# design 1

Figure 1. Signal wires on met2 (design 1).
Bar = 20 um.
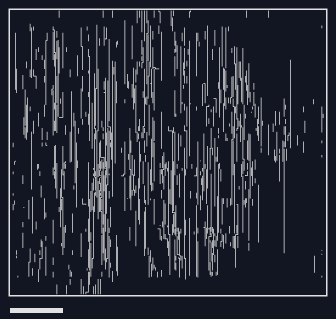

### src/rtl/coco_uart_tx.sv
`default_nettype none
// ============================================================================
// Module   : coco_uart_tx
// Function : Memory-mapped 8N1 UART transmitter with programmable bit period
//            and a level interrupt. Define COCO_UART_FIFO_EN for a DEPTH-entry
//            TX FIFO; otherwise a single holding register buffers the byte.
// Revision : 1.0 - initial release
// ============================================================================
module coco_uart_tx #(
    parameter int          DEPTH     = 4,
    parameter logic [15:0] DIV_RESET = 16'd434
) (
    input  logic        Clk,
    input  logic        Reset,
    input  logic [1:0]  A,
    input  logic        We,
    input  logic [31:0] Din,
    output logic [31:0] DOut,
    output logic        TxD,
    output logic        Out
);

    localparam logic [1:0] c_addr_ctrl   = 2'd0;
    localparam logic [1:0] c_addr_baud   = 2'd1;
    localparam logic [1:0] c_addr_txdata = 2'd2;
    localparam logic [1:0] c_addr_status = 2'd3;

    typedef enum logic [1:0] {
        ST_IDLE  = 2'd0,
        ST_START = 2'd1,
        ST_DATA  = 2'd2,
        ST_STOP  = 2'd3
    } state_t;

    state_t      r_state, w_state_nxt;
    logic        r_en, r_ie, r_ovf, r_txd, r_out;
    logic [15:0] r_div, r_baud_cnt;
    logic [7:0]  r_shift;
    logic [2:0]  r_bit_cnt;

    logic        w_push, w_push_ok, w_pop, w_empty, w_full, w_tick, w_busy;
    logic [7:0]  w_head;
    logic [3:0]  w_count;
    logic [15:0] w_period;
    logic        w_unused;

    assign w_push   = We && (A == c_addr_txdata);
    assign w_period = (r_div < 16'd2) ? 16'd2 : r_div;
    assign w_tick   = (r_baud_cnt == 16'd1);
    assign w_busy   = (r_state != ST_IDLE);

`ifdef COCO_UART_FIFO_EN
    localparam int               c_ptr_w    = (DEPTH > 1) ? $clog2(DEPTH) : 1;
    localparam logic [c_ptr_w-1:0] c_ptr_last = c_ptr_w'(DEPTH - 1);
    localparam logic [3:0]       c_depth    = 4'(DEPTH);

    logic [7:0]         r_mem [DEPTH];
    logic [c_ptr_w-1:0] r_wr_ptr, r_rd_ptr;
    logic [3:0]         r_count;

    assign w_empty   = (r_count == 4'd0);
    assign w_full    = (r_count == c_depth);
    // A pop in the same cycle frees the slot a full-FIFO push needs.
    assign w_push_ok = w_push && (!w_full || w_pop);
    assign w_head    = r_mem[r_rd_ptr];
    assign w_count   = r_count;
    assign w_unused  = ^Din[31:16];

    always_ff @(posedge Clk) begin
        if (w_push_ok) begin
            r_mem[r_wr_ptr] <= Din[7:0];
        end
    end

    always_ff @(posedge Clk or negedge Reset) begin
        if (!Reset) begin
            r_wr_ptr <= '0;
            r_rd_ptr <= '0;
            r_count  <= 4'd0;
        end else begin
            if (w_push_ok) begin
                r_wr_ptr <= (r_wr_ptr == c_ptr_last) ? '0 : r_wr_ptr + 1'b1;
            end
            if (w_pop) begin
                r_rd_ptr <= (r_rd_ptr == c_ptr_last) ? '0 : r_rd_ptr + 1'b1;
            end
            if (w_push_ok && !w_pop) begin
                r_count <= r_count + 4'd1;
            end else if (w_pop && !w_push_ok) begin
                r_count <= r_count - 4'd1;
            end
        end
    end
`else
    logic [7:0] r_hold;
    logic       r_valid;

    assign w_empty   = !r_valid;
    assign w_full    = r_valid;
    assign w_push_ok = w_push && (!r_valid || w_pop);
    assign w_head    = r_hold;
    assign w_count   = {3'b000, r_valid};
    assign w_unused  = ^{Din[31:16], (DEPTH != 0)};

    always_ff @(posedge Clk or negedge Reset) begin
        if (!Reset) begin
            r_hold  <= 8'h00;
            r_valid <= 1'b0;
        end else begin
            if (w_push_ok) begin
                r_hold  <= Din[7:0];
                r_valid <= 1'b1;
            end else if (w_pop) begin
                r_valid <= 1'b0;
            end
        end
    end
`endif

    always_ff @(posedge Clk or negedge Reset) begin
        if (!Reset) begin
            r_state <= ST_IDLE;
        end else begin
            r_state <= w_state_nxt;
        end
    end

    always_comb begin
        w_state_nxt = r_state;
        w_pop       = 1'b0;
        case (r_state)
            ST_IDLE: begin
                if (r_en && !w_empty) begin
                    w_state_nxt = ST_START;
                    w_pop       = 1'b1;
                end
            end
            ST_START: begin
                if (w_tick) w_state_nxt = ST_DATA;
            end
            ST_DATA: begin
                if (w_tick && (r_bit_cnt == 3'd7)) w_state_nxt = ST_STOP;
            end
            ST_STOP: begin
                // Chain straight into the next start bit when data is waiting.
                if (w_tick) begin
                    if (r_en && !w_empty) begin
                        w_state_nxt = ST_START;
                        w_pop       = 1'b1;
                    end else begin
                        w_state_nxt = ST_IDLE;
                    end
                end
            end
            default: w_state_nxt = ST_IDLE;
        endcase
    end

    always_ff @(posedge Clk or negedge Reset) begin
        if (!Reset) begin
            r_shift    <= 8'h00;
            r_bit_cnt  <= 3'd0;
            r_baud_cnt <= 16'd0;
            r_txd      <= 1'b1;
        end else if (w_pop) begin
            r_shift    <= w_head;
            r_bit_cnt  <= 3'd0;
            r_baud_cnt <= w_period;
            r_txd      <= 1'b0;
        end else if (r_state != ST_IDLE) begin
            if (w_tick) begin
                r_baud_cnt <= w_period;
                case (r_state)
                    ST_START: begin
                        r_txd     <= r_shift[0];
                        r_bit_cnt <= 3'd0;
                    end
                    ST_DATA: begin
                        if (r_bit_cnt == 3'd7) begin
                            r_txd <= 1'b1;
                        end else begin
                            r_shift   <= {1'b0, r_shift[7:1]};
                            r_txd     <= r_shift[1];
                            r_bit_cnt <= r_bit_cnt + 3'd1;
                        end
                    end
                    default: r_txd <= 1'b1;
                endcase
            end else begin
                r_baud_cnt <= r_baud_cnt - 16'd1;
            end
        end
    end

    always_ff @(posedge Clk or negedge Reset) begin
        if (!Reset) begin
            r_en  <= 1'b0;
            r_ie  <= 1'b0;
            r_div <= DIV_RESET;
            r_ovf <= 1'b0;
            r_out <= 1'b0;
        end else begin
            if (We && (A == c_addr_ctrl)) begin
                r_en <= Din[0];
                r_ie <= Din[1];
            end
            if (We && (A == c_addr_baud)) begin
                r_div <= Din[15:0];
            end
            if (We && (A == c_addr_status)) begin
                r_ovf <= 1'b0;
            end else if (w_push && !w_push_ok) begin
                r_ovf <= 1'b1;
            end
            r_out <= r_ie && w_empty && (r_state == ST_IDLE);
        end
    end

    always_comb begin
        DOut = 32'h0;
        case (A)
            c_addr_ctrl:   DOut = {30'h0, r_ie, r_en};
            c_addr_baud:   DOut = {16'h0, r_div};
            c_addr_status: DOut = {24'h0, w_count, r_ovf, w_empty, w_full, w_busy};
            default:       DOut = 32'h0;
        endcase
    end

    assign TxD = r_txd;
    assign Out = r_out;

endmodule
`default_nettype wire

### config.mk
export PLATFORM = sky130hd
export DESIGN_NAME = coco_uart_tx
export DESIGN_NICKNAME = d
export VERILOG_FILES = /design/src/rtl/coco_uart_tx.sv
export SDC_FILE = /design/constraint.sdc
export NUM_CORES = 1
export LEC_CHECK = 0
export CELL_PAD_IN_SITES_DETAIL_PLACEMENT = 0
export CELL_PAD_IN_SITES_GLOBAL_PLACEMENT = 1
export CORE_ASPECT_RATIO = 0.9
export CORE_UTILIZATION = 28
export CTS_BUF_LIST = sky130_fd_sc_hd__clkbuf_4 sky130_fd_sc_hd__clkbuf_8
export DETAILED_ROUTE_END_ITERATION = 8
export HOLD_SLACK_MARGIN = 0.06
export PLACE_DENSITY_LB_ADDON = 0.1
export SLEW_MARGIN = 20
export SYNTH_ARGS = -nofsm -noshare
export SYNTH_HDL_FRONTEND = slang
export SYNTH_SLANG_ARGS = --single-unit
export TNS_END_PERCENT = 20
### constraint.sdc
create_clock -name Clk -period 2.5 [get_ports Clk]
set_input_delay 0.5 -clock Clk [delete_from_list [all_inputs] [get_ports Clk]]
set_output_delay 0.5 -clock Clk [all_outputs]
set_load 0.005 [all_outputs]
# design 2

[config.mk]
export PLATFORM = sky130hd
export DESIGN_NAME = controlador_execucao
export DESIGN_NICKNAME = d
export VERILOG_FILES = /design/src/rtl/execucao_pkg.sv /design/src/rtl/debounce_botao.sv /design/src/rtl/controlador_execucao.sv
export SDC_FILE = /design/constraint.sdc
export NUM_CORES = 1
export LEC_CHECK = 0
export ABC_AREA = 1
export CAP_MARGIN = 40
export CORE_UTILIZATION = 38
export DETAILED_ROUTE_END_ITERATION = 12
export PLACE_DENSITY = 0.74
export SLEW_MARGIN = 5
export SYNTH_ARGS = -nofsm -noshare
export SYNTH_HDL_FRONTEND = slang
export SYNTH_SLANG_ARGS = --single-unit
[constraint.sdc]
create_clock -name clk0 -period 4.74 [get_ports clk0]
set_input_delay 0.948 -clock clk0 [delete_from_list [all_inputs] [get_ports clk0]]
set_output_delay 0.948 -clock clk0 [all_outputs]
set_load 0.03 [all_outputs]
[src/rtl/execucao_pkg.sv]
// Shared definitions for the execution controller: operating-mode codes,
// FSM state encoding and small decode helpers.
package execucao_pkg;

  // Operating modes selected by the board switches
  localparam logic [1:0] MODO_RUN    = 2'b00;
  localparam logic [1:0] MODO_STEP   = 2'b01;
  localparam logic [1:0] MODO_HALT   = 2'b10;
  localparam logic [1:0] MODO_RUN_BP = 2'b11;

  // Divider counter width: covers DIV_COUNT up to 2^26-1
  localparam int CNT_W    = 26;
  localparam int CICLOS_W = 32;

  // Controller states, 3-bit so they map straight onto the debug LEDs
  typedef enum logic [2:0] {
    ST_PARADO      = 3'd0,
    ST_RODANDO     = 3'd1,
    ST_PASSO_BAIXO = 3'd2,
    ST_BREAK       = 3'd3
  } estado_t;

  // Modes in which the processor clock free-runs
  function automatic logic modo_roda(input logic [1:0] m);
    return (m == MODO_RUN) || (m == MODO_RUN_BP);
  endfunction

  // States in which clk is frozen high
  function automatic logic estado_parado(input estado_t s);
    return (s == ST_PARADO) || (s == ST_BREAK);
  endfunction

endpackage

[src/rtl/debounce_botao.sv]
// Step-button conditioner: two-flop synchroniser for the asynchronous,
// active-low button, a stability filter, and a one-cycle pulse on each
// debounced press (1->0 transition). Reset returns every flop to the
// released level so a reset never manufactures a press.
module debounce_botao #(
  parameter int DEB_COUNT = 500000
) (
  input  logic clk0,
  input  logic reset,
  input  logic passo,
  output logic pulso_passo
);

  localparam int DEB_W = (DEB_COUNT < 2) ? 1 : $clog2(DEB_COUNT);
  localparam logic [DEB_W-1:0] DEB_LAST = DEB_W'(DEB_COUNT - 1);

  logic             sync1_q;
  logic             sync2_q;
  logic             nivel_q;
  logic             nivel_d;
  logic             nivel_ant_q;
  logic [DEB_W-1:0] deb_cnt_q;
  logic [DEB_W-1:0] deb_cnt_d;

  // The debounced level follows the synchronised input only after it has
  // differed from it for DEB_COUNT consecutive cycles; any bounce restarts it.
  always_comb begin
    nivel_d   = nivel_q;
    deb_cnt_d = '0;
    if (sync2_q != nivel_q) begin
      if (deb_cnt_q == DEB_LAST) begin
        nivel_d = sync2_q;
      end else begin
        deb_cnt_d = deb_cnt_q + 1'b1;
      end
    end
  end

  // Synchroniser, filter state and edge-detect register
  always_ff @(posedge clk0) begin
    if (!reset) begin
      sync1_q     <= 1'b1;
      sync2_q     <= 1'b1;
      nivel_q     <= 1'b1;
      nivel_ant_q <= 1'b1;
      deb_cnt_q   <= '0;
    end else begin
      sync1_q     <= passo;
      sync2_q     <= sync1_q;
      nivel_q     <= nivel_d;
      nivel_ant_q <= nivel_q;
      deb_cnt_q   <= deb_cnt_d;
    end
  end

  assign pulso_passo = nivel_ant_q & ~nivel_q;

endmodule

[src/rtl/controlador_execucao.sv]
// Execution controller: derives the processor clock clk from clk0 and
// sequences run, single-step, halt and run-to-breakpoint. clk always
// completes whole periods; a freeze only ever happens with clk high.
// Optional build macro CONTADOR_CICLOS_EN adds the 32-bit rising-edge
// counter on ciclos; without it ciclos reads 0 and FSM timing is unchanged.
module controlador_execucao
  import execucao_pkg::*;
#(
  parameter int DIV_COUNT = 25000000,
  parameter int STEP_HALF = 4,
  parameter int DEB_COUNT = 500000,
  parameter int PC_W      = 16
) (
  input  logic            clk0,
  input  logic            reset,
  input  logic [1:0]      modo,
  input  logic            passo,
  input  logic [PC_W-1:0] pc,
  input  logic [PC_W-1:0] bp_addr,
  output logic            clk,
  output logic [2:0]      estado,
  output logic            parado,
  output logic [31:0]     ciclos
);

  localparam logic [CNT_W-1:0] DIV_LAST  = CNT_W'(DIV_COUNT - 1);
  localparam logic [CNT_W-1:0] STEP_LAST = CNT_W'(STEP_HALF - 1);

  estado_t          estado_q;
  estado_t          estado_d;
  logic             clk_q;
  logic             clk_d;
  logic [CNT_W-1:0] cnt_q;
  logic [CNT_W-1:0] cnt_d;
  logic             supr_bp_q;
  logic             supr_bp_d;
  logic             parado_q;
  logic             pulso_passo;

  debounce_botao #(
    .DEB_COUNT (DEB_COUNT)
  ) u_debounce (
    .clk0        (clk0),
    .reset       (reset),
    .passo       (passo),
    .pulso_passo (pulso_passo)
  );

  // Next-state logic: state, clk level, divider count and the
  // breakpoint-suppress flag for the first high phase after a BREAK resume.
  always_comb begin
    estado_d  = estado_q;
    clk_d     = clk_q;
    cnt_d     = cnt_q;
    supr_bp_d = supr_bp_q;
    case (estado_q)
      ST_PARADO: begin
        clk_d = 1'b1;
        if (modo_roda(modo)) begin
          estado_d  = ST_RODANDO;
          cnt_d     = '0;
          supr_bp_d = 1'b0;
        end else if ((modo == MODO_STEP) && pulso_passo) begin
          estado_d = ST_PASSO_BAIXO;
          clk_d    = 1'b0;
          cnt_d    = '0;
        end
      end
      ST_RODANDO: begin
        if (clk_q && !modo_roda(modo)) begin
          // High phase can be cut short: the processor has already seen the rise
          estado_d = ST_PARADO;
        end else if (cnt_q == DIV_LAST) begin
          cnt_d = '0;
          if (clk_q) begin
            // End of high phase: the cycle clk would fall
            if ((modo == MODO_RUN_BP) && !supr_bp_q && (pc == bp_addr)) begin
              estado_d = ST_BREAK;
            end else begin
              clk_d = 1'b0;
            end
            supr_bp_d = 1'b0;
          end else begin
            // End of low phase: always raise clk, then stop if asked to
            clk_d = 1'b1;
            if (!modo_roda(modo)) begin
              estado_d = ST_PARADO;
            end
          end
        end else begin
          cnt_d = cnt_q + 1'b1;
        end
      end
      ST_PASSO_BAIXO: begin
        clk_d = 1'b0;
        if (cnt_q == STEP_LAST) begin
          clk_d    = 1'b1;
          cnt_d    = '0;
          estado_d = ST_PARADO;
        end else begin
          cnt_d = cnt_q + 1'b1;
        end
      end
      ST_BREAK: begin
        clk_d = 1'b1;
        if (pulso_passo) begin
          estado_d = ST_PASSO_BAIXO;
          clk_d    = 1'b0;
          cnt_d    = '0;
        end else if (modo == MODO_RUN) begin
          estado_d  = ST_RODANDO;
          cnt_d     = '0;
          supr_bp_d = 1'b1;
        end else if ((modo == MODO_HALT) || (modo == MODO_STEP)) begin
          estado_d = ST_PARADO;
        end
      end
      default: begin
        estado_d  = ST_PARADO;
        clk_d     = 1'b1;
        cnt_d     = '0;
        supr_bp_d = 1'b0;
      end
    endcase
  end

  // State register; reset forces clk high on the very next clk0 edge
  always_ff @(posedge clk0) begin
    if (!reset) begin
      estado_q  <= ST_PARADO;
      clk_q     <= 1'b1;
      cnt_q     <= '0;
      supr_bp_q <= 1'b0;
      parado_q  <= 1'b1;
    end else begin
      estado_q  <= estado_d;
      clk_q     <= clk_d;
      cnt_q     <= cnt_d;
      supr_bp_q <= supr_bp_d;
      parado_q  <= estado_parado(estado_d);
    end
  end

`ifdef CONTADOR_CICLOS_EN
  logic [CICLOS_W-1:0] ciclos_q;

  // Count clk rising edges; wraps naturally at 2^32
  always_ff @(posedge clk0) begin
    if (!reset) begin
      ciclos_q <= '0;
    end else if (clk_d && !clk_q) begin
      ciclos_q <= ciclos_q + 1'b1;
    end
  end

  assign ciclos = ciclos_q;
`else
  assign ciclos = '0;
`endif

  assign clk    = clk_q;
  assign estado = estado_q;
  assign parado = parado_q;

endmodule

Figure 2. Placement view (design 2).
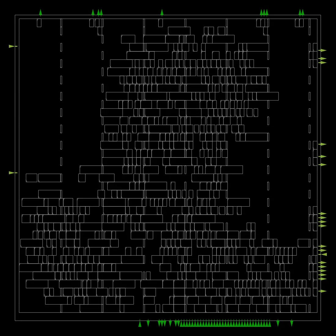
Fillers: 996
tapcell count: 133
flop count: 55
core area: 9730 um2

==> results.yml, design 2 <==
# physical design summary
yosys:
  syn_inst: 590
  largest_area_cell: "dfxtp_1"
  topCellsByArea: "dfxtp_1 29%, nand2_1 14%, inv_1 8.7%, nor2_1 7.4%, buf_4 6.5%"
  synthesis.area_um2: 3790
  synthAoiAreaFrac_pct: 8.48
  yosysUniqueCellTypes: 44
cells_and_area:
  stdcell_count: 767
  antenna_cells: 0
  regMostFlops: "cnt_q"
  logic_area_um2: 2160
timing:
  setup_ws_ns: 1.77
clocking:
  clock_path_buffers: 2
global_routing:
  grt.met3_usage_pct: 2.46
  grt_usage_pct: 17.2
floorplanning:
  die_w_um: 102
routing:
  vias: 3653
placement:
  place_ws_ns: 1.44
min_path:
  hold_start: "u_debounce.sync1_q"
run_status:
  status: "finished clean"
critical_path:
  cp_cell_sequence: "clkdlybuf4s50_1, inv_1, ha_1, inv_1, nor2_2, nand2_1, nand2_4, inv_4, nand3_2, nand2_4, inv_4, and3_1"
design 2: synth_stat cells (9+ instances only):
| master | count |
|---|---|
| nor3_1 | 18 |
| a21oi_1 | 23 |
| nor2_1 | 75 |
| nand3_1 | 36 |
| nand4_1 | 16 |
| inv_1 | 88 |
| dfxtp_1 | 55 |
| nand2_1 | 138 |
| nor2_2 | 9 |
| buf_4 | 33 |
| o21ai_0 | 12 |
design 2: layer usage:
| metal | wire, um | vias up |
|---|---|---|
| li1 | - | 1896 |
| met1 | 3800 | 1617 |
| met2 | 4420 | 127 |
| met3 | 433 | 13 |
| met4 | 84 | 0 |
| met5 | 0 | - |
Figure 3. Placement view (design 1).
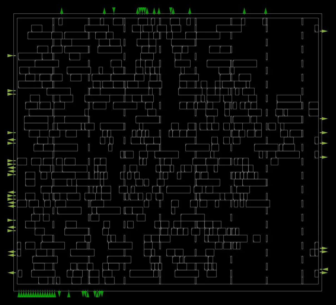
Finished Core Util: 36.9%
final cell count without fillers: 579
tapcell count: 160

## Picture notes: Figure 1
- wire length on this layer: 4480 um
- main direction: vertical
- longest straight run: 51.3 um
- share of all routed wire: 47%
total wire length: 9590 um
via count: 2737
met2 Use GR: 26.4%

==> results.yml, design 1 <==
# physical design summary
cells_and_area:
  nFillCells: 1271
  nClkBuffers: 9
  seq_share_pct: 33.3
  drive_above_1_share_pct: 27.2
  clk_share_pct: 4.04
  syn_to_final_growth_pct: 28.0
timing:
  setup_viol: 0
  slew_viol_final: 0
  max_freq_mhz: 419
  rsz0062_at_grt: "false"
yosys:
  ys_cells: 344
  async_reset_ff_share_pct: 100
  synth_flops: 59
  adder_share_pct: 2.87
  synthAoiAreaFrac_pct: 9.67
  ys_warn_count: 0
  xor_share_pct: 2.26
  ff_type: "dfrtp_1"
  ys_sh_simple_pct: 19.1
  syn_area_per_cell_um2: 10.1
  synth-edff-count: 0
  synthesis.area_um2: 3480
  yosysUniqueCellTypes: 54
  syn_inst: 344
routing:
  drc_errors: 0
  wl_per_cell_um: 16.6
clocking:
  root_buffer: "clkbuf_8"
  cts.repair.resized: 12
  h-tree-depth: 3
placement:
  gp_congestion: 0.760
  placedCellCount: 561
  portBuffers: 38
  hpwl_um: 7010
critical_path:
  r2r_end: "r_hold[6]"
  cp-end-kind: "register"
  cp.arrival_ns: 2.63
  cp_num_cells: 7
  max_stage_delay_ns: 0.61
  critPathSlowestCell: "or4_1"
  cp_cell_sequence: "or4_1, nor4_4, buf_4, a31oi_2, nor3_4, buf_12, mux2_2"
  endpoint: "r_hold[6]"
  crit_family: "simple AND/OR/NAND/NOR gates"
  rrSetupSlack_ns: 0.12
global_routing:
  use_met1_pct: 21.9
run_status:
  status: "finished clean"
design 1: where the power goes:
part | switching, uW | internal, uW | leakage (uW)
clock network | 447 | 373 | 0.0000910
registers | 303 | 1320 | 0.000708
logic | 992 | 1010 | 0.00117
design 1: placed cells by master (no fill, tap or decap), types with 7 or more instances in the layout:
master           netlist  routed
dfrtp_1               53      52
nand2_1               49      49
mux2_2                43      43
clkdlybuf4s50_1        0      32
buf_4                 16      32
conb_1                 1      16
and2_1                15      15
nor2_1                15      15
mux2i_1               13      12
o21ai_0               11      11
clkbuf_8               0       9
a21oi_1                9       8
ha_1                   8       8
nor2b_1                8       7
nor3_1                 7       7

==> notes/layouts.md <==
Pictures saved along the way, in no particular order.

Routed clock nets over the placement.
picture 1
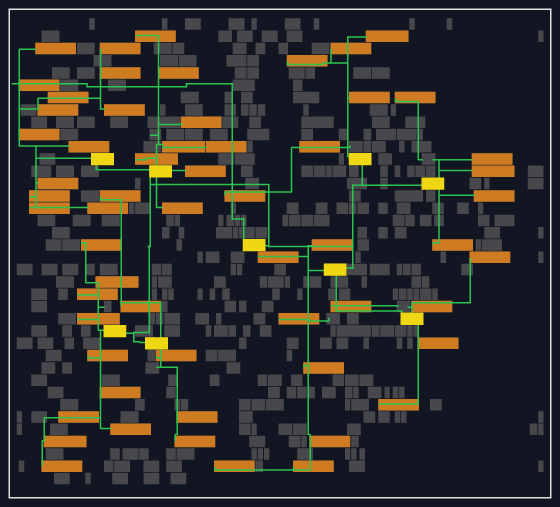
picture 2
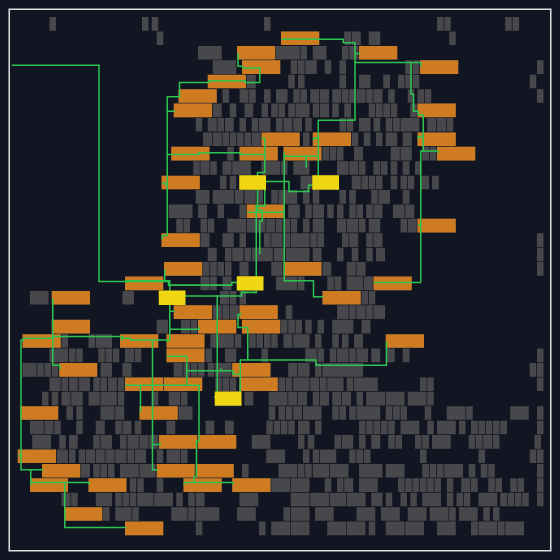
| picture | from |
|---|---|
| picture 2 | design 2 |
| picture 1 | design 1 |

Key to picture 1:
- clock-net drivers: yellow (count 9)
- flip-flops: orange (count 59)
- clock wires: green (length 973 um)
- flops lie: spread over the die


# design 3

--- src/rtl/piso_stream.sv ---
// Parallel-in/serial-out serializer with valid/ready on both sides.
// A one-word holding buffer lets frames stream back-to-back without idle bits.
module piso_stream #(
    parameter int unsigned WIDTH     = 8,
    parameter bit          MSB_FIRST = 1'b1
) (
    input  logic             clock,
    input  logic             reset_n,
    input  logic [WIDTH-1:0] in_data,
    input  logic             in_valid,
    output logic             in_ready,
    input  logic             out_ready,
    output logic             serial_out,
    output logic             out_valid,
    output logic             out_first,
    output logic             out_last,
    output logic             busy
);

    localparam int unsigned CntW = $clog2(WIDTH);
    localparam logic [CntW-1:0] LastCnt = CntW'(WIDTH - 1);

    logic [WIDTH-1:0] act_data_q, act_data_d;
    logic [WIDTH-1:0] hold_data_q, hold_data_d;
    logic             act_full_q, act_full_d;
    logic             hold_full_q, hold_full_d;
    logic [CntW-1:0]  cnt_q, cnt_d;

    logic             accept;
    logic             xfer;
    logic             last_xfer;
    logic [CntW-1:0]  bit_idx;

    // Forced low during reset so no word is captured while the block is held.
    assign in_ready  = reset_n && !hold_full_q;
    assign accept    = in_valid && in_ready;
    assign xfer      = act_full_q && out_ready;
    assign last_xfer = xfer && (cnt_q == LastCnt);

    always_comb begin
        act_data_d  = act_data_q;
        hold_data_d = hold_data_q;
        act_full_d  = act_full_q;
        hold_full_d = hold_full_q;
        cnt_d       = cnt_q;

        if (last_xfer) begin
            cnt_d = '0;
            if (hold_full_q) begin
                act_data_d  = hold_data_q;
                hold_full_d = 1'b0;
            end else if (accept) begin
                act_data_d = in_data;
            end else begin
                act_full_d = 1'b0;
            end
        end else begin
            if (xfer) begin
                cnt_d = cnt_q + 1'b1;
            end
            if (accept) begin
                if (!act_full_q) begin
                    act_data_d = in_data;
                    act_full_d = 1'b1;
                    cnt_d      = '0;
                end else begin
                    hold_data_d = in_data;
                    hold_full_d = 1'b1;
                end
            end
        end
    end

    always_ff @(posedge clock or negedge reset_n) begin
        if (!reset_n) begin
            act_data_q  <= '0;
            hold_data_q <= '0;
            act_full_q  <= 1'b0;
            hold_full_q <= 1'b0;
            cnt_q       <= '0;
        end else begin
            act_data_q  <= act_data_d;
            hold_data_q <= hold_data_d;
            act_full_q  <= act_full_d;
            hold_full_q <= hold_full_d;
            cnt_q       <= cnt_d;
        end
    end

    assign bit_idx = MSB_FIRST ? (LastCnt - cnt_q) : cnt_q;

    assign serial_out = act_full_q && act_data_q[bit_idx];
    assign out_valid  = act_full_q;
    assign out_first  = act_full_q && (cnt_q == '0);
    assign out_last   = act_full_q && (cnt_q == LastCnt);
    assign busy       = act_full_q || hold_full_q;

endmodule

--- config.mk ---
export PLATFORM = sky130hd
export DESIGN_NAME = piso_stream
export DESIGN_NICKNAME = d
export VERILOG_FILES = /design/src/rtl/piso_stream.sv
export SDC_FILE = /design/constraint.sdc
export NUM_CORES = 1
export LEC_CHECK = 0
export CAP_MARGIN = 5
export CORE_ASPECT_RATIO = 0.75
export CORE_MARGIN = 1
export CORE_UTILIZATION = 52
export DETAILED_ROUTE_END_ITERATION = 16
export MAX_ROUTING_LAYER = met4
export PLACE_DENSITY = 0.75
export RECOVER_POWER = 25
export REMOVE_ABC_BUFFERS = 1
export SKIP_CTS_REPAIR_TIMING = 1
export SLEW_MARGIN = 30
export SYNTH_ARGS = -nofsm -noshare
export SYNTH_HDL_FRONTEND = slang
export SYNTH_SLANG_ARGS = --single-unit
--- constraint.sdc ---
create_clock -name clock -period 2.5 [get_ports clock]
set_clock_uncertainty 0.15 [all_clocks]
set_input_delay 0.625 -clock clock [delete_from_list [all_inputs] [get_ports clock]]
set_output_delay 0.625 -clock clock [all_outputs]
set_load 0.05 [all_outputs]
# design 4

### config.mk
export PLATFORM = sky130hd
export DESIGN_NAME = sync_fifo_param
export DESIGN_NICKNAME = d
export VERILOG_FILES = /design/src/rtl/sync_fifo_pkg.sv /design/src/rtl/fifo_mem_1r1w.sv /design/src/rtl/sync_fifo_param.sv
export SDC_FILE = /design/constraint.sdc
export NUM_CORES = 1
export LEC_CHECK = 0
export CAP_MARGIN = 25
export CORE_MARGIN = 3
export CORE_UTILIZATION = 65
export CTS_CLUSTER_SIZE = 12
export DETAILED_ROUTE_END_ITERATION = 6
export GPL_ROUTABILITY_DRIVEN = 0
export HOLD_SLACK_MARGIN = 0.15
export MAX_ROUTING_LAYER = met4
export PLACE_DENSITY_LB_ADDON = 0.08
export SYNTH_ARGS = -nofsm -noshare
export SYNTH_HDL_FRONTEND = slang
export SYNTH_HIERARCHICAL = 1
export SYNTH_SLANG_ARGS = --single-unit
### constraint.sdc
create_clock -name clk -period 4.8 [get_ports clk]
set_input_delay 0.96 -clock clk [delete_from_list [all_inputs] [get_ports clk]]
set_output_delay 0.96 -clock clk [all_outputs]
set_load 0.01 [all_outputs]
### src/rtl/sync_fifo_pkg.sv
// Shared widths, defaults and read-mode encoding for the parametrised sync FIFO.
package sync_fifo_pkg;

  localparam int DEF_DATA_W = 8;
  localparam int DEF_DEPTH  = 64;

  typedef enum logic {
    RD_STD  = 1'b0,
    RD_FWFT = 1'b1
  } rd_mode_e;

  function automatic int ptr_w(input int depth);
    return (depth < 2) ? 1 : $clog2(depth);
  endfunction

  function automatic bit is_pow2(input int v);
    return (v >= 2) && ((v & (v - 1)) == 0);
  endfunction

endpackage

### src/rtl/fifo_mem_1r1w.sv
// DATA_W x DEPTH register-array storage: synchronous write, asynchronous read.
module fifo_mem_1r1w
  import sync_fifo_pkg::*;
#(
  parameter int DATA_W = DEF_DATA_W,
  parameter int DEPTH  = DEF_DEPTH,
  localparam int AW    = ptr_w(DEPTH)
) (
  input  logic              clk,
  input  logic              wr_en,
  input  logic [AW-1:0]     wr_addr,
  input  logic [DATA_W-1:0] wr_data,
  input  logic [AW-1:0]     rd_addr,
  output logic [DATA_W-1:0] rd_data
);

  logic [DATA_W-1:0] mem [DEPTH];

  // Storage is deliberately left out of reset; pointers define what is valid.
  always_ff @(posedge clk) begin
    if (wr_en) mem[wr_addr] <= wr_data;
  end

  assign rd_data = mem[rd_addr];

endmodule

### src/rtl/sync_fifo_param.sv
// Single-clock FIFO with count, almost-full/empty thresholds, sticky errors and
// an optional first-word-fall-through read port.
module sync_fifo_param
  import sync_fifo_pkg::*;
#(
  parameter int DATA_W     = DEF_DATA_W,
  parameter int DEPTH      = DEF_DEPTH,
  parameter int AFULL_THR  = DEPTH - 4,
  parameter int AEMPTY_THR = 4,
  parameter int FWFT       = 0,
  localparam int AW        = ptr_w(DEPTH)
) (
  input  logic              clk,
  input  logic              rst,
  input  logic              wr_en,
  input  logic [DATA_W-1:0] wr_data,
  input  logic              rd_en,
  output logic [DATA_W-1:0] rd_data,
  output logic              rd_valid,
  output logic              full,
  output logic              empty,
  output logic              almost_full,
  output logic              almost_empty,
  output logic [AW:0]       count,
  output logic              overflow,
  output logic              underflow,
  input  logic              err_clr
);

  localparam rd_mode_e     MODE     = (FWFT != 0) ? RD_FWFT : RD_STD;
  localparam logic [AW:0]  DEPTH_C  = (AW+1)'(DEPTH);
  localparam logic [AW:0]  AFULL_C  = (AW+1)'(AFULL_THR);
  localparam logic [AW:0]  AEMPTY_C = (AW+1)'(AEMPTY_THR);
  localparam logic [AW:0]  ONE      = (AW+1)'(1);

  if (!is_pow2(DEPTH)) begin : g_bad_depth
    $error("sync_fifo_param: DEPTH must be a power of two and >= 2");
  end
  if (AFULL_THR < 1 || AFULL_THR > DEPTH) begin : g_bad_afull
    $error("sync_fifo_param: AFULL_THR must lie in 1..DEPTH");
  end
  if (AEMPTY_THR < 0 || AEMPTY_THR > DEPTH - 1) begin : g_bad_aempty
    $error("sync_fifo_param: AEMPTY_THR must lie in 0..DEPTH-1");
  end

  logic [AW:0]       wr_ptr;
  logic [AW:0]       rd_ptr;
  logic [AW:0]       count_q;
  logic              wr_acc;
  logic              rd_acc;
  logic [DATA_W-1:0] mem_rd_data;

  assign full         = (count_q == DEPTH_C);
  assign empty        = (count_q == '0);
  assign almost_full  = (count_q >= AFULL_C);
  assign almost_empty = (count_q <= AEMPTY_C);
  assign count        = count_q;

  // Full blocks the write even when a read frees a slot on the same edge.
  assign wr_acc = wr_en & ~full;
  assign rd_acc = rd_en & ~empty;

  fifo_mem_1r1w #(
    .DATA_W (DATA_W),
    .DEPTH  (DEPTH)
  ) u_mem (
    .clk     (clk),
    .wr_en   (wr_acc),
    .wr_addr (wr_ptr[AW-1:0]),
    .wr_data (wr_data),
    .rd_addr (rd_ptr[AW-1:0]),
    .rd_data (mem_rd_data)
  );

  always_ff @(posedge clk or posedge rst) begin
    if (rst) begin
      wr_ptr    <= '0;
      rd_ptr    <= '0;
      count_q   <= '0;
      overflow  <= 1'b0;
      underflow <= 1'b0;
    end else begin
      if (wr_acc) wr_ptr <= wr_ptr + ONE;
      if (rd_acc) rd_ptr <= rd_ptr + ONE;
      if (wr_acc && !rd_acc)      count_q <= count_q + ONE;
      else if (rd_acc && !wr_acc) count_q <= count_q - ONE;
      // A fresh error on the clearing edge keeps the flag set.
      overflow  <= (wr_en & full)  | (overflow  & ~err_clr);
      underflow <= (rd_en & empty) | (underflow & ~err_clr);
    end
  end

  if (MODE == RD_FWFT) begin : g_fwft
    assign rd_data  = mem_rd_data;
    assign rd_valid = ~empty;
  end else begin : g_std
    logic [DATA_W-1:0] data_q;
    logic              valid_q;

    always_ff @(posedge clk or posedge rst) begin
      if (rst) begin
        data_q  <= '0;
        valid_q <= 1'b0;
      end else begin
        valid_q <= rd_acc;
        if (rd_acc) data_q <= mem_rd_data;
      end
    end

    assign rd_data  = data_q;
    assign rd_valid = valid_q;
  end

endmodule
# design 5

**src/rtl/ark_pkg.sv**
```systemverilog
// Shared types and constants for the AES AddRoundKey engine.
package ark_pkg;

  localparam int BLOCK_W = 128;

  typedef enum logic [1:0] {
    IDLE = 2'd0,
    RUN  = 2'd1,
    DONE = 2'd2
  } ark_state_t;

  function automatic int nslice(input int slice_w);
    return BLOCK_W / slice_w;
  endfunction

endpackage

```
**src/rtl/ark_slice.sv**
```systemverilog
// One SLICE_W-bit masked XOR: out = data ^ (enable ? key : 0).
module ark_slice #(
  parameter int W = 32
) (
  input  logic [W-1:0] data,
  input  logic [W-1:0] key,
  input  logic         enable,
  output logic [W-1:0] out
);

  assign out = data ^ (key & {W{enable}});

endmodule

```
**src/rtl/ark_engine.sv**
```systemverilog
// Sliced AddRoundKey engine: captures a 128-bit block and key, XORs SLICE_W bits per cycle.
// Build option ARK_KEY_ZEROIZE_EN clears the captured key once the last slice is processed.
module ark_engine
  import ark_pkg::*;
#(
  parameter int SLICE_W = 32,
  parameter int OUT_REG = 1
) (
  input  logic               clk,
  input  logic               rst,
  input  logic               in_valid,
  output logic               in_ready,
  input  logic               ark_enable,
  input  logic [BLOCK_W-1:0] data,
  input  logic [BLOCK_W-1:0] key,
  output logic               out_valid,
  input  logic               out_ready,
  output logic [BLOCK_W-1:0] ark_out,
  output logic               busy
);

  localparam int NSLICE = nslice(SLICE_W);
  localparam int CW     = (NSLICE > 1) ? $clog2(NSLICE) : 1;
  localparam logic [CW-1:0] LAST = CW'(NSLICE - 1);

  if (OUT_REG != 1) begin : g_bad_out_reg
    $error("ark_engine: OUT_REG must be 1");
  end
  if ((BLOCK_W % SLICE_W) != 0) begin : g_bad_slice_w
    $error("ark_engine: SLICE_W must divide 128");
  end

  ark_state_t         state;
  logic [CW-1:0]      cnt;
  logic [BLOCK_W-1:0] data_q;
  logic [BLOCK_W-1:0] key_q;
  logic               en_q;
  logic [BLOCK_W-1:0] res_q;
  logic [BLOCK_W-1:0] res_next;
  logic [7:0]         base;
  logic [SLICE_W-1:0] slice_out;

  assign base = 8'(cnt) * 8'(SLICE_W);

  ark_slice #(.W(SLICE_W)) u_slice (
    .data   (data_q[base +: SLICE_W]),
    .key    (key_q[base +: SLICE_W]),
    .enable (en_q),
    .out    (slice_out)
  );

  always_comb begin
    res_next = res_q;
    res_next[base +: SLICE_W] = slice_out;
  end

  // ark_out is loaded only on entry to DONE so partial results never escape.
  always_ff @(posedge clk or posedge rst) begin
    if (rst) begin
      state     <= IDLE;
      cnt       <= '0;
      data_q    <= '0;
      key_q     <= '0;
      en_q      <= 1'b0;
      res_q     <= '0;
      ark_out   <= '0;
      out_valid <= 1'b0;
      busy      <= 1'b0;
      in_ready  <= 1'b1;
    end else begin
      case (state)
        IDLE: begin
          if (in_valid && in_ready) begin
            data_q   <= data;
            key_q    <= key;
            en_q     <= ark_enable;
            cnt      <= '0;
            res_q    <= '0;
            state    <= RUN;
            in_ready <= 1'b0;
            busy     <= 1'b1;
          end
        end
        RUN: begin
          res_q <= res_next;
          if (cnt == LAST) begin
            state     <= DONE;
            out_valid <= 1'b1;
            ark_out   <= res_next;
`ifdef ARK_KEY_ZEROIZE_EN
            key_q     <= '0;
`endif
          end else begin
            cnt <= cnt + 1'b1;
          end
        end
        DONE: begin
          if (out_ready) begin
            state     <= IDLE;
            out_valid <= 1'b0;
            ark_out   <= '0;
            busy      <= 1'b0;
            in_ready  <= 1'b1;
          end
        end
        default: state <= IDLE;
      endcase
    end
  end

endmodule

```
**config.mk**
```make
export PLATFORM = sky130hd
export DESIGN_NAME = ark_engine
export DESIGN_NICKNAME = d
export VERILOG_FILES = /design/src/rtl/ark_pkg.sv /design/src/rtl/ark_slice.sv /design/src/rtl/ark_engine.sv
export SDC_FILE = /design/constraint.sdc
export NUM_CORES = 1
export LEC_CHECK = 0
export CAP_MARGIN = 20
export CORE_AREA = 2 2 242 184
export DETAILED_ROUTE_END_ITERATION = 10
export DIE_AREA = 0 0 244 186
export PLACE_DENSITY = 0.79
export SLEW_MARGIN = 20
export SYNTH_ARGS = -nofsm -noshare
export SYNTH_HDL_FRONTEND = slang
export SYNTH_HIERARCHICAL = 1
export SYNTH_SLANG_ARGS = --single-unit
```
**constraint.sdc**
```tcl
create_clock -name clk -period 18 [get_ports clk]
set_clock_uncertainty 0.2 [all_clocks]
set_input_delay 1.8 -clock clk [delete_from_list [all_inputs] [get_ports clk]]
set_output_delay 1.8 -clock clk [all_outputs]
set_load 0.005 [all_outputs]
```
# design 6

<file path="src/rtl/point_parser.sv">
// ASCII "x,y,z\n" line parser feeding parsed points to the day-8 solver.
// Stops after NUM_POINTS points; malformed lines set a sticky error and are dropped.
module point_parser #(
  parameter int unsigned NUM_POINTS = 3,
  parameter int unsigned DIM_W      = 10
) (
  input  logic                              clk,
  input  logic                              rst_n,
  input  logic [7:0]                        in_byte,
  input  logic                              in_vld,
  output logic                              in_rdy,
  output logic [DIM_W-1:0]                  xloc,
  output logic [DIM_W-1:0]                  yloc,
  output logic [DIM_W-1:0]                  zloc,
  output logic                              locs_vld,
  input  logic                              locs_rdy,
  output logic [$clog2(NUM_POINTS+1)-1:0]   pt_cnt,
  output logic                              done,
  output logic                              parse_err
);

  localparam int unsigned CNT_W = $clog2(NUM_POINTS + 1);
  localparam int unsigned ACC_W = DIM_W + 4;

  localparam logic [7:0] CH_COMMA = 8'h2C;
  localparam logic [7:0] CH_LF    = 8'h0A;
  localparam logic [7:0] CH_CR    = 8'h0D;
  localparam logic [7:0] CH_SP    = 8'h20;
  localparam logic [7:0] CH_0     = 8'h30;
  localparam logic [7:0] CH_9     = 8'h39;

  typedef enum logic [2:0] {FX, FY, FZ, HOLD, SKIP, DONE} state_t;

  state_t             state_q, state_d;
  logic [DIM_W-1:0]   acc_x_q, acc_y_q, acc_z_q;
  logic [DIM_W-1:0]   acc_x_d, acc_y_d, acc_z_d;
  logic               seen_q, seen_d;
  logic [DIM_W-1:0]   xloc_d, yloc_d, zloc_d;
  logic               locs_vld_d, done_d, parse_err_d;
  logic [CNT_W-1:0]   pt_cnt_d;

  logic [DIM_W-1:0]   acc_cur;
  logic [ACC_W-1:0]   acc_nxt;
  logic               acc_ovf;
  logic               is_digit;
  logic               clr;

  // Ready is a pure decode of the state register.
  assign in_rdy = (state_q == FX) || (state_q == FY) || (state_q == FZ) || (state_q == SKIP);

  always_comb begin
    state_d     = state_q;
    acc_x_d     = acc_x_q;
    acc_y_d     = acc_y_q;
    acc_z_d     = acc_z_q;
    seen_d      = seen_q;
    xloc_d      = xloc;
    yloc_d      = yloc;
    zloc_d      = zloc;
    locs_vld_d  = locs_vld;
    pt_cnt_d    = pt_cnt;
    done_d      = done;
    parse_err_d = parse_err;
    clr         = 1'b0;

    acc_cur  = (state_q == FY) ? acc_y_q : (state_q == FZ) ? acc_z_q : acc_x_q;
    is_digit = (in_byte >= CH_0) && (in_byte <= CH_9);
    // Widened by 4 bits so acc*10+9 can never wrap before the range check.
    acc_nxt  = ACC_W'(acc_cur) * ACC_W'(10) + ACC_W'(in_byte[3:0]);
    acc_ovf  = |acc_nxt[ACC_W-1:DIM_W];

    unique case (state_q)
      FX, FY, FZ: begin
        if (in_vld) begin
          if (is_digit) begin
            if (acc_ovf) begin
              parse_err_d = 1'b1;
              state_d     = SKIP;
            end else begin
              seen_d = 1'b1;
              case (state_q)
                FY:      acc_y_d = acc_nxt[DIM_W-1:0];
                FZ:      acc_z_d = acc_nxt[DIM_W-1:0];
                default: acc_x_d = acc_nxt[DIM_W-1:0];
              endcase
            end
          end else if ((in_byte == CH_COMMA) && (state_q != FZ) && seen_q) begin
            seen_d  = 1'b0;
            state_d = (state_q == FX) ? FY : FZ;
          end else if (in_byte == CH_LF) begin
            if ((state_q == FZ) && seen_q) begin
              xloc_d     = acc_x_q;
              yloc_d     = acc_y_q;
              zloc_d     = acc_z_q;
              locs_vld_d = 1'b1;
              state_d    = HOLD;
            end else if (!((state_q == FX) && !seen_q)) begin
              // Truncated line: the newline already ends it, so restart directly.
              parse_err_d = 1'b1;
              clr         = 1'b1;
              state_d     = FX;
            end
          end else if ((in_byte == CH_CR) || (in_byte == CH_SP)) begin
            state_d = state_q;
          end else begin
            parse_err_d = 1'b1;
            state_d     = SKIP;
          end
        end
      end
      SKIP: begin
        if (in_vld && (in_byte == CH_LF)) begin
          clr     = 1'b1;
          state_d = FX;
        end
      end
      HOLD: begin
        if (locs_rdy) begin
          locs_vld_d = 1'b0;
          pt_cnt_d   = pt_cnt + CNT_W'(1);
          if (pt_cnt_d == CNT_W'(NUM_POINTS)) begin
            done_d  = 1'b1;
            state_d = DONE;
          end else begin
            clr     = 1'b1;
            state_d = FX;
          end
        end
      end
      DONE: begin
        locs_vld_d = 1'b0;
        done_d     = 1'b1;
      end
      default: state_d = FX;
    endcase

    if (clr) begin
      acc_x_d = '0;
      acc_y_d = '0;
      acc_z_d = '0;
      seen_d  = 1'b0;
    end
  end

  always_ff @(posedge clk or negedge rst_n) begin
    if (!rst_n) begin
      state_q   <= FX;
      acc_x_q   <= '0;
      acc_y_q   <= '0;
      acc_z_q   <= '0;
      seen_q    <= 1'b0;
      xloc      <= '0;
      yloc      <= '0;
      zloc      <= '0;
      locs_vld  <= 1'b0;
      pt_cnt    <= '0;
      done      <= 1'b0;
      parse_err <= 1'b0;
    end else begin
      state_q   <= state_d;
      acc_x_q   <= acc_x_d;
      acc_y_q   <= acc_y_d;
      acc_z_q   <= acc_z_d;
      seen_q    <= seen_d;
      xloc      <= xloc_d;
      yloc      <= yloc_d;
      zloc      <= zloc_d;
      locs_vld  <= locs_vld_d;
      pt_cnt    <= pt_cnt_d;
      done      <= done_d;
      parse_err <= parse_err_d;
    end
  end

endmodule

</file>
<file path="config.mk">
export PLATFORM = sky130hd
export DESIGN_NAME = point_parser
export DESIGN_NICKNAME = d
export VERILOG_FILES = /design/src/rtl/point_parser.sv
export SDC_FILE = /design/constraint.sdc
export NUM_CORES = 1
export LEC_CHECK = 0
export ABC_AREA = 1
export CAP_MARGIN = 25
export CORE_MARGIN = 4
export CORE_UTILIZATION = 51
export CTS_CLUSTER_DIAMETER = 40
export DETAILED_ROUTE_END_ITERATION = 7
export GPL_TIMING_DRIVEN = 0
export PLACE_DENSITY = 0.81
export SLEW_MARGIN = 20
export SYNTH_ARGS = -nofsm -noshare
export SYNTH_HDL_FRONTEND = slang
export SYNTH_SLANG_ARGS = --single-unit
</file>
<file path="constraint.sdc">
create_clock -name clk -period 4 [get_ports clk]
set_input_delay 0.8 -clock clk [delete_from_list [all_inputs] [get_ports clk]]
set_output_delay 0.8 -clock clk [all_outputs]
set_load 0.01 [all_outputs]
</file>

==> notes/layouts.md <==
Pictures saved along the way, in no particular order.

Cells coloured by class.
shot_01.png
Bar = 20 um. Fill, decap, tap and diode cells in grey.
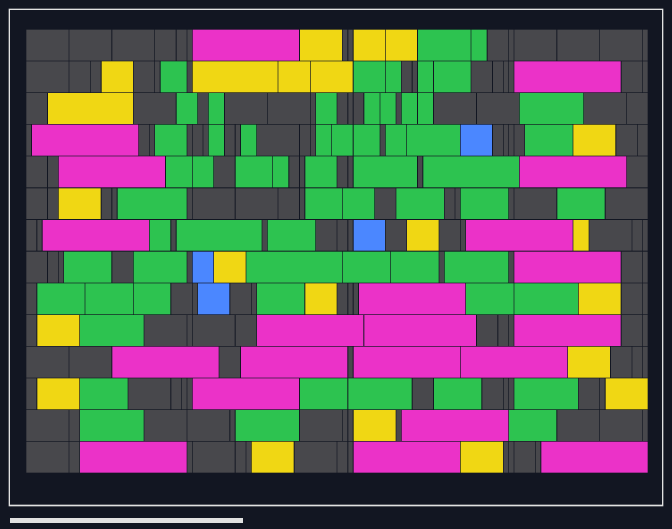
shot_02.png
Bar = 20 um. Fill, decap, tap and diode cells in grey.
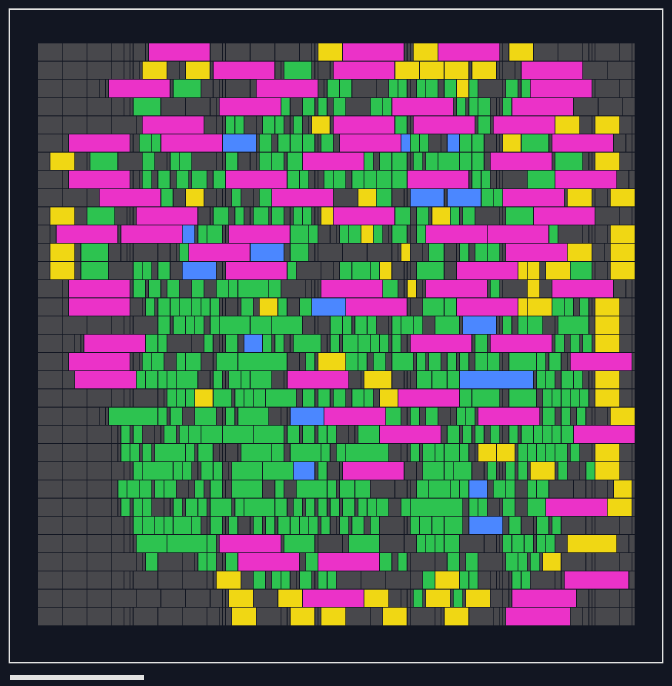
shot_03.png
Bar = 50 um. Fill, decap, tap and diode cells in grey.
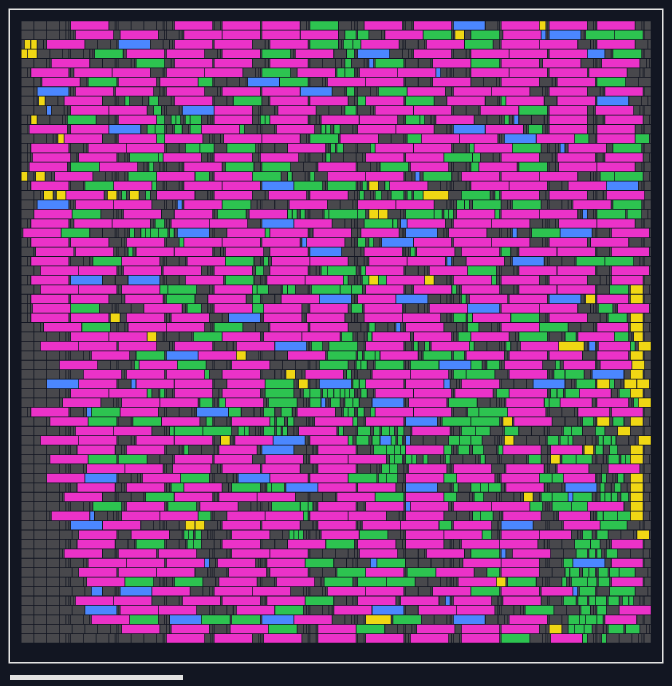
shot_04.png
Bar = 50 um. Fill, decap, tap and diode cells in grey.
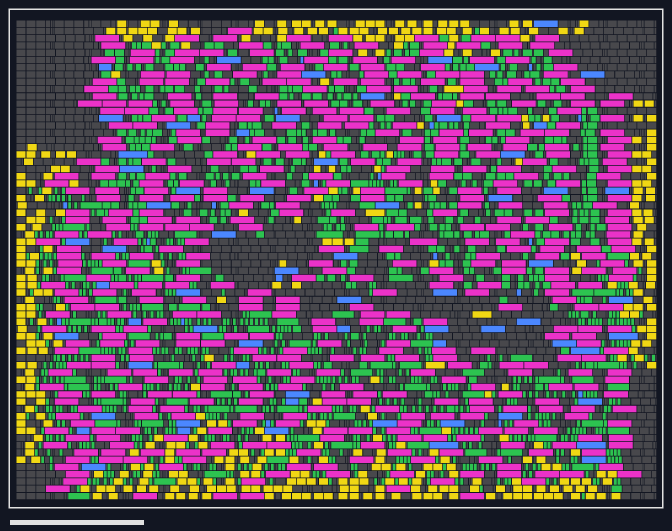
Of these, largest die: shot_04.png
Of these, fewest sequential cells: shot_01.png
| from | picture |
|---|---|
| design 5 | shot_04.png |
| design 4 | shot_03.png |
| design 6 | shot_02.png |
| design 3 | shot_01.png |

Key to shot_02.png:
- registers: magenta (cells 69)
- remaining logic cells: green (cells 425)
- clock drivers and dummy loads: blue (cells 16)
- remaining buffers and delay cells: yellow (cells 71)

Figure 4. Supply network (design 5).
Pins as bars on the die edge. Tap cells in grey.
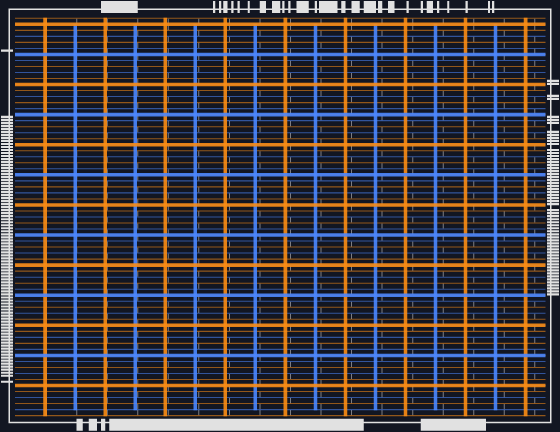
- VDD: blue
- VSS: orange
- signal pins: 392
- met1 rails: 67
core area: 43000 um2
Die H: 186 um

Figure 5. Signal wires on met2 (design 5).
Bar = 50 um.
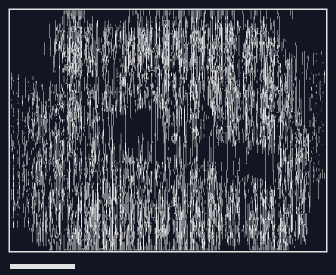
- longest straight run: 63.9 um
- nets with wire on the layer: 2245
- wire length on this layer: 30.7 mm
total wire length: 65900 um
met2 Use GR: 46.9%

==> results.yml, design 5 <==
# physical design summary
routing:
  met3WireLength_um: 5470
  ant_nets: 0
  vias_per_cell: 5.81
cells_and_area:
  syn_to_final_growth_pct: 25.7
  nNonClkInverters: 7
  logic_gates: 1423
yosys:
  ff_type: "dfrtp_1"
  syn_inst: 2113
  synth_flops: 520
power_and_ir_drop:
  p_sw_uw: 477
timing:
  holdWs_ns: 0.270
  max_freq_mhz: 230
critical_path:
  startpoint_type: "input port"
  cp_max_fo: 129
  rrSetupSlack_ns: 13.96
  endpoint: "res_q[81]"
  max_stage_delay_ns: 0.89
placement:
  portBuffers: 391
  placedCellCount: 2944
  place_ws_ns: 12.95
run_status:
  status: "finished clean"
clocking:
  clock_path_buffers: 3
min_path:
  holdPathStages: 2
global_routing:
  grt_busiest_layer: "met2"
## design 5: cell usage in the layout, fill, tap and decap left out, types with 3 or more instances in the layout
cell type        count
mux4_2              64
o21ai_0              4
clkbuf_1             9
inv_1                6
buf_12               4
buf_4               22
o2bb2ai_1           32
nor2_2               4
a21oi_1             35
ha_1                 5
clkinv_2             9
clkbuf_16           49
clkbuf_8            12
nor2b_1             64
nand2_1            807
xnor2_1             32
a21oi_2              3
a22o_1             128
nor3_1              96
diode_2              4
nand2b_1            32
clkdlybuf4s50_1    391
bufinv_16            5
dfrtp_1            517
a221o_1             96
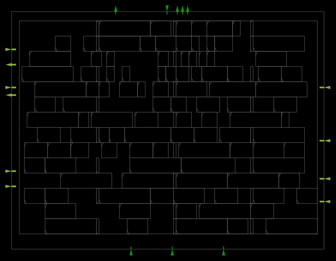
Figure 6: design 3, placement view.
FP Rows: 14
Finished Core Util: 68.6%
final cell count without fillers: 132

==> results.yml, design 3 <==
# physical design summary
run_status:
  status: "finished clean"
cells_and_area:
  syn_to_final_growth_pct: 22.8
  final_area_um2: 1390
  drive_above_1_share_pct: 44.4
power_and_ir_drop:
  p_sw_uw: 609
  p_clk_uw: 163
  pg_comb_uw: 790
timing:
  setup_viol: 0
  fin_crit_ns: 2.40
  slew_viol_final: 0
run:
  drv_cap: 0
clocking:
  cts.sinks: 21
routing:
  first_pass_iters: 4
  drc_errors: 0
yosys:
  xor_share_pct: 0
  ys_warn_count: 0
  ys_seq_share_pct: 46.3
  synth-edff-count: 0
critical_path:
  cp_cell_sequence: "clkdlybuf4s50_1, and2b_2, buf_12"
placement:
  gp_congestion: 0.807
## design 3: state kept, by name, indices dropped and copies added (netlist names)
name / flops
act_data_q: 8
hold_data_q: 8
cnt_q: 3
hold_full_q: 1
out_valid: 1
## design 3: area by class of cell
class / count / area, um2 / share of cell area [%]
Timing Repair Buffer: 22 / 216 / 15.5
Multi-Input combinational cell: 58 / 582 / 41.7
Inverter: 3 / 11.3 / 0.808
Clock buffer: 3 / 22.5 / 1.62
Tap cell: 24 / 30.0 / 2.15
Sequential cell: 21 / 527 / 37.8
Clock inverter: 1 / 5.00 / 0.359
Figure 7. Signal wires on met2 (design 4).
Bar = 50 um.
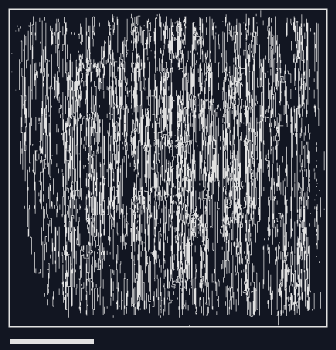
- main direction: vertical
- share of all routed wire: 47%
- wire length on this layer: 21.7 mm
- nets with wire on the layer: 1050
via count: 10800
total wire length: 46600 um
met2 Use GR: 40.7%

Figure 8. Placement view (design 4).
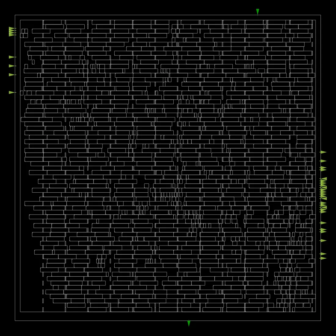
flop count: 542
tapcell count: 442
final cell count without fillers: 1600
sequential cell area share: 67.6%
Finished Core Util: 73.1%

==> results.yml, design 4 <==
# physical design summary
run_status:
  status: "finished clean"
critical_path:
  timing.rr.start: "count[3]"
  cp-end-kind: "primary output"
  cp_cell_sequence: "or3_4, nor3_1, clkdlybuf4s50_1"
  worstSetupStartpoint: "count[3]"
cells_and_area:
  clk_share_pct: 6.36
  nClkBuffers: 74
  seq_area_um2: 16100
  sh_comb_area_pct: 21.2
yosys:
  ys_warn_count: 6
  most_common_cell: "edfxtp_1"
  ys_sh_mux_pct: 15.6
  ys_top_cells_by_count: "512 x edfxtp_1, 126 x mux4_2, 88 x nor2_1"
  syn_inst: 1061
  floorplan.nets: 1083
  ys_cells: 1061
floorplanning:
  num_io_pins: 35
timing:
  rsz0062_at_grt: "false"
  worst_slew_pin_slew_ns: 0.958
  fin_crit_ns: 3.48
clocking:
  cts.sinks: 542
  post_cts_buffers: 0
  h-tree-depth: 2
  cts_buffers: 54
power_and_ir_drop:
  p_clk_uw: 3710
  power.leakage_uw: 0.00763
  combPwrFrac_pct: 28.5
  p_total_uw: 13700
global_routing:
  antenna_found_initial: 0
placement:
  placedCellCount: 1514
-- design 4: worst min path at each step --
stage                     startpoint         end  slack (ns)  cells after the start
after detailed placement    overflow    overflow        0.49                      1
final                       overflow    overflow        0.50                      1
after floorplan            wr_ptr[4]   wr_ptr[4]        0.46                      1
after CTS                   overflow    overflow        0.51                      1
after global placement    rd_data[6]  rd_data[6]        0.49                      1
after global routing      rd_data[3]  rd_data[3]        0.52                      1
-- design 4: routing by layer --
metal,up-vias,global-route usage (%)
li1,4486,-
met1,5645,43.6
met2,573,40.7
met3,83,4.28
met4,0,6.98
met5,-,-
Figure 9. Routed clock nets over the placement (design 6).
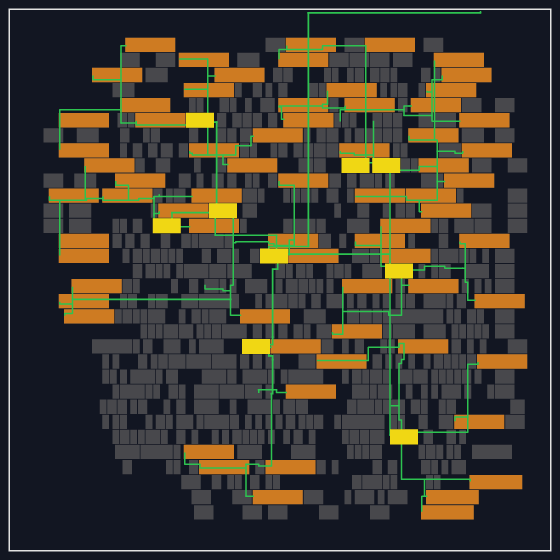
- flip-flops: orange (count 69)
- clock-net drivers: yellow (count 9)
- clock wires: green (length 915 um)
- routed clock nets: 10
clock share of power: 32.7%
clock skew after layout: 0.0101 ns
P_clk: 567 uW
clock latency (worst-skew pair): 0.35 ns

==> results.yml, design 6 <==
# physical design summary
clocking:
  cts.sinks: 69
  h-tree-depth: 3
cells_and_area:
  nFillCells: 682
  drive_above_1_share_pct: 13.6
yosys:
  most_common_cell: "nand2_1"
  syn_inst: 512
  ff_type: "dfrtp_1"
  ys_seq_share_pct: 42.4
  synth_flops: 69
  synth_top_area_share_pct: 42.4
  async_reset_ff_share_pct: 100
floorplanning:
  rows: 32
  die_h_um: 97.4
  die_w_um: 97.4
placement:
  place_ws_ns: -0.693
  hpwl_um: 8390
global_routing:
  grt.met3_usage_pct: 4.67
critical_path:
  r2r_cells: 21
  crit_family: "simple AND/OR/NAND/NOR gates"
routing:
  first_pass_iters: 5
  wl_per_cell_um: 16.1
run:
  drv_cap: 0
power_and_ir_drop:
  power.leakage_uw: 0.00258
run_status:
  status: "finished clean"
[design 6: where the power goes]
part	total [uW]	internal [uW]	leakage [uW]	switching, uW
clock	567	287	0.0000923	280
sequential	742	721	0.000939	20.5
combinational	423	140	0.00155	283
[design 6: layout make-up]
class	instances	area (um2)	area share [%]
Buffer	16	97.6	1.96
Clock buffer	10	128	2.56
Clock inverter	6	63.8	1.28
Inverter	64	248	4.97
Multi-Input combinational cell	361	2050	41.1
Sequential cell	69	1730	34.7
Tap cell	102	128	2.56
Timing Repair Buffer	55	541	10.8

# design 7

Figure 10. Cells coloured by class (design 7).
Bar = 100 um. Fill, decap, tap and diode cells in grey.
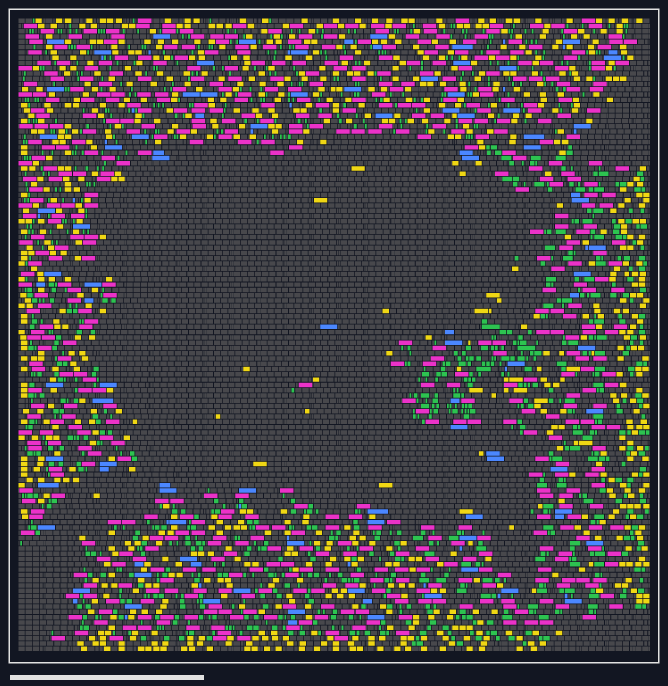

### src/rtl/mem_arbiter_2way_if.sv
// Bundle of the two cache requester ports, the DRAM FIFO port and the status
// outputs of the two-way memory arbiter.
interface mem_arbiter_2way_if #(
    parameter int ADDR_W = 27,
    parameter int DATA_W = 128
);
    logic [ADDR_W-1:0] r0_addr;
    logic [DATA_W-1:0] r0_data;
    logic              r0_rw;
    logic              r0_valid;
    logic [DATA_W-1:0] r0_rdata;
    logic              r0_ready;

    logic [ADDR_W-1:0] r1_addr;
    logic [DATA_W-1:0] r1_data;
    logic              r1_rw;
    logic              r1_valid;
    logic [DATA_W-1:0] r1_rdata;
    logic              r1_ready;

    logic              mem_req_cmd;
    logic [ADDR_W-1:0] mem_req_addr;
    logic [DATA_W-1:0] mem_req_data;
    logic              mem_req_en;
    logic              mem_req_rdy;
    logic              mem_rsp_en;
    logic [DATA_W-1:0] mem_rsp_data;
    logic              mem_rsp_rdy;

    logic              busy;
    logic [1:0]        err;

    modport slave (
        input  r0_addr, r0_data, r0_rw, r0_valid,
        output r0_rdata, r0_ready,
        input  r1_addr, r1_data, r1_rw, r1_valid,
        output r1_rdata, r1_ready,
        output mem_req_cmd, mem_req_addr, mem_req_data, mem_req_en,
        input  mem_req_rdy, mem_rsp_en, mem_rsp_data,
        output mem_rsp_rdy, busy, err
    );

    modport master (
        output r0_addr, r0_data, r0_rw, r0_valid,
        input  r0_rdata, r0_ready,
        output r1_addr, r1_data, r1_rw, r1_valid,
        input  r1_rdata, r1_ready,
        input  mem_req_cmd, mem_req_addr, mem_req_data, mem_req_en,
        output mem_req_rdy, mem_rsp_en, mem_rsp_data,
        input  mem_rsp_rdy, busy, err
    );
endinterface

### src/rtl/mem_arbiter_2way.sv
// Round-robin arbiter sharing one DRAM request/response FIFO between two
// cache requesters, one transaction outstanding, with timeout and sticky errors.
module mem_arbiter_2way #(
    parameter int ADDR_W  = 27,
    parameter int DATA_W  = 128,
    parameter int TIMEOUT = 1023
) (
    input logic          CLK,
    input logic          RST,
    mem_arbiter_2way_if.slave bus
);
    localparam int CW = (TIMEOUT > 0) ? $clog2(TIMEOUT + 1) : 1;
    // The last WAIT_RSP cycle is the one whose count is TIMEOUT-1.
    localparam logic [CW-1:0] TO_LAST = CW'((TIMEOUT > 0) ? TIMEOUT - 1 : 0);

    typedef enum logic [1:0] {IDLE, ISSUE, WAIT_RSP, ACK} state_t;

    state_t            state_reg, state_next;
    logic              grant_reg, grant_next;
    logic              last_grant_reg, last_grant_next;
    logic [ADDR_W-1:0] addr_reg, addr_next;
    logic [DATA_W-1:0] data_reg, data_next;
    logic              rw_reg, rw_next;
    logic [CW-1:0]     count_reg, count_next;
    logic [1:0]        err_reg, err_next;
    logic [DATA_W-1:0] ack_data;

    logic              req_en_reg, req_cmd_reg;
    logic [ADDR_W-1:0] req_addr_reg;
    logic [DATA_W-1:0] req_data_reg;
    logic              ready0_reg, ready1_reg;
    logic [DATA_W-1:0] rdata0_reg, rdata1_reg;

    always_comb begin
        state_next      = state_reg;
        grant_next      = grant_reg;
        last_grant_next = last_grant_reg;
        addr_next       = addr_reg;
        data_next       = data_reg;
        rw_next         = rw_reg;
        count_next      = count_reg;
        err_next        = err_reg;
        ack_data        = '0;

        if (bus.mem_rsp_en && state_reg != WAIT_RSP)
            err_next[1] = 1'b1;

        case (state_reg)
            IDLE: begin
                if (bus.r0_valid && (!bus.r1_valid || last_grant_reg)) begin
                    grant_next = 1'b0;
                    addr_next  = bus.r0_addr;
                    data_next  = bus.r0_data;
                    rw_next    = bus.r0_rw;
                    state_next = ISSUE;
                end else if (bus.r1_valid) begin
                    grant_next = 1'b1;
                    addr_next  = bus.r1_addr;
                    data_next  = bus.r1_data;
                    rw_next    = bus.r1_rw;
                    state_next = ISSUE;
                end
            end
            ISSUE: begin
                if (bus.mem_req_rdy) begin
                    if (rw_reg) begin
                        state_next = ACK;
                    end else begin
                        state_next = WAIT_RSP;
                        count_next = '0;
                    end
                end
            end
            WAIT_RSP: begin
                count_next = count_reg + 1'b1;
                // A response arriving on the final cycle beats the timeout.
                if (bus.mem_rsp_en) begin
                    ack_data   = bus.mem_rsp_data;
                    state_next = ACK;
                end else if (TIMEOUT != 0 && count_reg == TO_LAST) begin
                    err_next[0] = 1'b1;
                    state_next  = ACK;
                end
            end
            ACK: begin
                last_grant_next = grant_reg;
                state_next      = IDLE;
            end
            default: state_next = IDLE;
        endcase
    end

    // Registered outputs are derived from the state being entered.
    always_ff @(posedge CLK) begin
        if (RST) begin
            state_reg      <= IDLE;
            grant_reg      <= 1'b0;
            last_grant_reg <= 1'b1;
            addr_reg       <= '0;
            data_reg       <= '0;
            rw_reg         <= 1'b0;
            count_reg      <= '0;
            err_reg        <= 2'b00;
            req_en_reg     <= 1'b0;
            req_cmd_reg    <= 1'b0;
            req_addr_reg   <= '0;
            req_data_reg   <= '0;
            ready0_reg     <= 1'b0;
            ready1_reg     <= 1'b0;
            rdata0_reg     <= '0;
            rdata1_reg     <= '0;
        end else begin
            state_reg      <= state_next;
            grant_reg      <= grant_next;
            last_grant_reg <= last_grant_next;
            addr_reg       <= addr_next;
            data_reg       <= data_next;
            rw_reg         <= rw_next;
            count_reg      <= count_next;
            err_reg        <= err_next;
            req_en_reg     <= (state_next == ISSUE);
            req_cmd_reg    <= (state_next == ISSUE) && !rw_next;
            req_addr_reg   <= (state_next == ISSUE) ? addr_next : '0;
            req_data_reg   <= (state_next == ISSUE && rw_next) ? data_next : '0;
            ready0_reg     <= (state_next == ACK) && !grant_next;
            ready1_reg     <= (state_next == ACK) && grant_next;
            rdata0_reg     <= (state_next == ACK && !grant_next) ? ack_data : '0;
            rdata1_reg     <= (state_next == ACK && grant_next) ? ack_data : '0;
        end
    end

    assign bus.mem_req_en   = req_en_reg;
    assign bus.mem_req_cmd  = req_cmd_reg;
    assign bus.mem_req_addr = req_addr_reg;
    assign bus.mem_req_data = req_data_reg;
    assign bus.mem_rsp_rdy  = 1'b1;
    assign bus.r0_ready     = ready0_reg;
    assign bus.r1_ready     = ready1_reg;
    assign bus.r0_rdata     = rdata0_reg;
    assign bus.r1_rdata     = rdata1_reg;
    assign bus.busy         = (state_reg != IDLE);
    assign bus.err          = err_reg;
endmodule

### src/flat_wrapper.sv
// flat-port wrapper written by rule: the top's interface ports become plain ports
module mem_arbiter_2way_flat 
#(
    parameter int ADDR_W  = 27,
    parameter int DATA_W  = 128,
    parameter int TIMEOUT = 1023
)
  (CLK, RST, bus_r0_addr, bus_r0_data, bus_r0_rw, bus_r0_valid, bus_r0_rdata, bus_r0_ready, bus_r1_addr, bus_r1_data, bus_r1_rw, bus_r1_valid, bus_r1_rdata, bus_r1_ready, bus_mem_req_cmd, bus_mem_req_addr, bus_mem_req_data, bus_mem_req_en, bus_mem_req_rdy, bus_mem_rsp_en, bus_mem_rsp_data, bus_mem_rsp_rdy, bus_busy, bus_err);
  mem_arbiter_2way_if #(.ADDR_W(ADDR_W), .DATA_W(DATA_W)) bus_i ();
  input logic CLK;
  input logic RST;
  input wire logic [$bits(bus_i.r0_addr)-1:0] bus_r0_addr;
  input wire logic [$bits(bus_i.r0_data)-1:0] bus_r0_data;
  input wire logic [$bits(bus_i.r0_rw)-1:0] bus_r0_rw;
  input wire logic [$bits(bus_i.r0_valid)-1:0] bus_r0_valid;
  output wire logic [$bits(bus_i.r0_rdata)-1:0] bus_r0_rdata;
  output wire logic [$bits(bus_i.r0_ready)-1:0] bus_r0_ready;
  input wire logic [$bits(bus_i.r1_addr)-1:0] bus_r1_addr;
  input wire logic [$bits(bus_i.r1_data)-1:0] bus_r1_data;
  input wire logic [$bits(bus_i.r1_rw)-1:0] bus_r1_rw;
  input wire logic [$bits(bus_i.r1_valid)-1:0] bus_r1_valid;
  output wire logic [$bits(bus_i.r1_rdata)-1:0] bus_r1_rdata;
  output wire logic [$bits(bus_i.r1_ready)-1:0] bus_r1_ready;
  output wire logic [$bits(bus_i.mem_req_cmd)-1:0] bus_mem_req_cmd;
  output wire logic [$bits(bus_i.mem_req_addr)-1:0] bus_mem_req_addr;
  output wire logic [$bits(bus_i.mem_req_data)-1:0] bus_mem_req_data;
  output wire logic [$bits(bus_i.mem_req_en)-1:0] bus_mem_req_en;
  input wire logic [$bits(bus_i.mem_req_rdy)-1:0] bus_mem_req_rdy;
  input wire logic [$bits(bus_i.mem_rsp_en)-1:0] bus_mem_rsp_en;
  input wire logic [$bits(bus_i.mem_rsp_data)-1:0] bus_mem_rsp_data;
  output wire logic [$bits(bus_i.mem_rsp_rdy)-1:0] bus_mem_rsp_rdy;
  output wire logic [$bits(bus_i.busy)-1:0] bus_busy;
  output wire logic [$bits(bus_i.err)-1:0] bus_err;
  assign bus_i.r0_addr = bus_r0_addr;
  assign bus_i.r0_data = bus_r0_data;
  assign bus_i.r0_rw = bus_r0_rw;
  assign bus_i.r0_valid = bus_r0_valid;
  assign bus_r0_rdata = bus_i.r0_rdata;
  assign bus_r0_ready = bus_i.r0_ready;
  assign bus_i.r1_addr = bus_r1_addr;
  assign bus_i.r1_data = bus_r1_data;
  assign bus_i.r1_rw = bus_r1_rw;
  assign bus_i.r1_valid = bus_r1_valid;
  assign bus_r1_rdata = bus_i.r1_rdata;
  assign bus_r1_ready = bus_i.r1_ready;
  assign bus_mem_req_cmd = bus_i.mem_req_cmd;
  assign bus_mem_req_addr = bus_i.mem_req_addr;
  assign bus_mem_req_data = bus_i.mem_req_data;
  assign bus_mem_req_en = bus_i.mem_req_en;
  assign bus_i.mem_req_rdy = bus_mem_req_rdy;
  assign bus_i.mem_rsp_en = bus_mem_rsp_en;
  assign bus_i.mem_rsp_data = bus_mem_rsp_data;
  assign bus_mem_rsp_rdy = bus_i.mem_rsp_rdy;
  assign bus_busy = bus_i.busy;
  assign bus_err = bus_i.err;
  mem_arbiter_2way #(.ADDR_W(ADDR_W), .DATA_W(DATA_W), .TIMEOUT(TIMEOUT)) u_core (.CLK(CLK), .RST(RST), .bus(bus_i));
endmodule
### config.mk
export PLATFORM = sky130hd
export DESIGN_NAME = mem_arbiter_2way_flat
export DESIGN_NICKNAME = d
export VERILOG_FILES = /design/src/rtl/mem_arbiter_2way_if.sv /design/src/rtl/mem_arbiter_2way.sv /design/src/flat_wrapper.sv
export SDC_FILE = /design/constraint.sdc
export NUM_CORES = 1
export LEC_CHECK = 0
export CORE_AREA = 4 4 330 332
export CTS_CLUSTER_SIZE = 40
export DETAILED_ROUTE_END_ITERATION = 8
export DIE_AREA = 0 0 334 336
export PLACE_DENSITY_LB_ADDON = 0.25
export RECOVER_POWER = 50
export SETUP_SLACK_MARGIN = 0.1
export SYNTH_ARGS = -nofsm -noshare
export SYNTH_HDL_FRONTEND = slang
export SYNTH_SLANG_ARGS = --single-unit
### constraint.sdc
create_clock -name CLK -period 4.4 [get_ports CLK]
set_clock_uncertainty 0.05 [all_clocks]
set_input_delay 0.88 -clock CLK [delete_from_list [all_inputs] [get_ports CLK]]
set_output_delay 0.88 -clock CLK [all_outputs]
set_load 0.005 [all_outputs]
# design 8

### config.mk
export PLATFORM = sky130hd
export DESIGN_NAME = rf_lane_2r1w_clr
export DESIGN_NICKNAME = d
export VERILOG_FILES = /design/src/rtl/rf_lane_2r1w_clr.sv
export SDC_FILE = /design/constraint.sdc
export NUM_CORES = 1
export LEC_CHECK = 0
export CORE_UTILIZATION = 57
export DETAILED_ROUTE_END_ITERATION = 10
export HOLD_SLACK_MARGIN = 0.12
export PLACE_DENSITY = 0.78
export RECOVER_POWER = 100
export REMOVE_ABC_BUFFERS = 1
export SYNTH_ARGS = -nofsm -noshare
export SYNTH_HDL_FRONTEND = slang
export SYNTH_SLANG_ARGS = --single-unit
### constraint.sdc
create_clock -name clk -period 3.5 [get_ports clk]
set_clock_uncertainty 0.1 [all_clocks]
set_input_delay 1.05 -clock clk [delete_from_list [all_inputs] [get_ports clk]]
set_output_delay 1.05 -clock clk [all_outputs]
set_load 0.02 [all_outputs]
### src/rtl/rf_lane_2r1w_clr.sv
// rf_lane_2r1w_clr: 2-read/1-write register file with lane write enables and a hardware clear engine
// Ports:
//   clk, reset (async active-low), clear_req       - clock, reset, full-clear request
//   ready                                          - clear done; writes accepted, reads valid
//   read_addr0/1 -> read_data0/1                   - combinational read ports (0 unless ready)
//   write_lane_en, write_addr, write_data          - lane-granular write port
// Optional: define RF_LANE_BYPASS_EN to forward same-cycle write lanes to matching read ports.
module rf_lane_2r1w_clr #(
  parameter int NBITS = 8,
  parameter int NENTRIES = 8,
  parameter int LANE_BITS = 4,
  localparam int NLANES = NBITS / LANE_BITS,
  localparam int AW = $clog2(NENTRIES)
) (
  input  logic              clk,
  input  logic              reset,
  input  logic              clear_req,
  output logic              ready,
  input  logic [AW-1:0]     read_addr0,
  output logic [NBITS-1:0]  read_data0,
  input  logic [AW-1:0]     read_addr1,
  output logic [NBITS-1:0]  read_data1,
  input  logic [NLANES-1:0] write_lane_en,
  input  logic [AW-1:0]     write_addr,
  input  logic [NBITS-1:0]  write_data
);
  typedef enum logic {CLEAR, READY} state_t;
  state_t state;
  logic [AW-1:0] clr_addr;
  logic [NBITS-1:0] mem [NENTRIES];
  logic [1:0][AW-1:0] raddr;
  function automatic logic in_range(input logic [AW-1:0] a);
    return (AW+1)'(a) <= (AW+1)'(NENTRIES - 1);
  endfunction
  always_ff @(posedge clk or negedge reset)
    if (!reset) begin
      state <= CLEAR;
      clr_addr <= '0;
      ready <= 1'b0;
    end else if (state == CLEAR) begin
      if (clr_addr == AW'(NENTRIES - 1)) begin
        state <= READY;
        ready <= 1'b1;
        clr_addr <= '0;
      end else begin
        clr_addr <= clr_addr + 1'b1;
      end
    end else if (clear_req) begin
      state <= CLEAR;
      ready <= 1'b0;
      clr_addr <= '0;
    end
  // Storage has no reset; it is zeroed one entry per edge by the clear engine instead.
  always_ff @(posedge clk)
    if (reset) begin
      if (state == CLEAR)
        mem[clr_addr] <= '0;
      else if (!clear_req && in_range(write_addr))
        for (int i = 0; i < NLANES; i++)
          if (write_lane_en[i])
            mem[write_addr][i*LANE_BITS +: LANE_BITS] <= write_data[i*LANE_BITS +: LANE_BITS];
    end
  assign raddr = {read_addr1, read_addr0};
  for (genvar p = 0; p < 2; p++) begin : g_rd
    logic [NBITS-1:0] d;
    always_comb begin
      d = '0;
      if (ready && in_range(raddr[p])) begin
        d = mem[raddr[p]];
`ifdef RF_LANE_BYPASS_EN
        if (!clear_req && raddr[p] == write_addr)
          for (int i = 0; i < NLANES; i++)
            if (write_lane_en[i])
              d[i*LANE_BITS +: LANE_BITS] = write_data[i*LANE_BITS +: LANE_BITS];
`endif
      end
    end
  end
  assign read_data0 = g_rd[0].d;
  assign read_data1 = g_rd[1].d;
endmodule

# design 9

**config.mk**
```make
export PLATFORM = sky130hd
export DESIGN_NAME = csr_trap_sequencer_flat
export DESIGN_NICKNAME = d
export VERILOG_FILES = /design/src/rtl/csr_trap_sequencer_if.sv /design/src/rtl/csr_trap_sequencer.sv /design/src/flat_wrapper.sv
export SDC_FILE = /design/constraint.sdc
export NUM_CORES = 1
export LEC_CHECK = 0
export CAP_MARGIN = 20
export CELL_PAD_IN_SITES_DETAIL_PLACEMENT = 0
export CELL_PAD_IN_SITES_GLOBAL_PLACEMENT = 1
export CORE_UTILIZATION = 35
export DETAILED_ROUTE_END_ITERATION = 7
export GPL_ROUTABILITY_DRIVEN = 0
export PLACE_DENSITY_LB_ADDON = 0.1
export SYNTH_ARGS = -nofsm -noshare
export SYNTH_HDL_FRONTEND = slang
export SYNTH_SLANG_ARGS = --single-unit
```
**constraint.sdc**
```tcl
create_clock -name clk -period 4.6 [get_ports clk]
set_input_delay 1.15 -clock clk [delete_from_list [all_inputs] [get_ports clk]]
set_output_delay 1.15 -clock clk [all_outputs]
set_load 0.005 [all_outputs]
```
**src/rtl/csr_trap_sequencer_if.sv**
```systemverilog
// Bundle of signals between the trap/CSR sequencer, the pipeline and the CSR register file.
// The slave side is the sequencer. The master side is the pipeline plus the CSR file.
//
// Handshake: a CSR request transfers on a cycle where csr_req_valid and csr_req_ready are
// both high. csr_req_ready does not depend on csr_req_valid. The old CSR value comes back
// on csr_rsp_valid/csr_rsp_rdata exactly one cycle later. trap_valid and mret_valid have
// no ready signal: they are taken on any cycle the sequencer is idle, and ignored otherwise.
interface csr_trap_sequencer_if;
  logic        csr_req_valid;
  logic        csr_req_ready;
  logic [11:0] csr_req_addr;
  logic [1:0]  csr_req_op;
  logic        csr_req_wen;
  logic [31:0] csr_req_wdata;
  logic        csr_rsp_valid;
  logic [31:0] csr_rsp_rdata;
  logic        trap_valid;
  logic [31:0] trap_cause;
  logic [31:0] trap_pc;
  logic [31:0] trap_tval;
  logic        mret_valid;
  logic        busy;
  logic        redirect_valid;
  logic [31:0] redirect_pc;
  logic [11:0] csr_addr;
  logic        csr_we;
  logic [31:0] csr_wdata;
  logic [31:0] csr_rdata;

  modport slave (
    input  csr_req_valid, csr_req_addr, csr_req_op, csr_req_wen, csr_req_wdata,
    input  trap_valid, trap_cause, trap_pc, trap_tval, mret_valid, csr_rdata,
    output csr_req_ready, csr_rsp_valid, csr_rsp_rdata, busy,
    output redirect_valid, redirect_pc, csr_addr, csr_we, csr_wdata
  );

  modport master (
    output csr_req_valid, csr_req_addr, csr_req_op, csr_req_wen, csr_req_wdata,
    output trap_valid, trap_cause, trap_pc, trap_tval, mret_valid, csr_rdata,
    input  csr_req_ready, csr_rsp_valid, csr_rsp_rdata, busy,
    input  redirect_valid, redirect_pc, csr_addr, csr_we, csr_wdata
  );
endinterface

```
**src/rtl/csr_trap_sequencer.sv**
```systemverilog
// Single owner of the CSR file port. Pipeline CSR instructions are serviced in one cycle
// from IDLE; trap entry and MRET run fixed multi-cycle sequences that end in a one-cycle
// fetch redirect. The pipeline is stalled through busy in every non-idle state.
module csr_trap_sequencer #(
  parameter bit         VECTORED_EN = 1'b1,
  parameter logic [1:0] MRET_MPP    = 2'b11
) (
  input  logic                       clk,
  input  logic                       rst,
  csr_trap_sequencer_if.slave        bus,
  output logic [3:0]                 state_dbg
);

  localparam logic [11:0] ADDR_MSTATUS = 12'h300;
  localparam logic [11:0] ADDR_MTVEC   = 12'h305;
  localparam logic [11:0] ADDR_MEPC    = 12'h341;
  localparam logic [11:0] ADDR_MCAUSE  = 12'h342;
  localparam logic [11:0] ADDR_MTVAL   = 12'h343;

  localparam logic [1:0] OP_RW = 2'b01;
  localparam logic [1:0] OP_RS = 2'b10;
  localparam logic [1:0] OP_RC = 2'b11;

  typedef enum logic [3:0] {
    S_IDLE       = 4'd0,
    S_TRAP_EPC   = 4'd1,
    S_TRAP_CAUSE = 4'd2,
    S_TRAP_TVAL  = 4'd3,
    S_TRAP_STAT  = 4'd4,
    S_TRAP_VEC   = 4'd5,
    S_MRET_EPC   = 4'd6,
    S_MRET_STAT  = 4'd7,
    S_REDIRECT   = 4'd8
  } state_t;

  state_t      state;
  state_t      state_nxt;

  // Trap operands captured on the accept cycle; the requester drops them afterwards.
  logic [31:0] epc_q;
  logic [31:0] cause_q;
  logic [31:0] tval_q;
  logic [31:0] target_q;

  logic        rsp_valid_q;
  logic [31:0] rsp_rdata_q;

  // Last address/data put on the CSR port, so the port holds steady when idle.
  logic [11:0] addr_q;
  logic [31:0] wdata_q;

  logic        req_ready;
  logic        req_fire;
  logic        req_wr;
  logic [31:0] csr_new;
  logic [31:0] stat_trap;
  logic [31:0] stat_mret;
  logic [31:0] vec_base;
  logic [31:0] vec_target;
  logic [31:0] epc_read;

  logic        busy_c;
  logic        redirect_c;
  logic        we_c;
  logic [11:0] addr_c;
  logic [31:0] wdata_c;

  // Traps and MRET outrank pipeline requests; a reset cycle accepts nothing.
  assign req_ready = (state == S_IDLE) & ~bus.trap_valid & ~bus.mret_valid & ~rst;
  assign req_fire  = bus.csr_req_valid & req_ready;
  assign req_wr    = bus.csr_req_wen & (bus.csr_req_op != 2'b00);

  // New value for a pipeline CSR instruction, from the combinational read of the CSR file.
  always_comb begin
    csr_new = bus.csr_rdata;
    case (bus.csr_req_op)
      OP_RW:   csr_new = bus.csr_req_wdata;
      OP_RS:   csr_new = bus.csr_rdata | bus.csr_req_wdata;
      OP_RC:   csr_new = bus.csr_rdata & ~bus.csr_req_wdata;
      default: csr_new = bus.csr_rdata;
    endcase
  end

  // mstatus read-modify-write values for trap entry and MRET; all other bits pass through.
  always_comb begin
    stat_trap        = bus.csr_rdata;
    stat_trap[7]     = bus.csr_rdata[3];
    stat_trap[3]     = 1'b0;
    stat_trap[12:11] = 2'b11;

    stat_mret        = bus.csr_rdata;
    stat_mret[3]     = bus.csr_rdata[7];
    stat_mret[7]     = 1'b1;
    stat_mret[12:11] = MRET_MPP;
  end

  // Trap vector: interrupts in vectored mode jump to base + 4*code, wrapping mod 2^32.
  always_comb begin
    vec_base   = bus.csr_rdata & ~32'h3;
    vec_target = vec_base;
    if (VECTORED_EN && (bus.csr_rdata[1:0] == 2'b01) && cause_q[31]) begin
      vec_target = vec_base + {cause_q[29:0], 2'b00};
    end
  end

  assign epc_read = bus.csr_rdata & ~32'h3;

  // State register.
  always_ff @(posedge clk) begin
    if (rst) begin
      state <= S_IDLE;
    end else begin
      state <= state_nxt;
    end
  end

  // Next-state logic: fixed sequences, only IDLE looks at the requests.
  always_comb begin
    state_nxt = state;
    case (state)
      S_IDLE: begin
        if (bus.trap_valid) begin
          state_nxt = S_TRAP_EPC;
        end else if (bus.mret_valid) begin
          state_nxt = S_MRET_EPC;
        end
      end
      S_TRAP_EPC:   state_nxt = S_TRAP_CAUSE;
      S_TRAP_CAUSE: state_nxt = S_TRAP_TVAL;
      S_TRAP_TVAL:  state_nxt = S_TRAP_STAT;
      S_TRAP_STAT:  state_nxt = S_TRAP_VEC;
      S_TRAP_VEC:   state_nxt = S_REDIRECT;
      S_MRET_EPC:   state_nxt = S_MRET_STAT;
      S_MRET_STAT:  state_nxt = S_REDIRECT;
      S_REDIRECT:   state_nxt = S_IDLE;
      default:      state_nxt = S_IDLE;
    endcase
  end

  // Output logic: CSR port control per state, redirect pulse and stall.
  always_comb begin
    busy_c     = (state != S_IDLE);
    redirect_c = 1'b0;
    we_c       = 1'b0;
    addr_c     = addr_q;
    wdata_c    = wdata_q;
    case (state)
      S_IDLE: begin
        if (req_fire) begin
          addr_c = bus.csr_req_addr;
          if (req_wr) begin
            we_c    = 1'b1;
            wdata_c = csr_new;
          end
        end
      end
      S_TRAP_EPC: begin
        we_c    = 1'b1;
        addr_c  = ADDR_MEPC;
        wdata_c = epc_q;
      end
      S_TRAP_CAUSE: begin
        we_c    = 1'b1;
        addr_c  = ADDR_MCAUSE;
        wdata_c = cause_q;
      end
      S_TRAP_TVAL: begin
        we_c    = 1'b1;
        addr_c  = ADDR_MTVAL;
        wdata_c = tval_q;
      end
      S_TRAP_STAT: begin
        we_c    = 1'b1;
        addr_c  = ADDR_MSTATUS;
        wdata_c = stat_trap;
      end
      S_TRAP_VEC: begin
        addr_c = ADDR_MTVEC;
      end
      S_MRET_EPC: begin
        addr_c = ADDR_MEPC;
      end
      S_MRET_STAT: begin
        we_c    = 1'b1;
        addr_c  = ADDR_MSTATUS;
        wdata_c = stat_mret;
      end
      S_REDIRECT: begin
        redirect_c = 1'b1;
      end
      default: begin
        busy_c = 1'b1;
      end
    endcase
    // A reset cycle aborts the sequence: no further write and no redirect.
    if (rst) begin
      we_c       = 1'b0;
      redirect_c = 1'b0;
    end
  end

  // Datapath registers: operand capture, target, CSR response and port hold values.
  always_ff @(posedge clk) begin
    if (rst) begin
      epc_q       <= '0;
      cause_q     <= '0;
      tval_q      <= '0;
      target_q    <= '0;
      rsp_valid_q <= 1'b0;
      rsp_rdata_q <= '0;
      addr_q      <= '0;
      wdata_q     <= '0;
    end else begin
      rsp_valid_q <= req_fire;
      if (req_fire) begin
        rsp_rdata_q <= bus.csr_rdata;
      end
      if ((state == S_IDLE) && bus.trap_valid) begin
        epc_q   <= bus.trap_pc & ~32'h3;
        cause_q <= bus.trap_cause;
        tval_q  <= bus.trap_tval;
      end
      if (state == S_TRAP_VEC) begin
        target_q <= vec_target;
      end
      if (state == S_MRET_EPC) begin
        target_q <= epc_read;
      end
      addr_q  <= addr_c;
      wdata_q <= wdata_c;
    end
  end

  assign bus.csr_req_ready  = req_ready;
  assign bus.csr_rsp_valid  = rsp_valid_q;
  assign bus.csr_rsp_rdata  = rsp_rdata_q;
  assign bus.busy           = busy_c;
  assign bus.redirect_valid = redirect_c;
  assign bus.redirect_pc    = target_q;
  assign bus.csr_addr       = addr_c;
  assign bus.csr_we         = we_c;
  assign bus.csr_wdata      = wdata_c;
  assign state_dbg          = state;

endmodule

```
**src/flat_wrapper.sv**
```systemverilog
// flat-port wrapper written by rule: the top's interface ports become plain ports
module csr_trap_sequencer_flat 
#(
  parameter bit         VECTORED_EN = 1'b1,
  parameter logic [1:0] MRET_MPP    = 2'b11
)
  (clk, rst, state_dbg, bus_csr_req_valid, bus_csr_req_addr, bus_csr_req_op, bus_csr_req_wen, bus_csr_req_wdata, bus_trap_valid, bus_trap_cause, bus_trap_pc, bus_trap_tval, bus_mret_valid, bus_csr_rdata, bus_csr_req_ready, bus_csr_rsp_valid, bus_csr_rsp_rdata, bus_busy, bus_redirect_valid, bus_redirect_pc, bus_csr_addr, bus_csr_we, bus_csr_wdata);
  csr_trap_sequencer_if bus_i ();
  input  logic clk;
  input  logic rst;
  output logic [3:0] state_dbg;
  input wire logic [$bits(bus_i.csr_req_valid)-1:0] bus_csr_req_valid;
  input wire logic [$bits(bus_i.csr_req_addr)-1:0] bus_csr_req_addr;
  input wire logic [$bits(bus_i.csr_req_op)-1:0] bus_csr_req_op;
  input wire logic [$bits(bus_i.csr_req_wen)-1:0] bus_csr_req_wen;
  input wire logic [$bits(bus_i.csr_req_wdata)-1:0] bus_csr_req_wdata;
  input wire logic [$bits(bus_i.trap_valid)-1:0] bus_trap_valid;
  input wire logic [$bits(bus_i.trap_cause)-1:0] bus_trap_cause;
  input wire logic [$bits(bus_i.trap_pc)-1:0] bus_trap_pc;
  input wire logic [$bits(bus_i.trap_tval)-1:0] bus_trap_tval;
  input wire logic [$bits(bus_i.mret_valid)-1:0] bus_mret_valid;
  input wire logic [$bits(bus_i.csr_rdata)-1:0] bus_csr_rdata;
  output wire logic [$bits(bus_i.csr_req_ready)-1:0] bus_csr_req_ready;
  output wire logic [$bits(bus_i.csr_rsp_valid)-1:0] bus_csr_rsp_valid;
  output wire logic [$bits(bus_i.csr_rsp_rdata)-1:0] bus_csr_rsp_rdata;
  output wire logic [$bits(bus_i.busy)-1:0] bus_busy;
  output wire logic [$bits(bus_i.redirect_valid)-1:0] bus_redirect_valid;
  output wire logic [$bits(bus_i.redirect_pc)-1:0] bus_redirect_pc;
  output wire logic [$bits(bus_i.csr_addr)-1:0] bus_csr_addr;
  output wire logic [$bits(bus_i.csr_we)-1:0] bus_csr_we;
  output wire logic [$bits(bus_i.csr_wdata)-1:0] bus_csr_wdata;
  assign bus_i.csr_req_valid = bus_csr_req_valid;
  assign bus_i.csr_req_addr = bus_csr_req_addr;
  assign bus_i.csr_req_op = bus_csr_req_op;
  assign bus_i.csr_req_wen = bus_csr_req_wen;
  assign bus_i.csr_req_wdata = bus_csr_req_wdata;
  assign bus_i.trap_valid = bus_trap_valid;
  assign bus_i.trap_cause = bus_trap_cause;
  assign bus_i.trap_pc = bus_trap_pc;
  assign bus_i.trap_tval = bus_trap_tval;
  assign bus_i.mret_valid = bus_mret_valid;
  assign bus_i.csr_rdata = bus_csr_rdata;
  assign bus_csr_req_ready = bus_i.csr_req_ready;
  assign bus_csr_rsp_valid = bus_i.csr_rsp_valid;
  assign bus_csr_rsp_rdata = bus_i.csr_rsp_rdata;
  assign bus_busy = bus_i.busy;
  assign bus_redirect_valid = bus_i.redirect_valid;
  assign bus_redirect_pc = bus_i.redirect_pc;
  assign bus_csr_addr = bus_i.csr_addr;
  assign bus_csr_we = bus_i.csr_we;
  assign bus_csr_wdata = bus_i.csr_wdata;
  csr_trap_sequencer #(.VECTORED_EN(VECTORED_EN), .MRET_MPP(MRET_MPP)) u_core (.clk(clk), .rst(rst), .bus(bus_i), .state_dbg(state_dbg));
endmodule
```
# design 10

$ cat src/rtl/branch_predictor.sv
`default_nettype none
// ============================================================================
// Module   : branch_predictor
// Purpose  : Bimodal 2-bit-counter branch predictor with mispredict flagging
//            and saturating branch / mispredict performance counters.
// Revision : 1.0 - initial release
// ============================================================================
module branch_predictor #(
   parameter int WIDTH     = 32,
   parameter int IDX_BITS  = 4,
   parameter int CNT_WIDTH = 32
) (
   input  logic                 clk,
   input  logic                 rst,
   input  logic                 stall,
   input  logic [WIDTH-1:0]     PCF,
   input  logic [31:0]          InstrF,
   output logic                 pred_taken,
   input  logic                 branchE,
   input  logic [WIDTH-1:0]     PCE,
   input  logic                 takenE,
   input  logic                 pred_takenE,
   output logic                 mispredictE,
   output logic [CNT_WIDTH-1:0] branch_count,
   output logic [CNT_WIDTH-1:0] mispredict_count
);

   localparam int              ENTRIES       = 1 << IDX_BITS;
   localparam logic [6:0]      c_OP_BRANCH   = 7'b1100011;
   localparam logic [1:0]      c_STRONG_NT   = 2'b00;
   localparam logic [1:0]      c_WEAK_NT     = 2'b01;
   localparam logic [1:0]      c_STRONG_T    = 2'b11;
   localparam logic [CNT_WIDTH-1:0] c_CNT_ONE = {{(CNT_WIDTH-1){1'b0}}, 1'b1};
   localparam logic [CNT_WIDTH-1:0] c_CNT_MAX = {CNT_WIDTH{1'b1}};

   logic [1:0]           table_q [ENTRIES];
   logic [1:0]           ctr_d;
   logic [CNT_WIDTH-1:0] bcnt_q, bcnt_d;
   logic [CNT_WIDTH-1:0] mcnt_q, mcnt_d;

   logic [IDX_BITS-1:0]  w_lookup_idx;
   logic [IDX_BITS-1:0]  w_upd_idx;
   logic [1:0]           w_ctr_cur;
   logic                 w_upd_en;
   logic                 w_is_branch;
   logic                 w_mispredict;
   logic                 w_unused;

   assign w_lookup_idx = PCF[IDX_BITS+1:2];
   assign w_upd_idx    = PCE[IDX_BITS+1:2];
   assign w_is_branch  = (InstrF[6:0] == c_OP_BRANCH);
   assign w_upd_en     = branchE & ~stall;
   assign w_mispredict = branchE & (takenE ^ pred_takenE);
   assign w_ctr_cur    = table_q[w_upd_idx];

   // Lookup reads the registered table, so a same-cycle update is not bypassed.
   assign pred_taken       = w_is_branch & table_q[w_lookup_idx][1];
   assign mispredictE      = w_mispredict;
   assign branch_count     = bcnt_q;
   assign mispredict_count = mcnt_q;

   assign w_unused = ^{PCF[WIDTH-1:IDX_BITS+2], PCF[1:0],
                       PCE[WIDTH-1:IDX_BITS+2], PCE[1:0], InstrF[31:7]};

   always_comb begin
      ctr_d = w_ctr_cur;
      if (takenE) begin
         if (w_ctr_cur != c_STRONG_T) begin
            ctr_d = w_ctr_cur + 2'd1;
         end
      end else begin
         if (w_ctr_cur != c_STRONG_NT) begin
            ctr_d = w_ctr_cur - 2'd1;
         end
      end
   end

   always_comb begin
      bcnt_d = bcnt_q;
      mcnt_d = mcnt_q;
      if (w_upd_en && (bcnt_q != c_CNT_MAX)) begin
         bcnt_d = bcnt_q + c_CNT_ONE;
      end
      if (w_mispredict && !stall && (mcnt_q != c_CNT_MAX)) begin
         mcnt_d = mcnt_q + c_CNT_ONE;
      end
   end

   always_ff @(posedge clk or posedge rst) begin
      if (rst) begin
         for (int i = 0; i < ENTRIES; i++) begin
            table_q[i] <= c_WEAK_NT;
         end
      end else if (w_upd_en) begin
         table_q[w_upd_idx] <= ctr_d;
      end
   end

   always_ff @(posedge clk or posedge rst) begin
      if (rst) begin
         bcnt_q <= '0;
         mcnt_q <= '0;
      end else begin
         bcnt_q <= bcnt_d;
         mcnt_q <= mcnt_d;
      end
   end

endmodule
`default_nettype wire

$ cat config.mk
export PLATFORM = sky130hd
export DESIGN_NAME = branch_predictor
export DESIGN_NICKNAME = d
export VERILOG_FILES = /design/src/rtl/branch_predictor.sv
export SDC_FILE = /design/constraint.sdc
export NUM_CORES = 1
export LEC_CHECK = 0
export CAP_MARGIN = 40
export CORE_UTILIZATION = 46
export DETAILED_ROUTE_END_ITERATION = 10
export GPL_TIMING_DRIVEN = 0
export PLACE_DENSITY = 0.87
export REMOVE_ABC_BUFFERS = 1
export SYNTH_ARGS = -nofsm -noshare
export SYNTH_HDL_FRONTEND = slang
export SYNTH_SLANG_ARGS = --single-unit
$ cat constraint.sdc
create_clock -name clk -period 4.45 [get_ports clk]
set_input_delay 1.335 -clock clk [delete_from_list [all_inputs] [get_ports clk]]
set_output_delay 1.335 -clock clk [all_outputs]
set_load 0.03 [all_outputs]
Figure 11. Supply network (design 8).
Pins as bars on the die edge. Tap cells in grey.
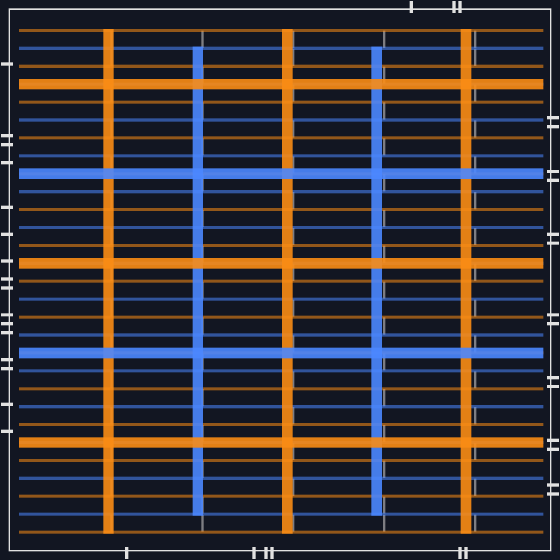
- VDD: blue
- VSS: orange
- tap cells: 75
- signal pins: 39
- met4 straps: 5
core area: 6060 um2
peak supply drop: 433 uV

==> results.yml, design 8 <==
# physical design summary
run_status:
  status: "finished clean"
routing:
  vias_per_cell: 6.60
  m1WireLength_um: 3460
placement:
  hpwl_um: 5420
  portBuffers: 38
cells_and_area:
  seq_area_um2: 2050
  flop-count: 69
  post-route-util_pct: 71.5
  largest_class: "registers"
  layout_top_cell: "edfxtp_1"
clocking:
  hold_buffers: 0
  cts_buffers: 9
  cts.sinks: 69
yosys:
  syn_area_per_cell_um2: 17.0
  topCellsByArea: "edfxtp_1 53%, mux4_1 19%, mux2i_1 4.4%, dfrtp_1 3.4%, mux4_2 3.1%"
  ys_cells: 215
  most_common_cell: "edfxtp_1"
power_and_ir_drop:
  powerSeq_uw: 1160
timing:
  post-route-period-util_pct: 98.7
  worst_slew_pin_slew_ns: 0.928
critical_path:
  r2r_cells: 4
  cp-end-kind: "primary output"
  crit_family: "multiplexers"
global_routing:
  grt_busiest_layer: "met2"
## design 8: worst reg2reg max path, cell delays in order, from the launching register on
cell	delay (ns)
dfrtp_1	0.42
nand3b_1	0.30
or4b_1	0.64
a21oi_1	0.17
clkbuf_1	0.31
## design 8: registers in the layout, indices dropped and copies added, names as in the netlist
| register | flops |
|---|---|
| clr_addr | 3 |
| mem | 64 |
| ready | 1 |
| state | 1 |
## design 8: per-stage QoR
stage	instances	setup WS [ns]	TNS, ns
after floorplan	201	0.543	0
after global placement	333	-0.721	-11.18
after detailed placement	333	-0.772	-11.78
after CTS	353	0.00531	0
after global routing	353	0.00687	0
final	353	0.0447	0
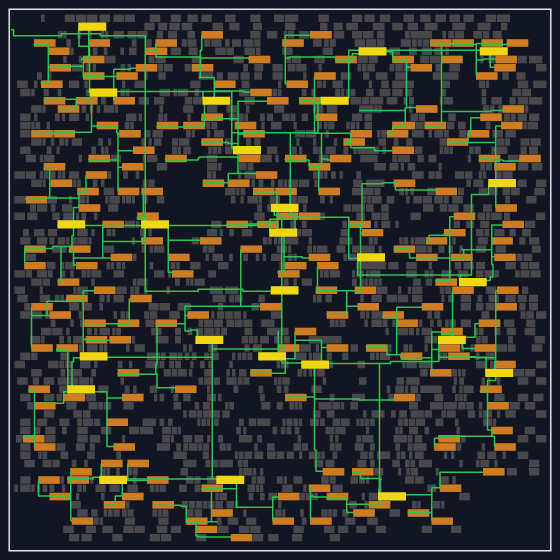
Figure 12: design 9, routed clock nets over the placement.
- clock wires: green (length 3240 um)
- clock-net drivers: yellow (count 25)
- flip-flops: orange (count 205)
- flops lie: spread over the die
- routed clock nets: 26
clock share of power: 34.2%
P_clk: 1990 uW
clock skew after layout: 0.0248 ns
clock latency (worst-skew pair): 0.55 ns

==> results.yml, design 9 <==
# physical design summary
run_status:
  status: "finished clean"
yosys:
  synthesis.area_um2: 10900
  ys_sh_mux_pct: 3.06
  ys_warn_count: 0
  async_reset_ff_share_pct: 0
  synth-edff-count: 0
  ys_chip_area_um2: 10900
  xor_share_pct: 4.11
  ys_seq_share_pct: 37.8
  ys_sh_simple_pct: 23.0
timing:
  finalHoldViolCount: 0
  fin_crit_ns: 4.55
cells_and_area:
  layout_top_cell: "nand2_1"
  lay_top_cells: "283 x nand2_1, 248 x clkdlybuf4s50_1, 204 x dfxtp_1"
  logic_gates: 1055
  clk_share_pct: 5.32
  seq_share_pct: 26.9
  syn_to_final_growth_pct: 40.6
  logic_area_um2: 6370
min_path:
  holdPathStages: 2
clocking:
  cts.sinks: 205
  h-tree-depth: 1
  root_buffer: "clkbuf_16"
critical_path:
  cp_num_cells: 8
  cp_cell_sequence: "clkdlybuf4s50_1, or3_4, or3b_4, nor2_8, o21ai_4, buf_6, a221o_1, dlygate4sd2_1"
  rrSetupSlack_ns: 1.54
  cp_max_fo: 11
  r2r_end: "u_core.bus.redirect_pc[20]"
  crit_family: "simple AND/OR/NAND/NOR gates"
run:
  drv_cap: 0
routing:
  drt_wl_total_um: 42400
  m1WireLength_um: 18900
  drt-initial-drc-count: 652
placement:
  placedCellCount: 2014
power_and_ir_drop:
  power.leakage_uw: 0.00575
global_routing:
  grt.met3_usage_pct: 5.01
## design 9: flip-flops by register name, summed over array words and instances, names as in the netlist
name	count
u_core.epc_q	30
u_core.addr_q	12
u_core.wdata_q	32
u_core.tval_q	32
u_core.bus.csr_rsp_valid	1
u_core.bus.csr_rsp_rdata	32
u_core.state_dbg	4
u_core.cause_q	32
u_core.bus.redirect_pc	30
## design 9: power by group
group | leakage [uW] | internal, uW | switching, uW
sequential | 0.00167 | 1960 | 109
combinational | 0.00368 | 836 | 922
clock | 0.000395 | 1170 | 821
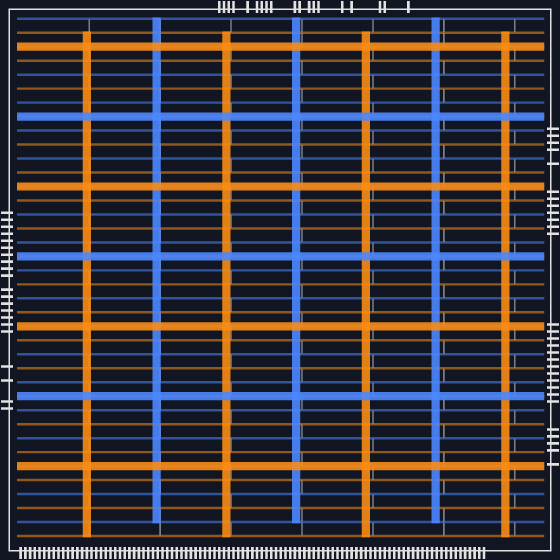
Figure 13: design 10, supply network.
Pins as bars on the die edge. Tap cells in grey.
- VDD: blue
- VSS: orange
- tap cells: 136
- signal pins: 168
core area: 10300 um2
Die X: 105 um
Die H: 105 um
peak supply drop: 201 uV

==> results.yml, design 10 <==
# physical design summary
yosys:
  synth_flops: 96
  ys_warn_count: 0
  synth_top_area_share_pct: 41.0
  syn_inst: 433
run:
  drv_cap: 0
timing:
  max_freq_mhz: 228
critical_path:
  cp_cell_sequence: "clkdlybuf4s15_2, mux4_2, mux4_2, and4_1, clkdlybuf4s15_2"
  crit_type: "in2out"
  critPathSlowestCell: "mux4_2"
  max_stage_delay_ns: 0.53
run_status:
  status: "finished clean"
global_routing:
  grt_pass1_vias: 3709
cells_and_area:
  nNonClkInverters: 9
  seq_share_pct: 39.3
  nClkBuffers: 10
  drive_above_1_share_pct: 15.9
clocking:
  h-tree-depth: 3
  cts_tree: "yes"
  path_clk_slew_ns: 0.10
floorplanning:
  nWellTaps: 136
routing:
  vias: 3681
  ant_nets: 0
  drt_wl_total_um: 10700
placement:
  portBuffers: 86
  hpwl_um: 7900
  post_dp_cell_area_um2: 5910
power_and_ir_drop:
  p_sw_uw: 710
-- design 10: power by group through the flow --
stage | logic [uW] | registers (uW) | clock network [uW]
floorplan | 269 | 1220 | 0
global placement | 536 | 1140 | 0
detailed placement | 561 | 1150 | 0
CTS | 564 | 1140 | 697
global route | 602 | 1160 | 735
finish | 558 | 1140 | 684
-- design 10: through the flow --
stage / cells / hold WS (ns)
floorplan: 424 / 0.442
global placement: 646 / 0.450
detailed placement: 647 / 0.458
CTS: 663 / 0.472
global route: 663 / 0.498
finish: 663 / 0.470
Figure 14. Routed clock nets over the placement (design 7).
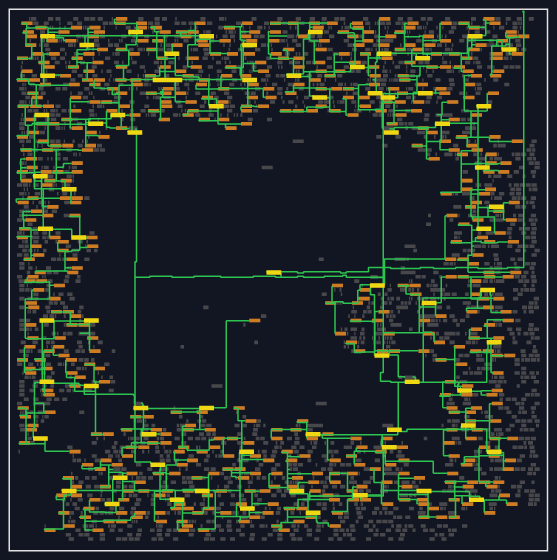
- clock wires: green (length 8820 um)
- flip-flops: orange (count 587)
- clock-net drivers: yellow (count 70)
- flops lie: spread over the die
clock latency (worst-skew pair): 0.62 ns
clock share of power: 42.4%

## Picture notes: Figure 10
- remaining buffers and delay cells: yellow (cells 899)
- registers: magenta (cells 587)
- clock drivers and dummy loads: blue (cells 123)
- remaining logic cells: green (cells 1171)
sequential cell area share: 36.7%
FP Rows: 120

==> results.yml, design 7 <==
# physical design summary
critical_path:
  rrSetupSlack_ns: 0.89
  cp-end-kind: "register"
  r2r_end: "u_core.bus.mem_req_addr[23]"
  critPathSlowestCell: "nand3_1"
  r2r_cells: 6
  cp.arrival_ns: 3.95
  cp_num_cells: 6
  worstPathBufferInverterCount: 2
clocking:
  hold_buffers: 0
  cts.repair.resized: 0
  path_clk_slew_ns: 0.06
  post_cts_buffers: 0
yosys:
  floorplan.nets: 2379
  topCellsByArea: "dfxtp_1 60%, nor2_1 8.5%, a2111oi_2 4.8%, o221ai_1 4.1%, o21bai_1 3.6%"
  synth_top_area_share_pct: 60.1
  ys_warn_count: 0
  syn_inst: 1931
  yosysUniqueCellTypes: 51
  syn_area_per_cell_um2: 10.1
  synth-edff-count: 0
power_and_ir_drop:
  p_total_uw: 14000
cells_and_area:
  logic_gates: 1164
  flop-count: 587
  sh_comb_area_pct: 22.0
  clk_share_pct: 7.37
  syn_to_final_growth_pct: 63.8
  antenna_cells: 14
timing:
  slew_headroom_pct: 20.8
  rsz0062_at_grt: "false"
  slew_viol_final: 0
  setup_ws_ns: 0.886
routing:
  drt_wl_total_um: 84800
  wl_met2_um: 41500
  first_pass_iters: 5
placement:
  placedCellCount: 4060
run_status:
  status: "finished clean"
floorplanning:
  die_area_um2: 112000
  fp-utilization_pct: 18.4
global_routing:
  antenna_found_initial: 17
  grt_max_degree: 129
  gr-usage-met2_pct: 23.9
  use_met1_pct: 17.2
min_path:
  hold_start: "u_core.bus.err[1]"
[design 7: synthesized netlist by cell type, types with 2 or more instances]
cell / number
nor3_1: 80
nand2_1: 138
dfxtp_1: 587
buf_6: 4
a21oi_1: 7
a211oi_1: 65
o221ai_1: 92
buf_4: 7
o21ai_0: 3
nand3b_1: 2
nor2_1: 445
a2111oi_2: 62
nand3_1: 6
a311oi_1: 3
a31oi_1: 2
nor2b_1: 4
o21bai_1: 93
o22ai_1: 2
nand4_1: 3
mux2_2: 2
mux2i_1: 63
clkbuf_1: 97
or4_1: 2
nand2b_1: 67
inv_1: 6
buf_1: 5
buf_2: 59
ha_1: 2


==> layout pictures side by side <==
Cells coloured by class.
(a)
Bar = 20 um. Fill, decap, tap and diode cells in grey.
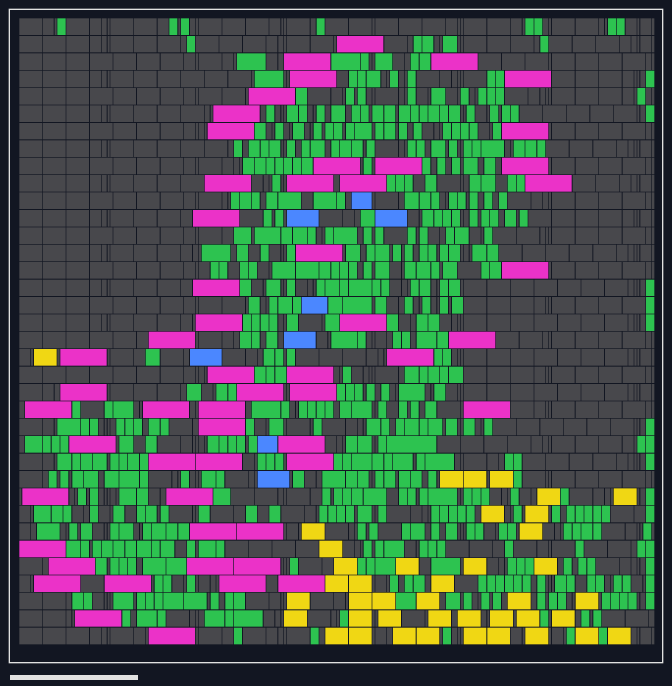
(b)
Bar = 20 um. Fill, decap, tap and diode cells in grey.
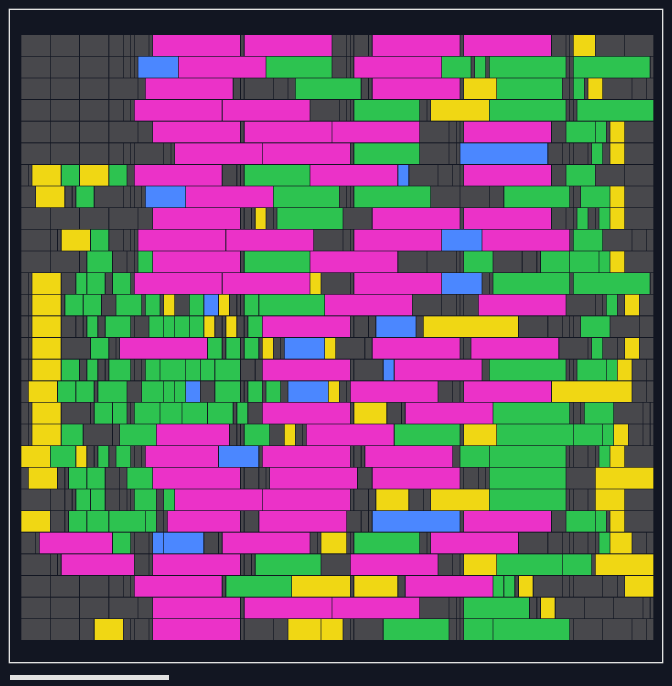
(c)
Bar = 50 um. Fill, decap, tap and diode cells in grey.
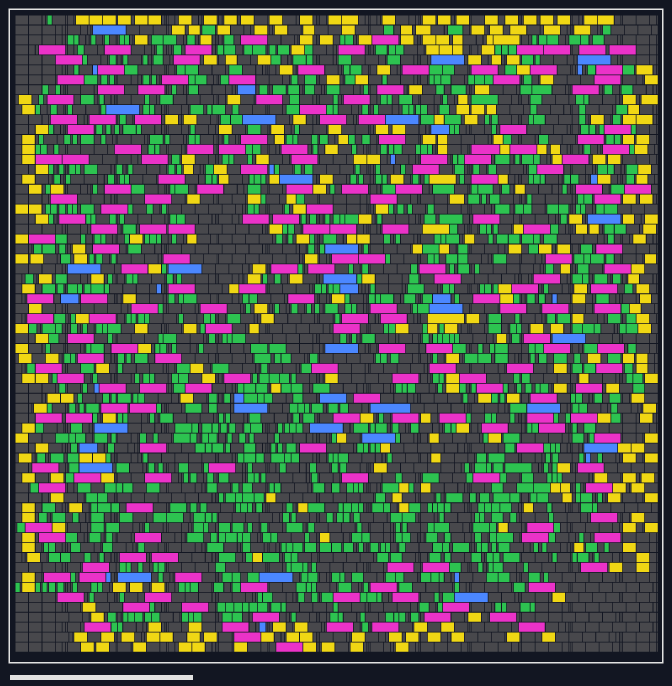
(d)
Bar = 20 um. Fill, decap, tap and diode cells in grey.
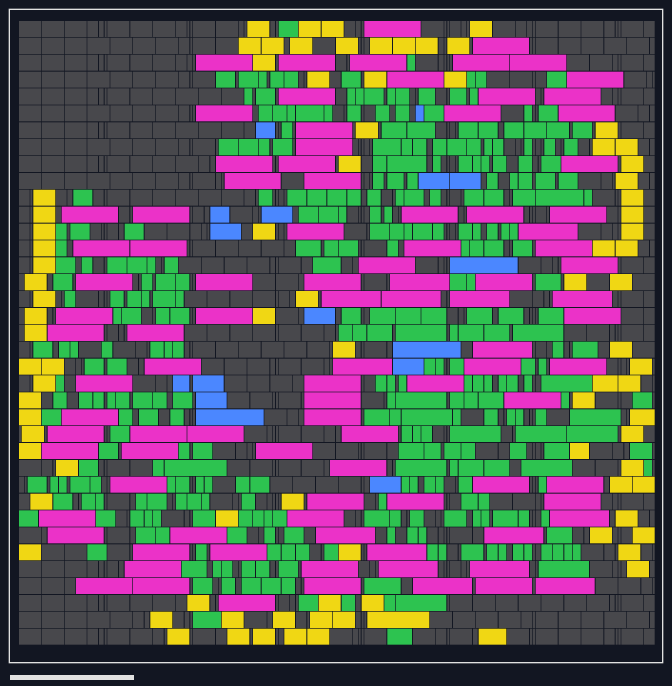
(e)
Bar = 20 um. Fill, decap, tap and diode cells in grey.
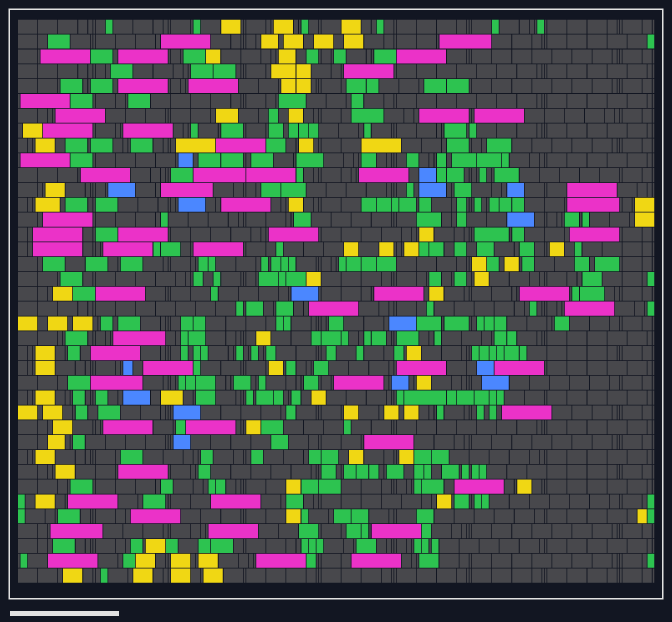
The one with the largest die is (c).
The one with the most cells is (c).
(e) is design 1.
(d) is design 10.
(a) is design 2.
(c) is design 9.
(b) is design 8.

Key to (b):
- remaining buffers and delay cells: yellow (cells 61)
- remaining logic cells: green (cells 132)
- clock drivers and dummy loads: blue (cells 16)
- registers: magenta (cells 69)


==> notes/layouts.md <==
Pictures saved along the way, in no particular order.

Supply network.
Pins as bars on the die edge. Tap cells in grey.
panel A
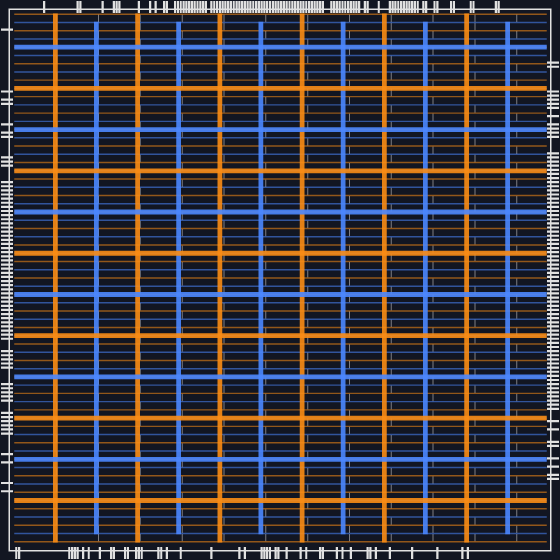
panel B
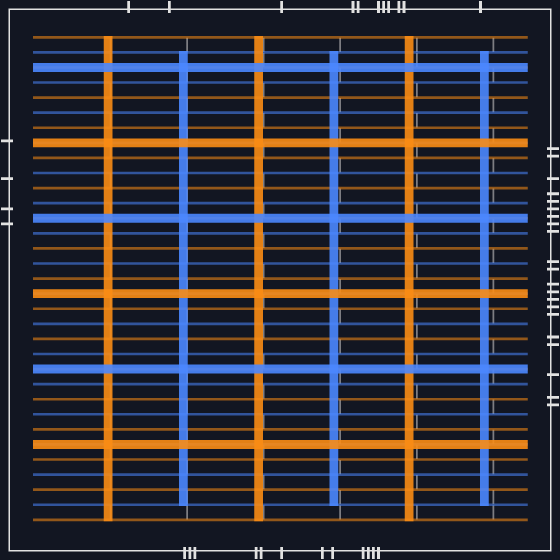
panel C
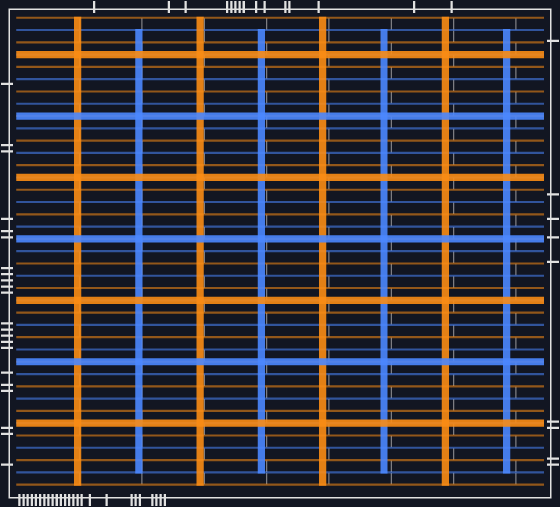
panel D
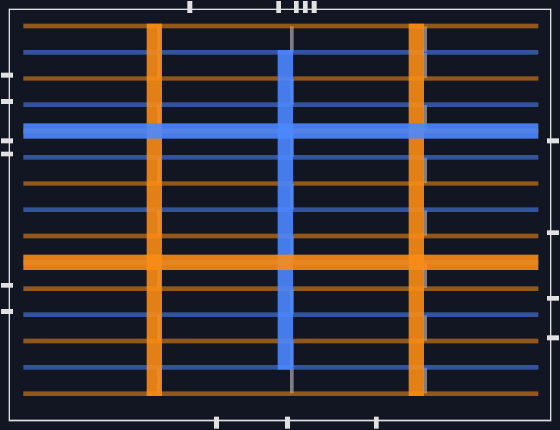
panel E
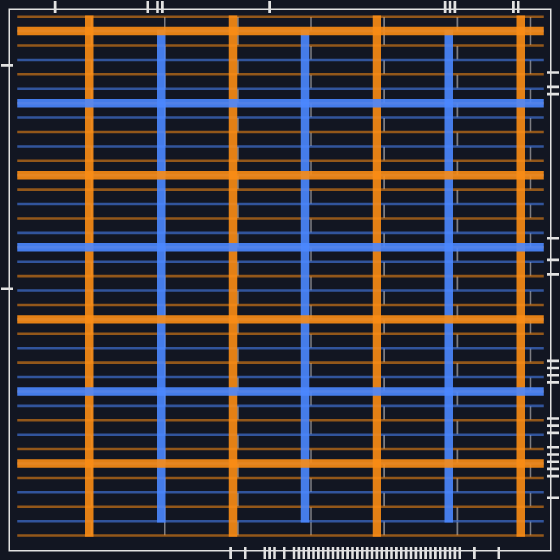
panel F
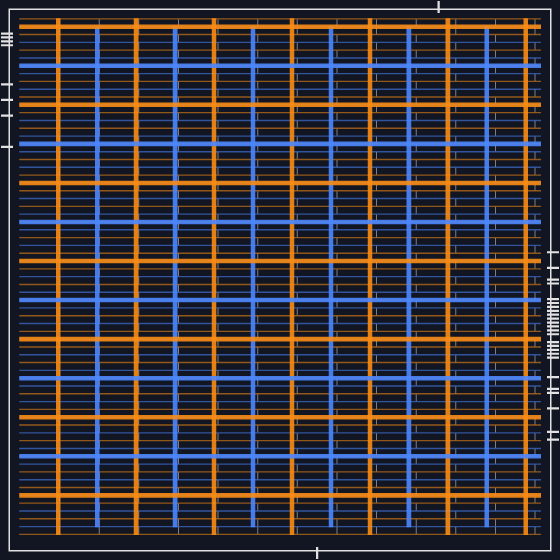
panel F -> design 4
panel C -> design 1
panel A -> design 9
panel E -> design 2
panel B -> design 6
panel D -> design 3

No activity file was given, so power comes from the tool's default toggle rates.
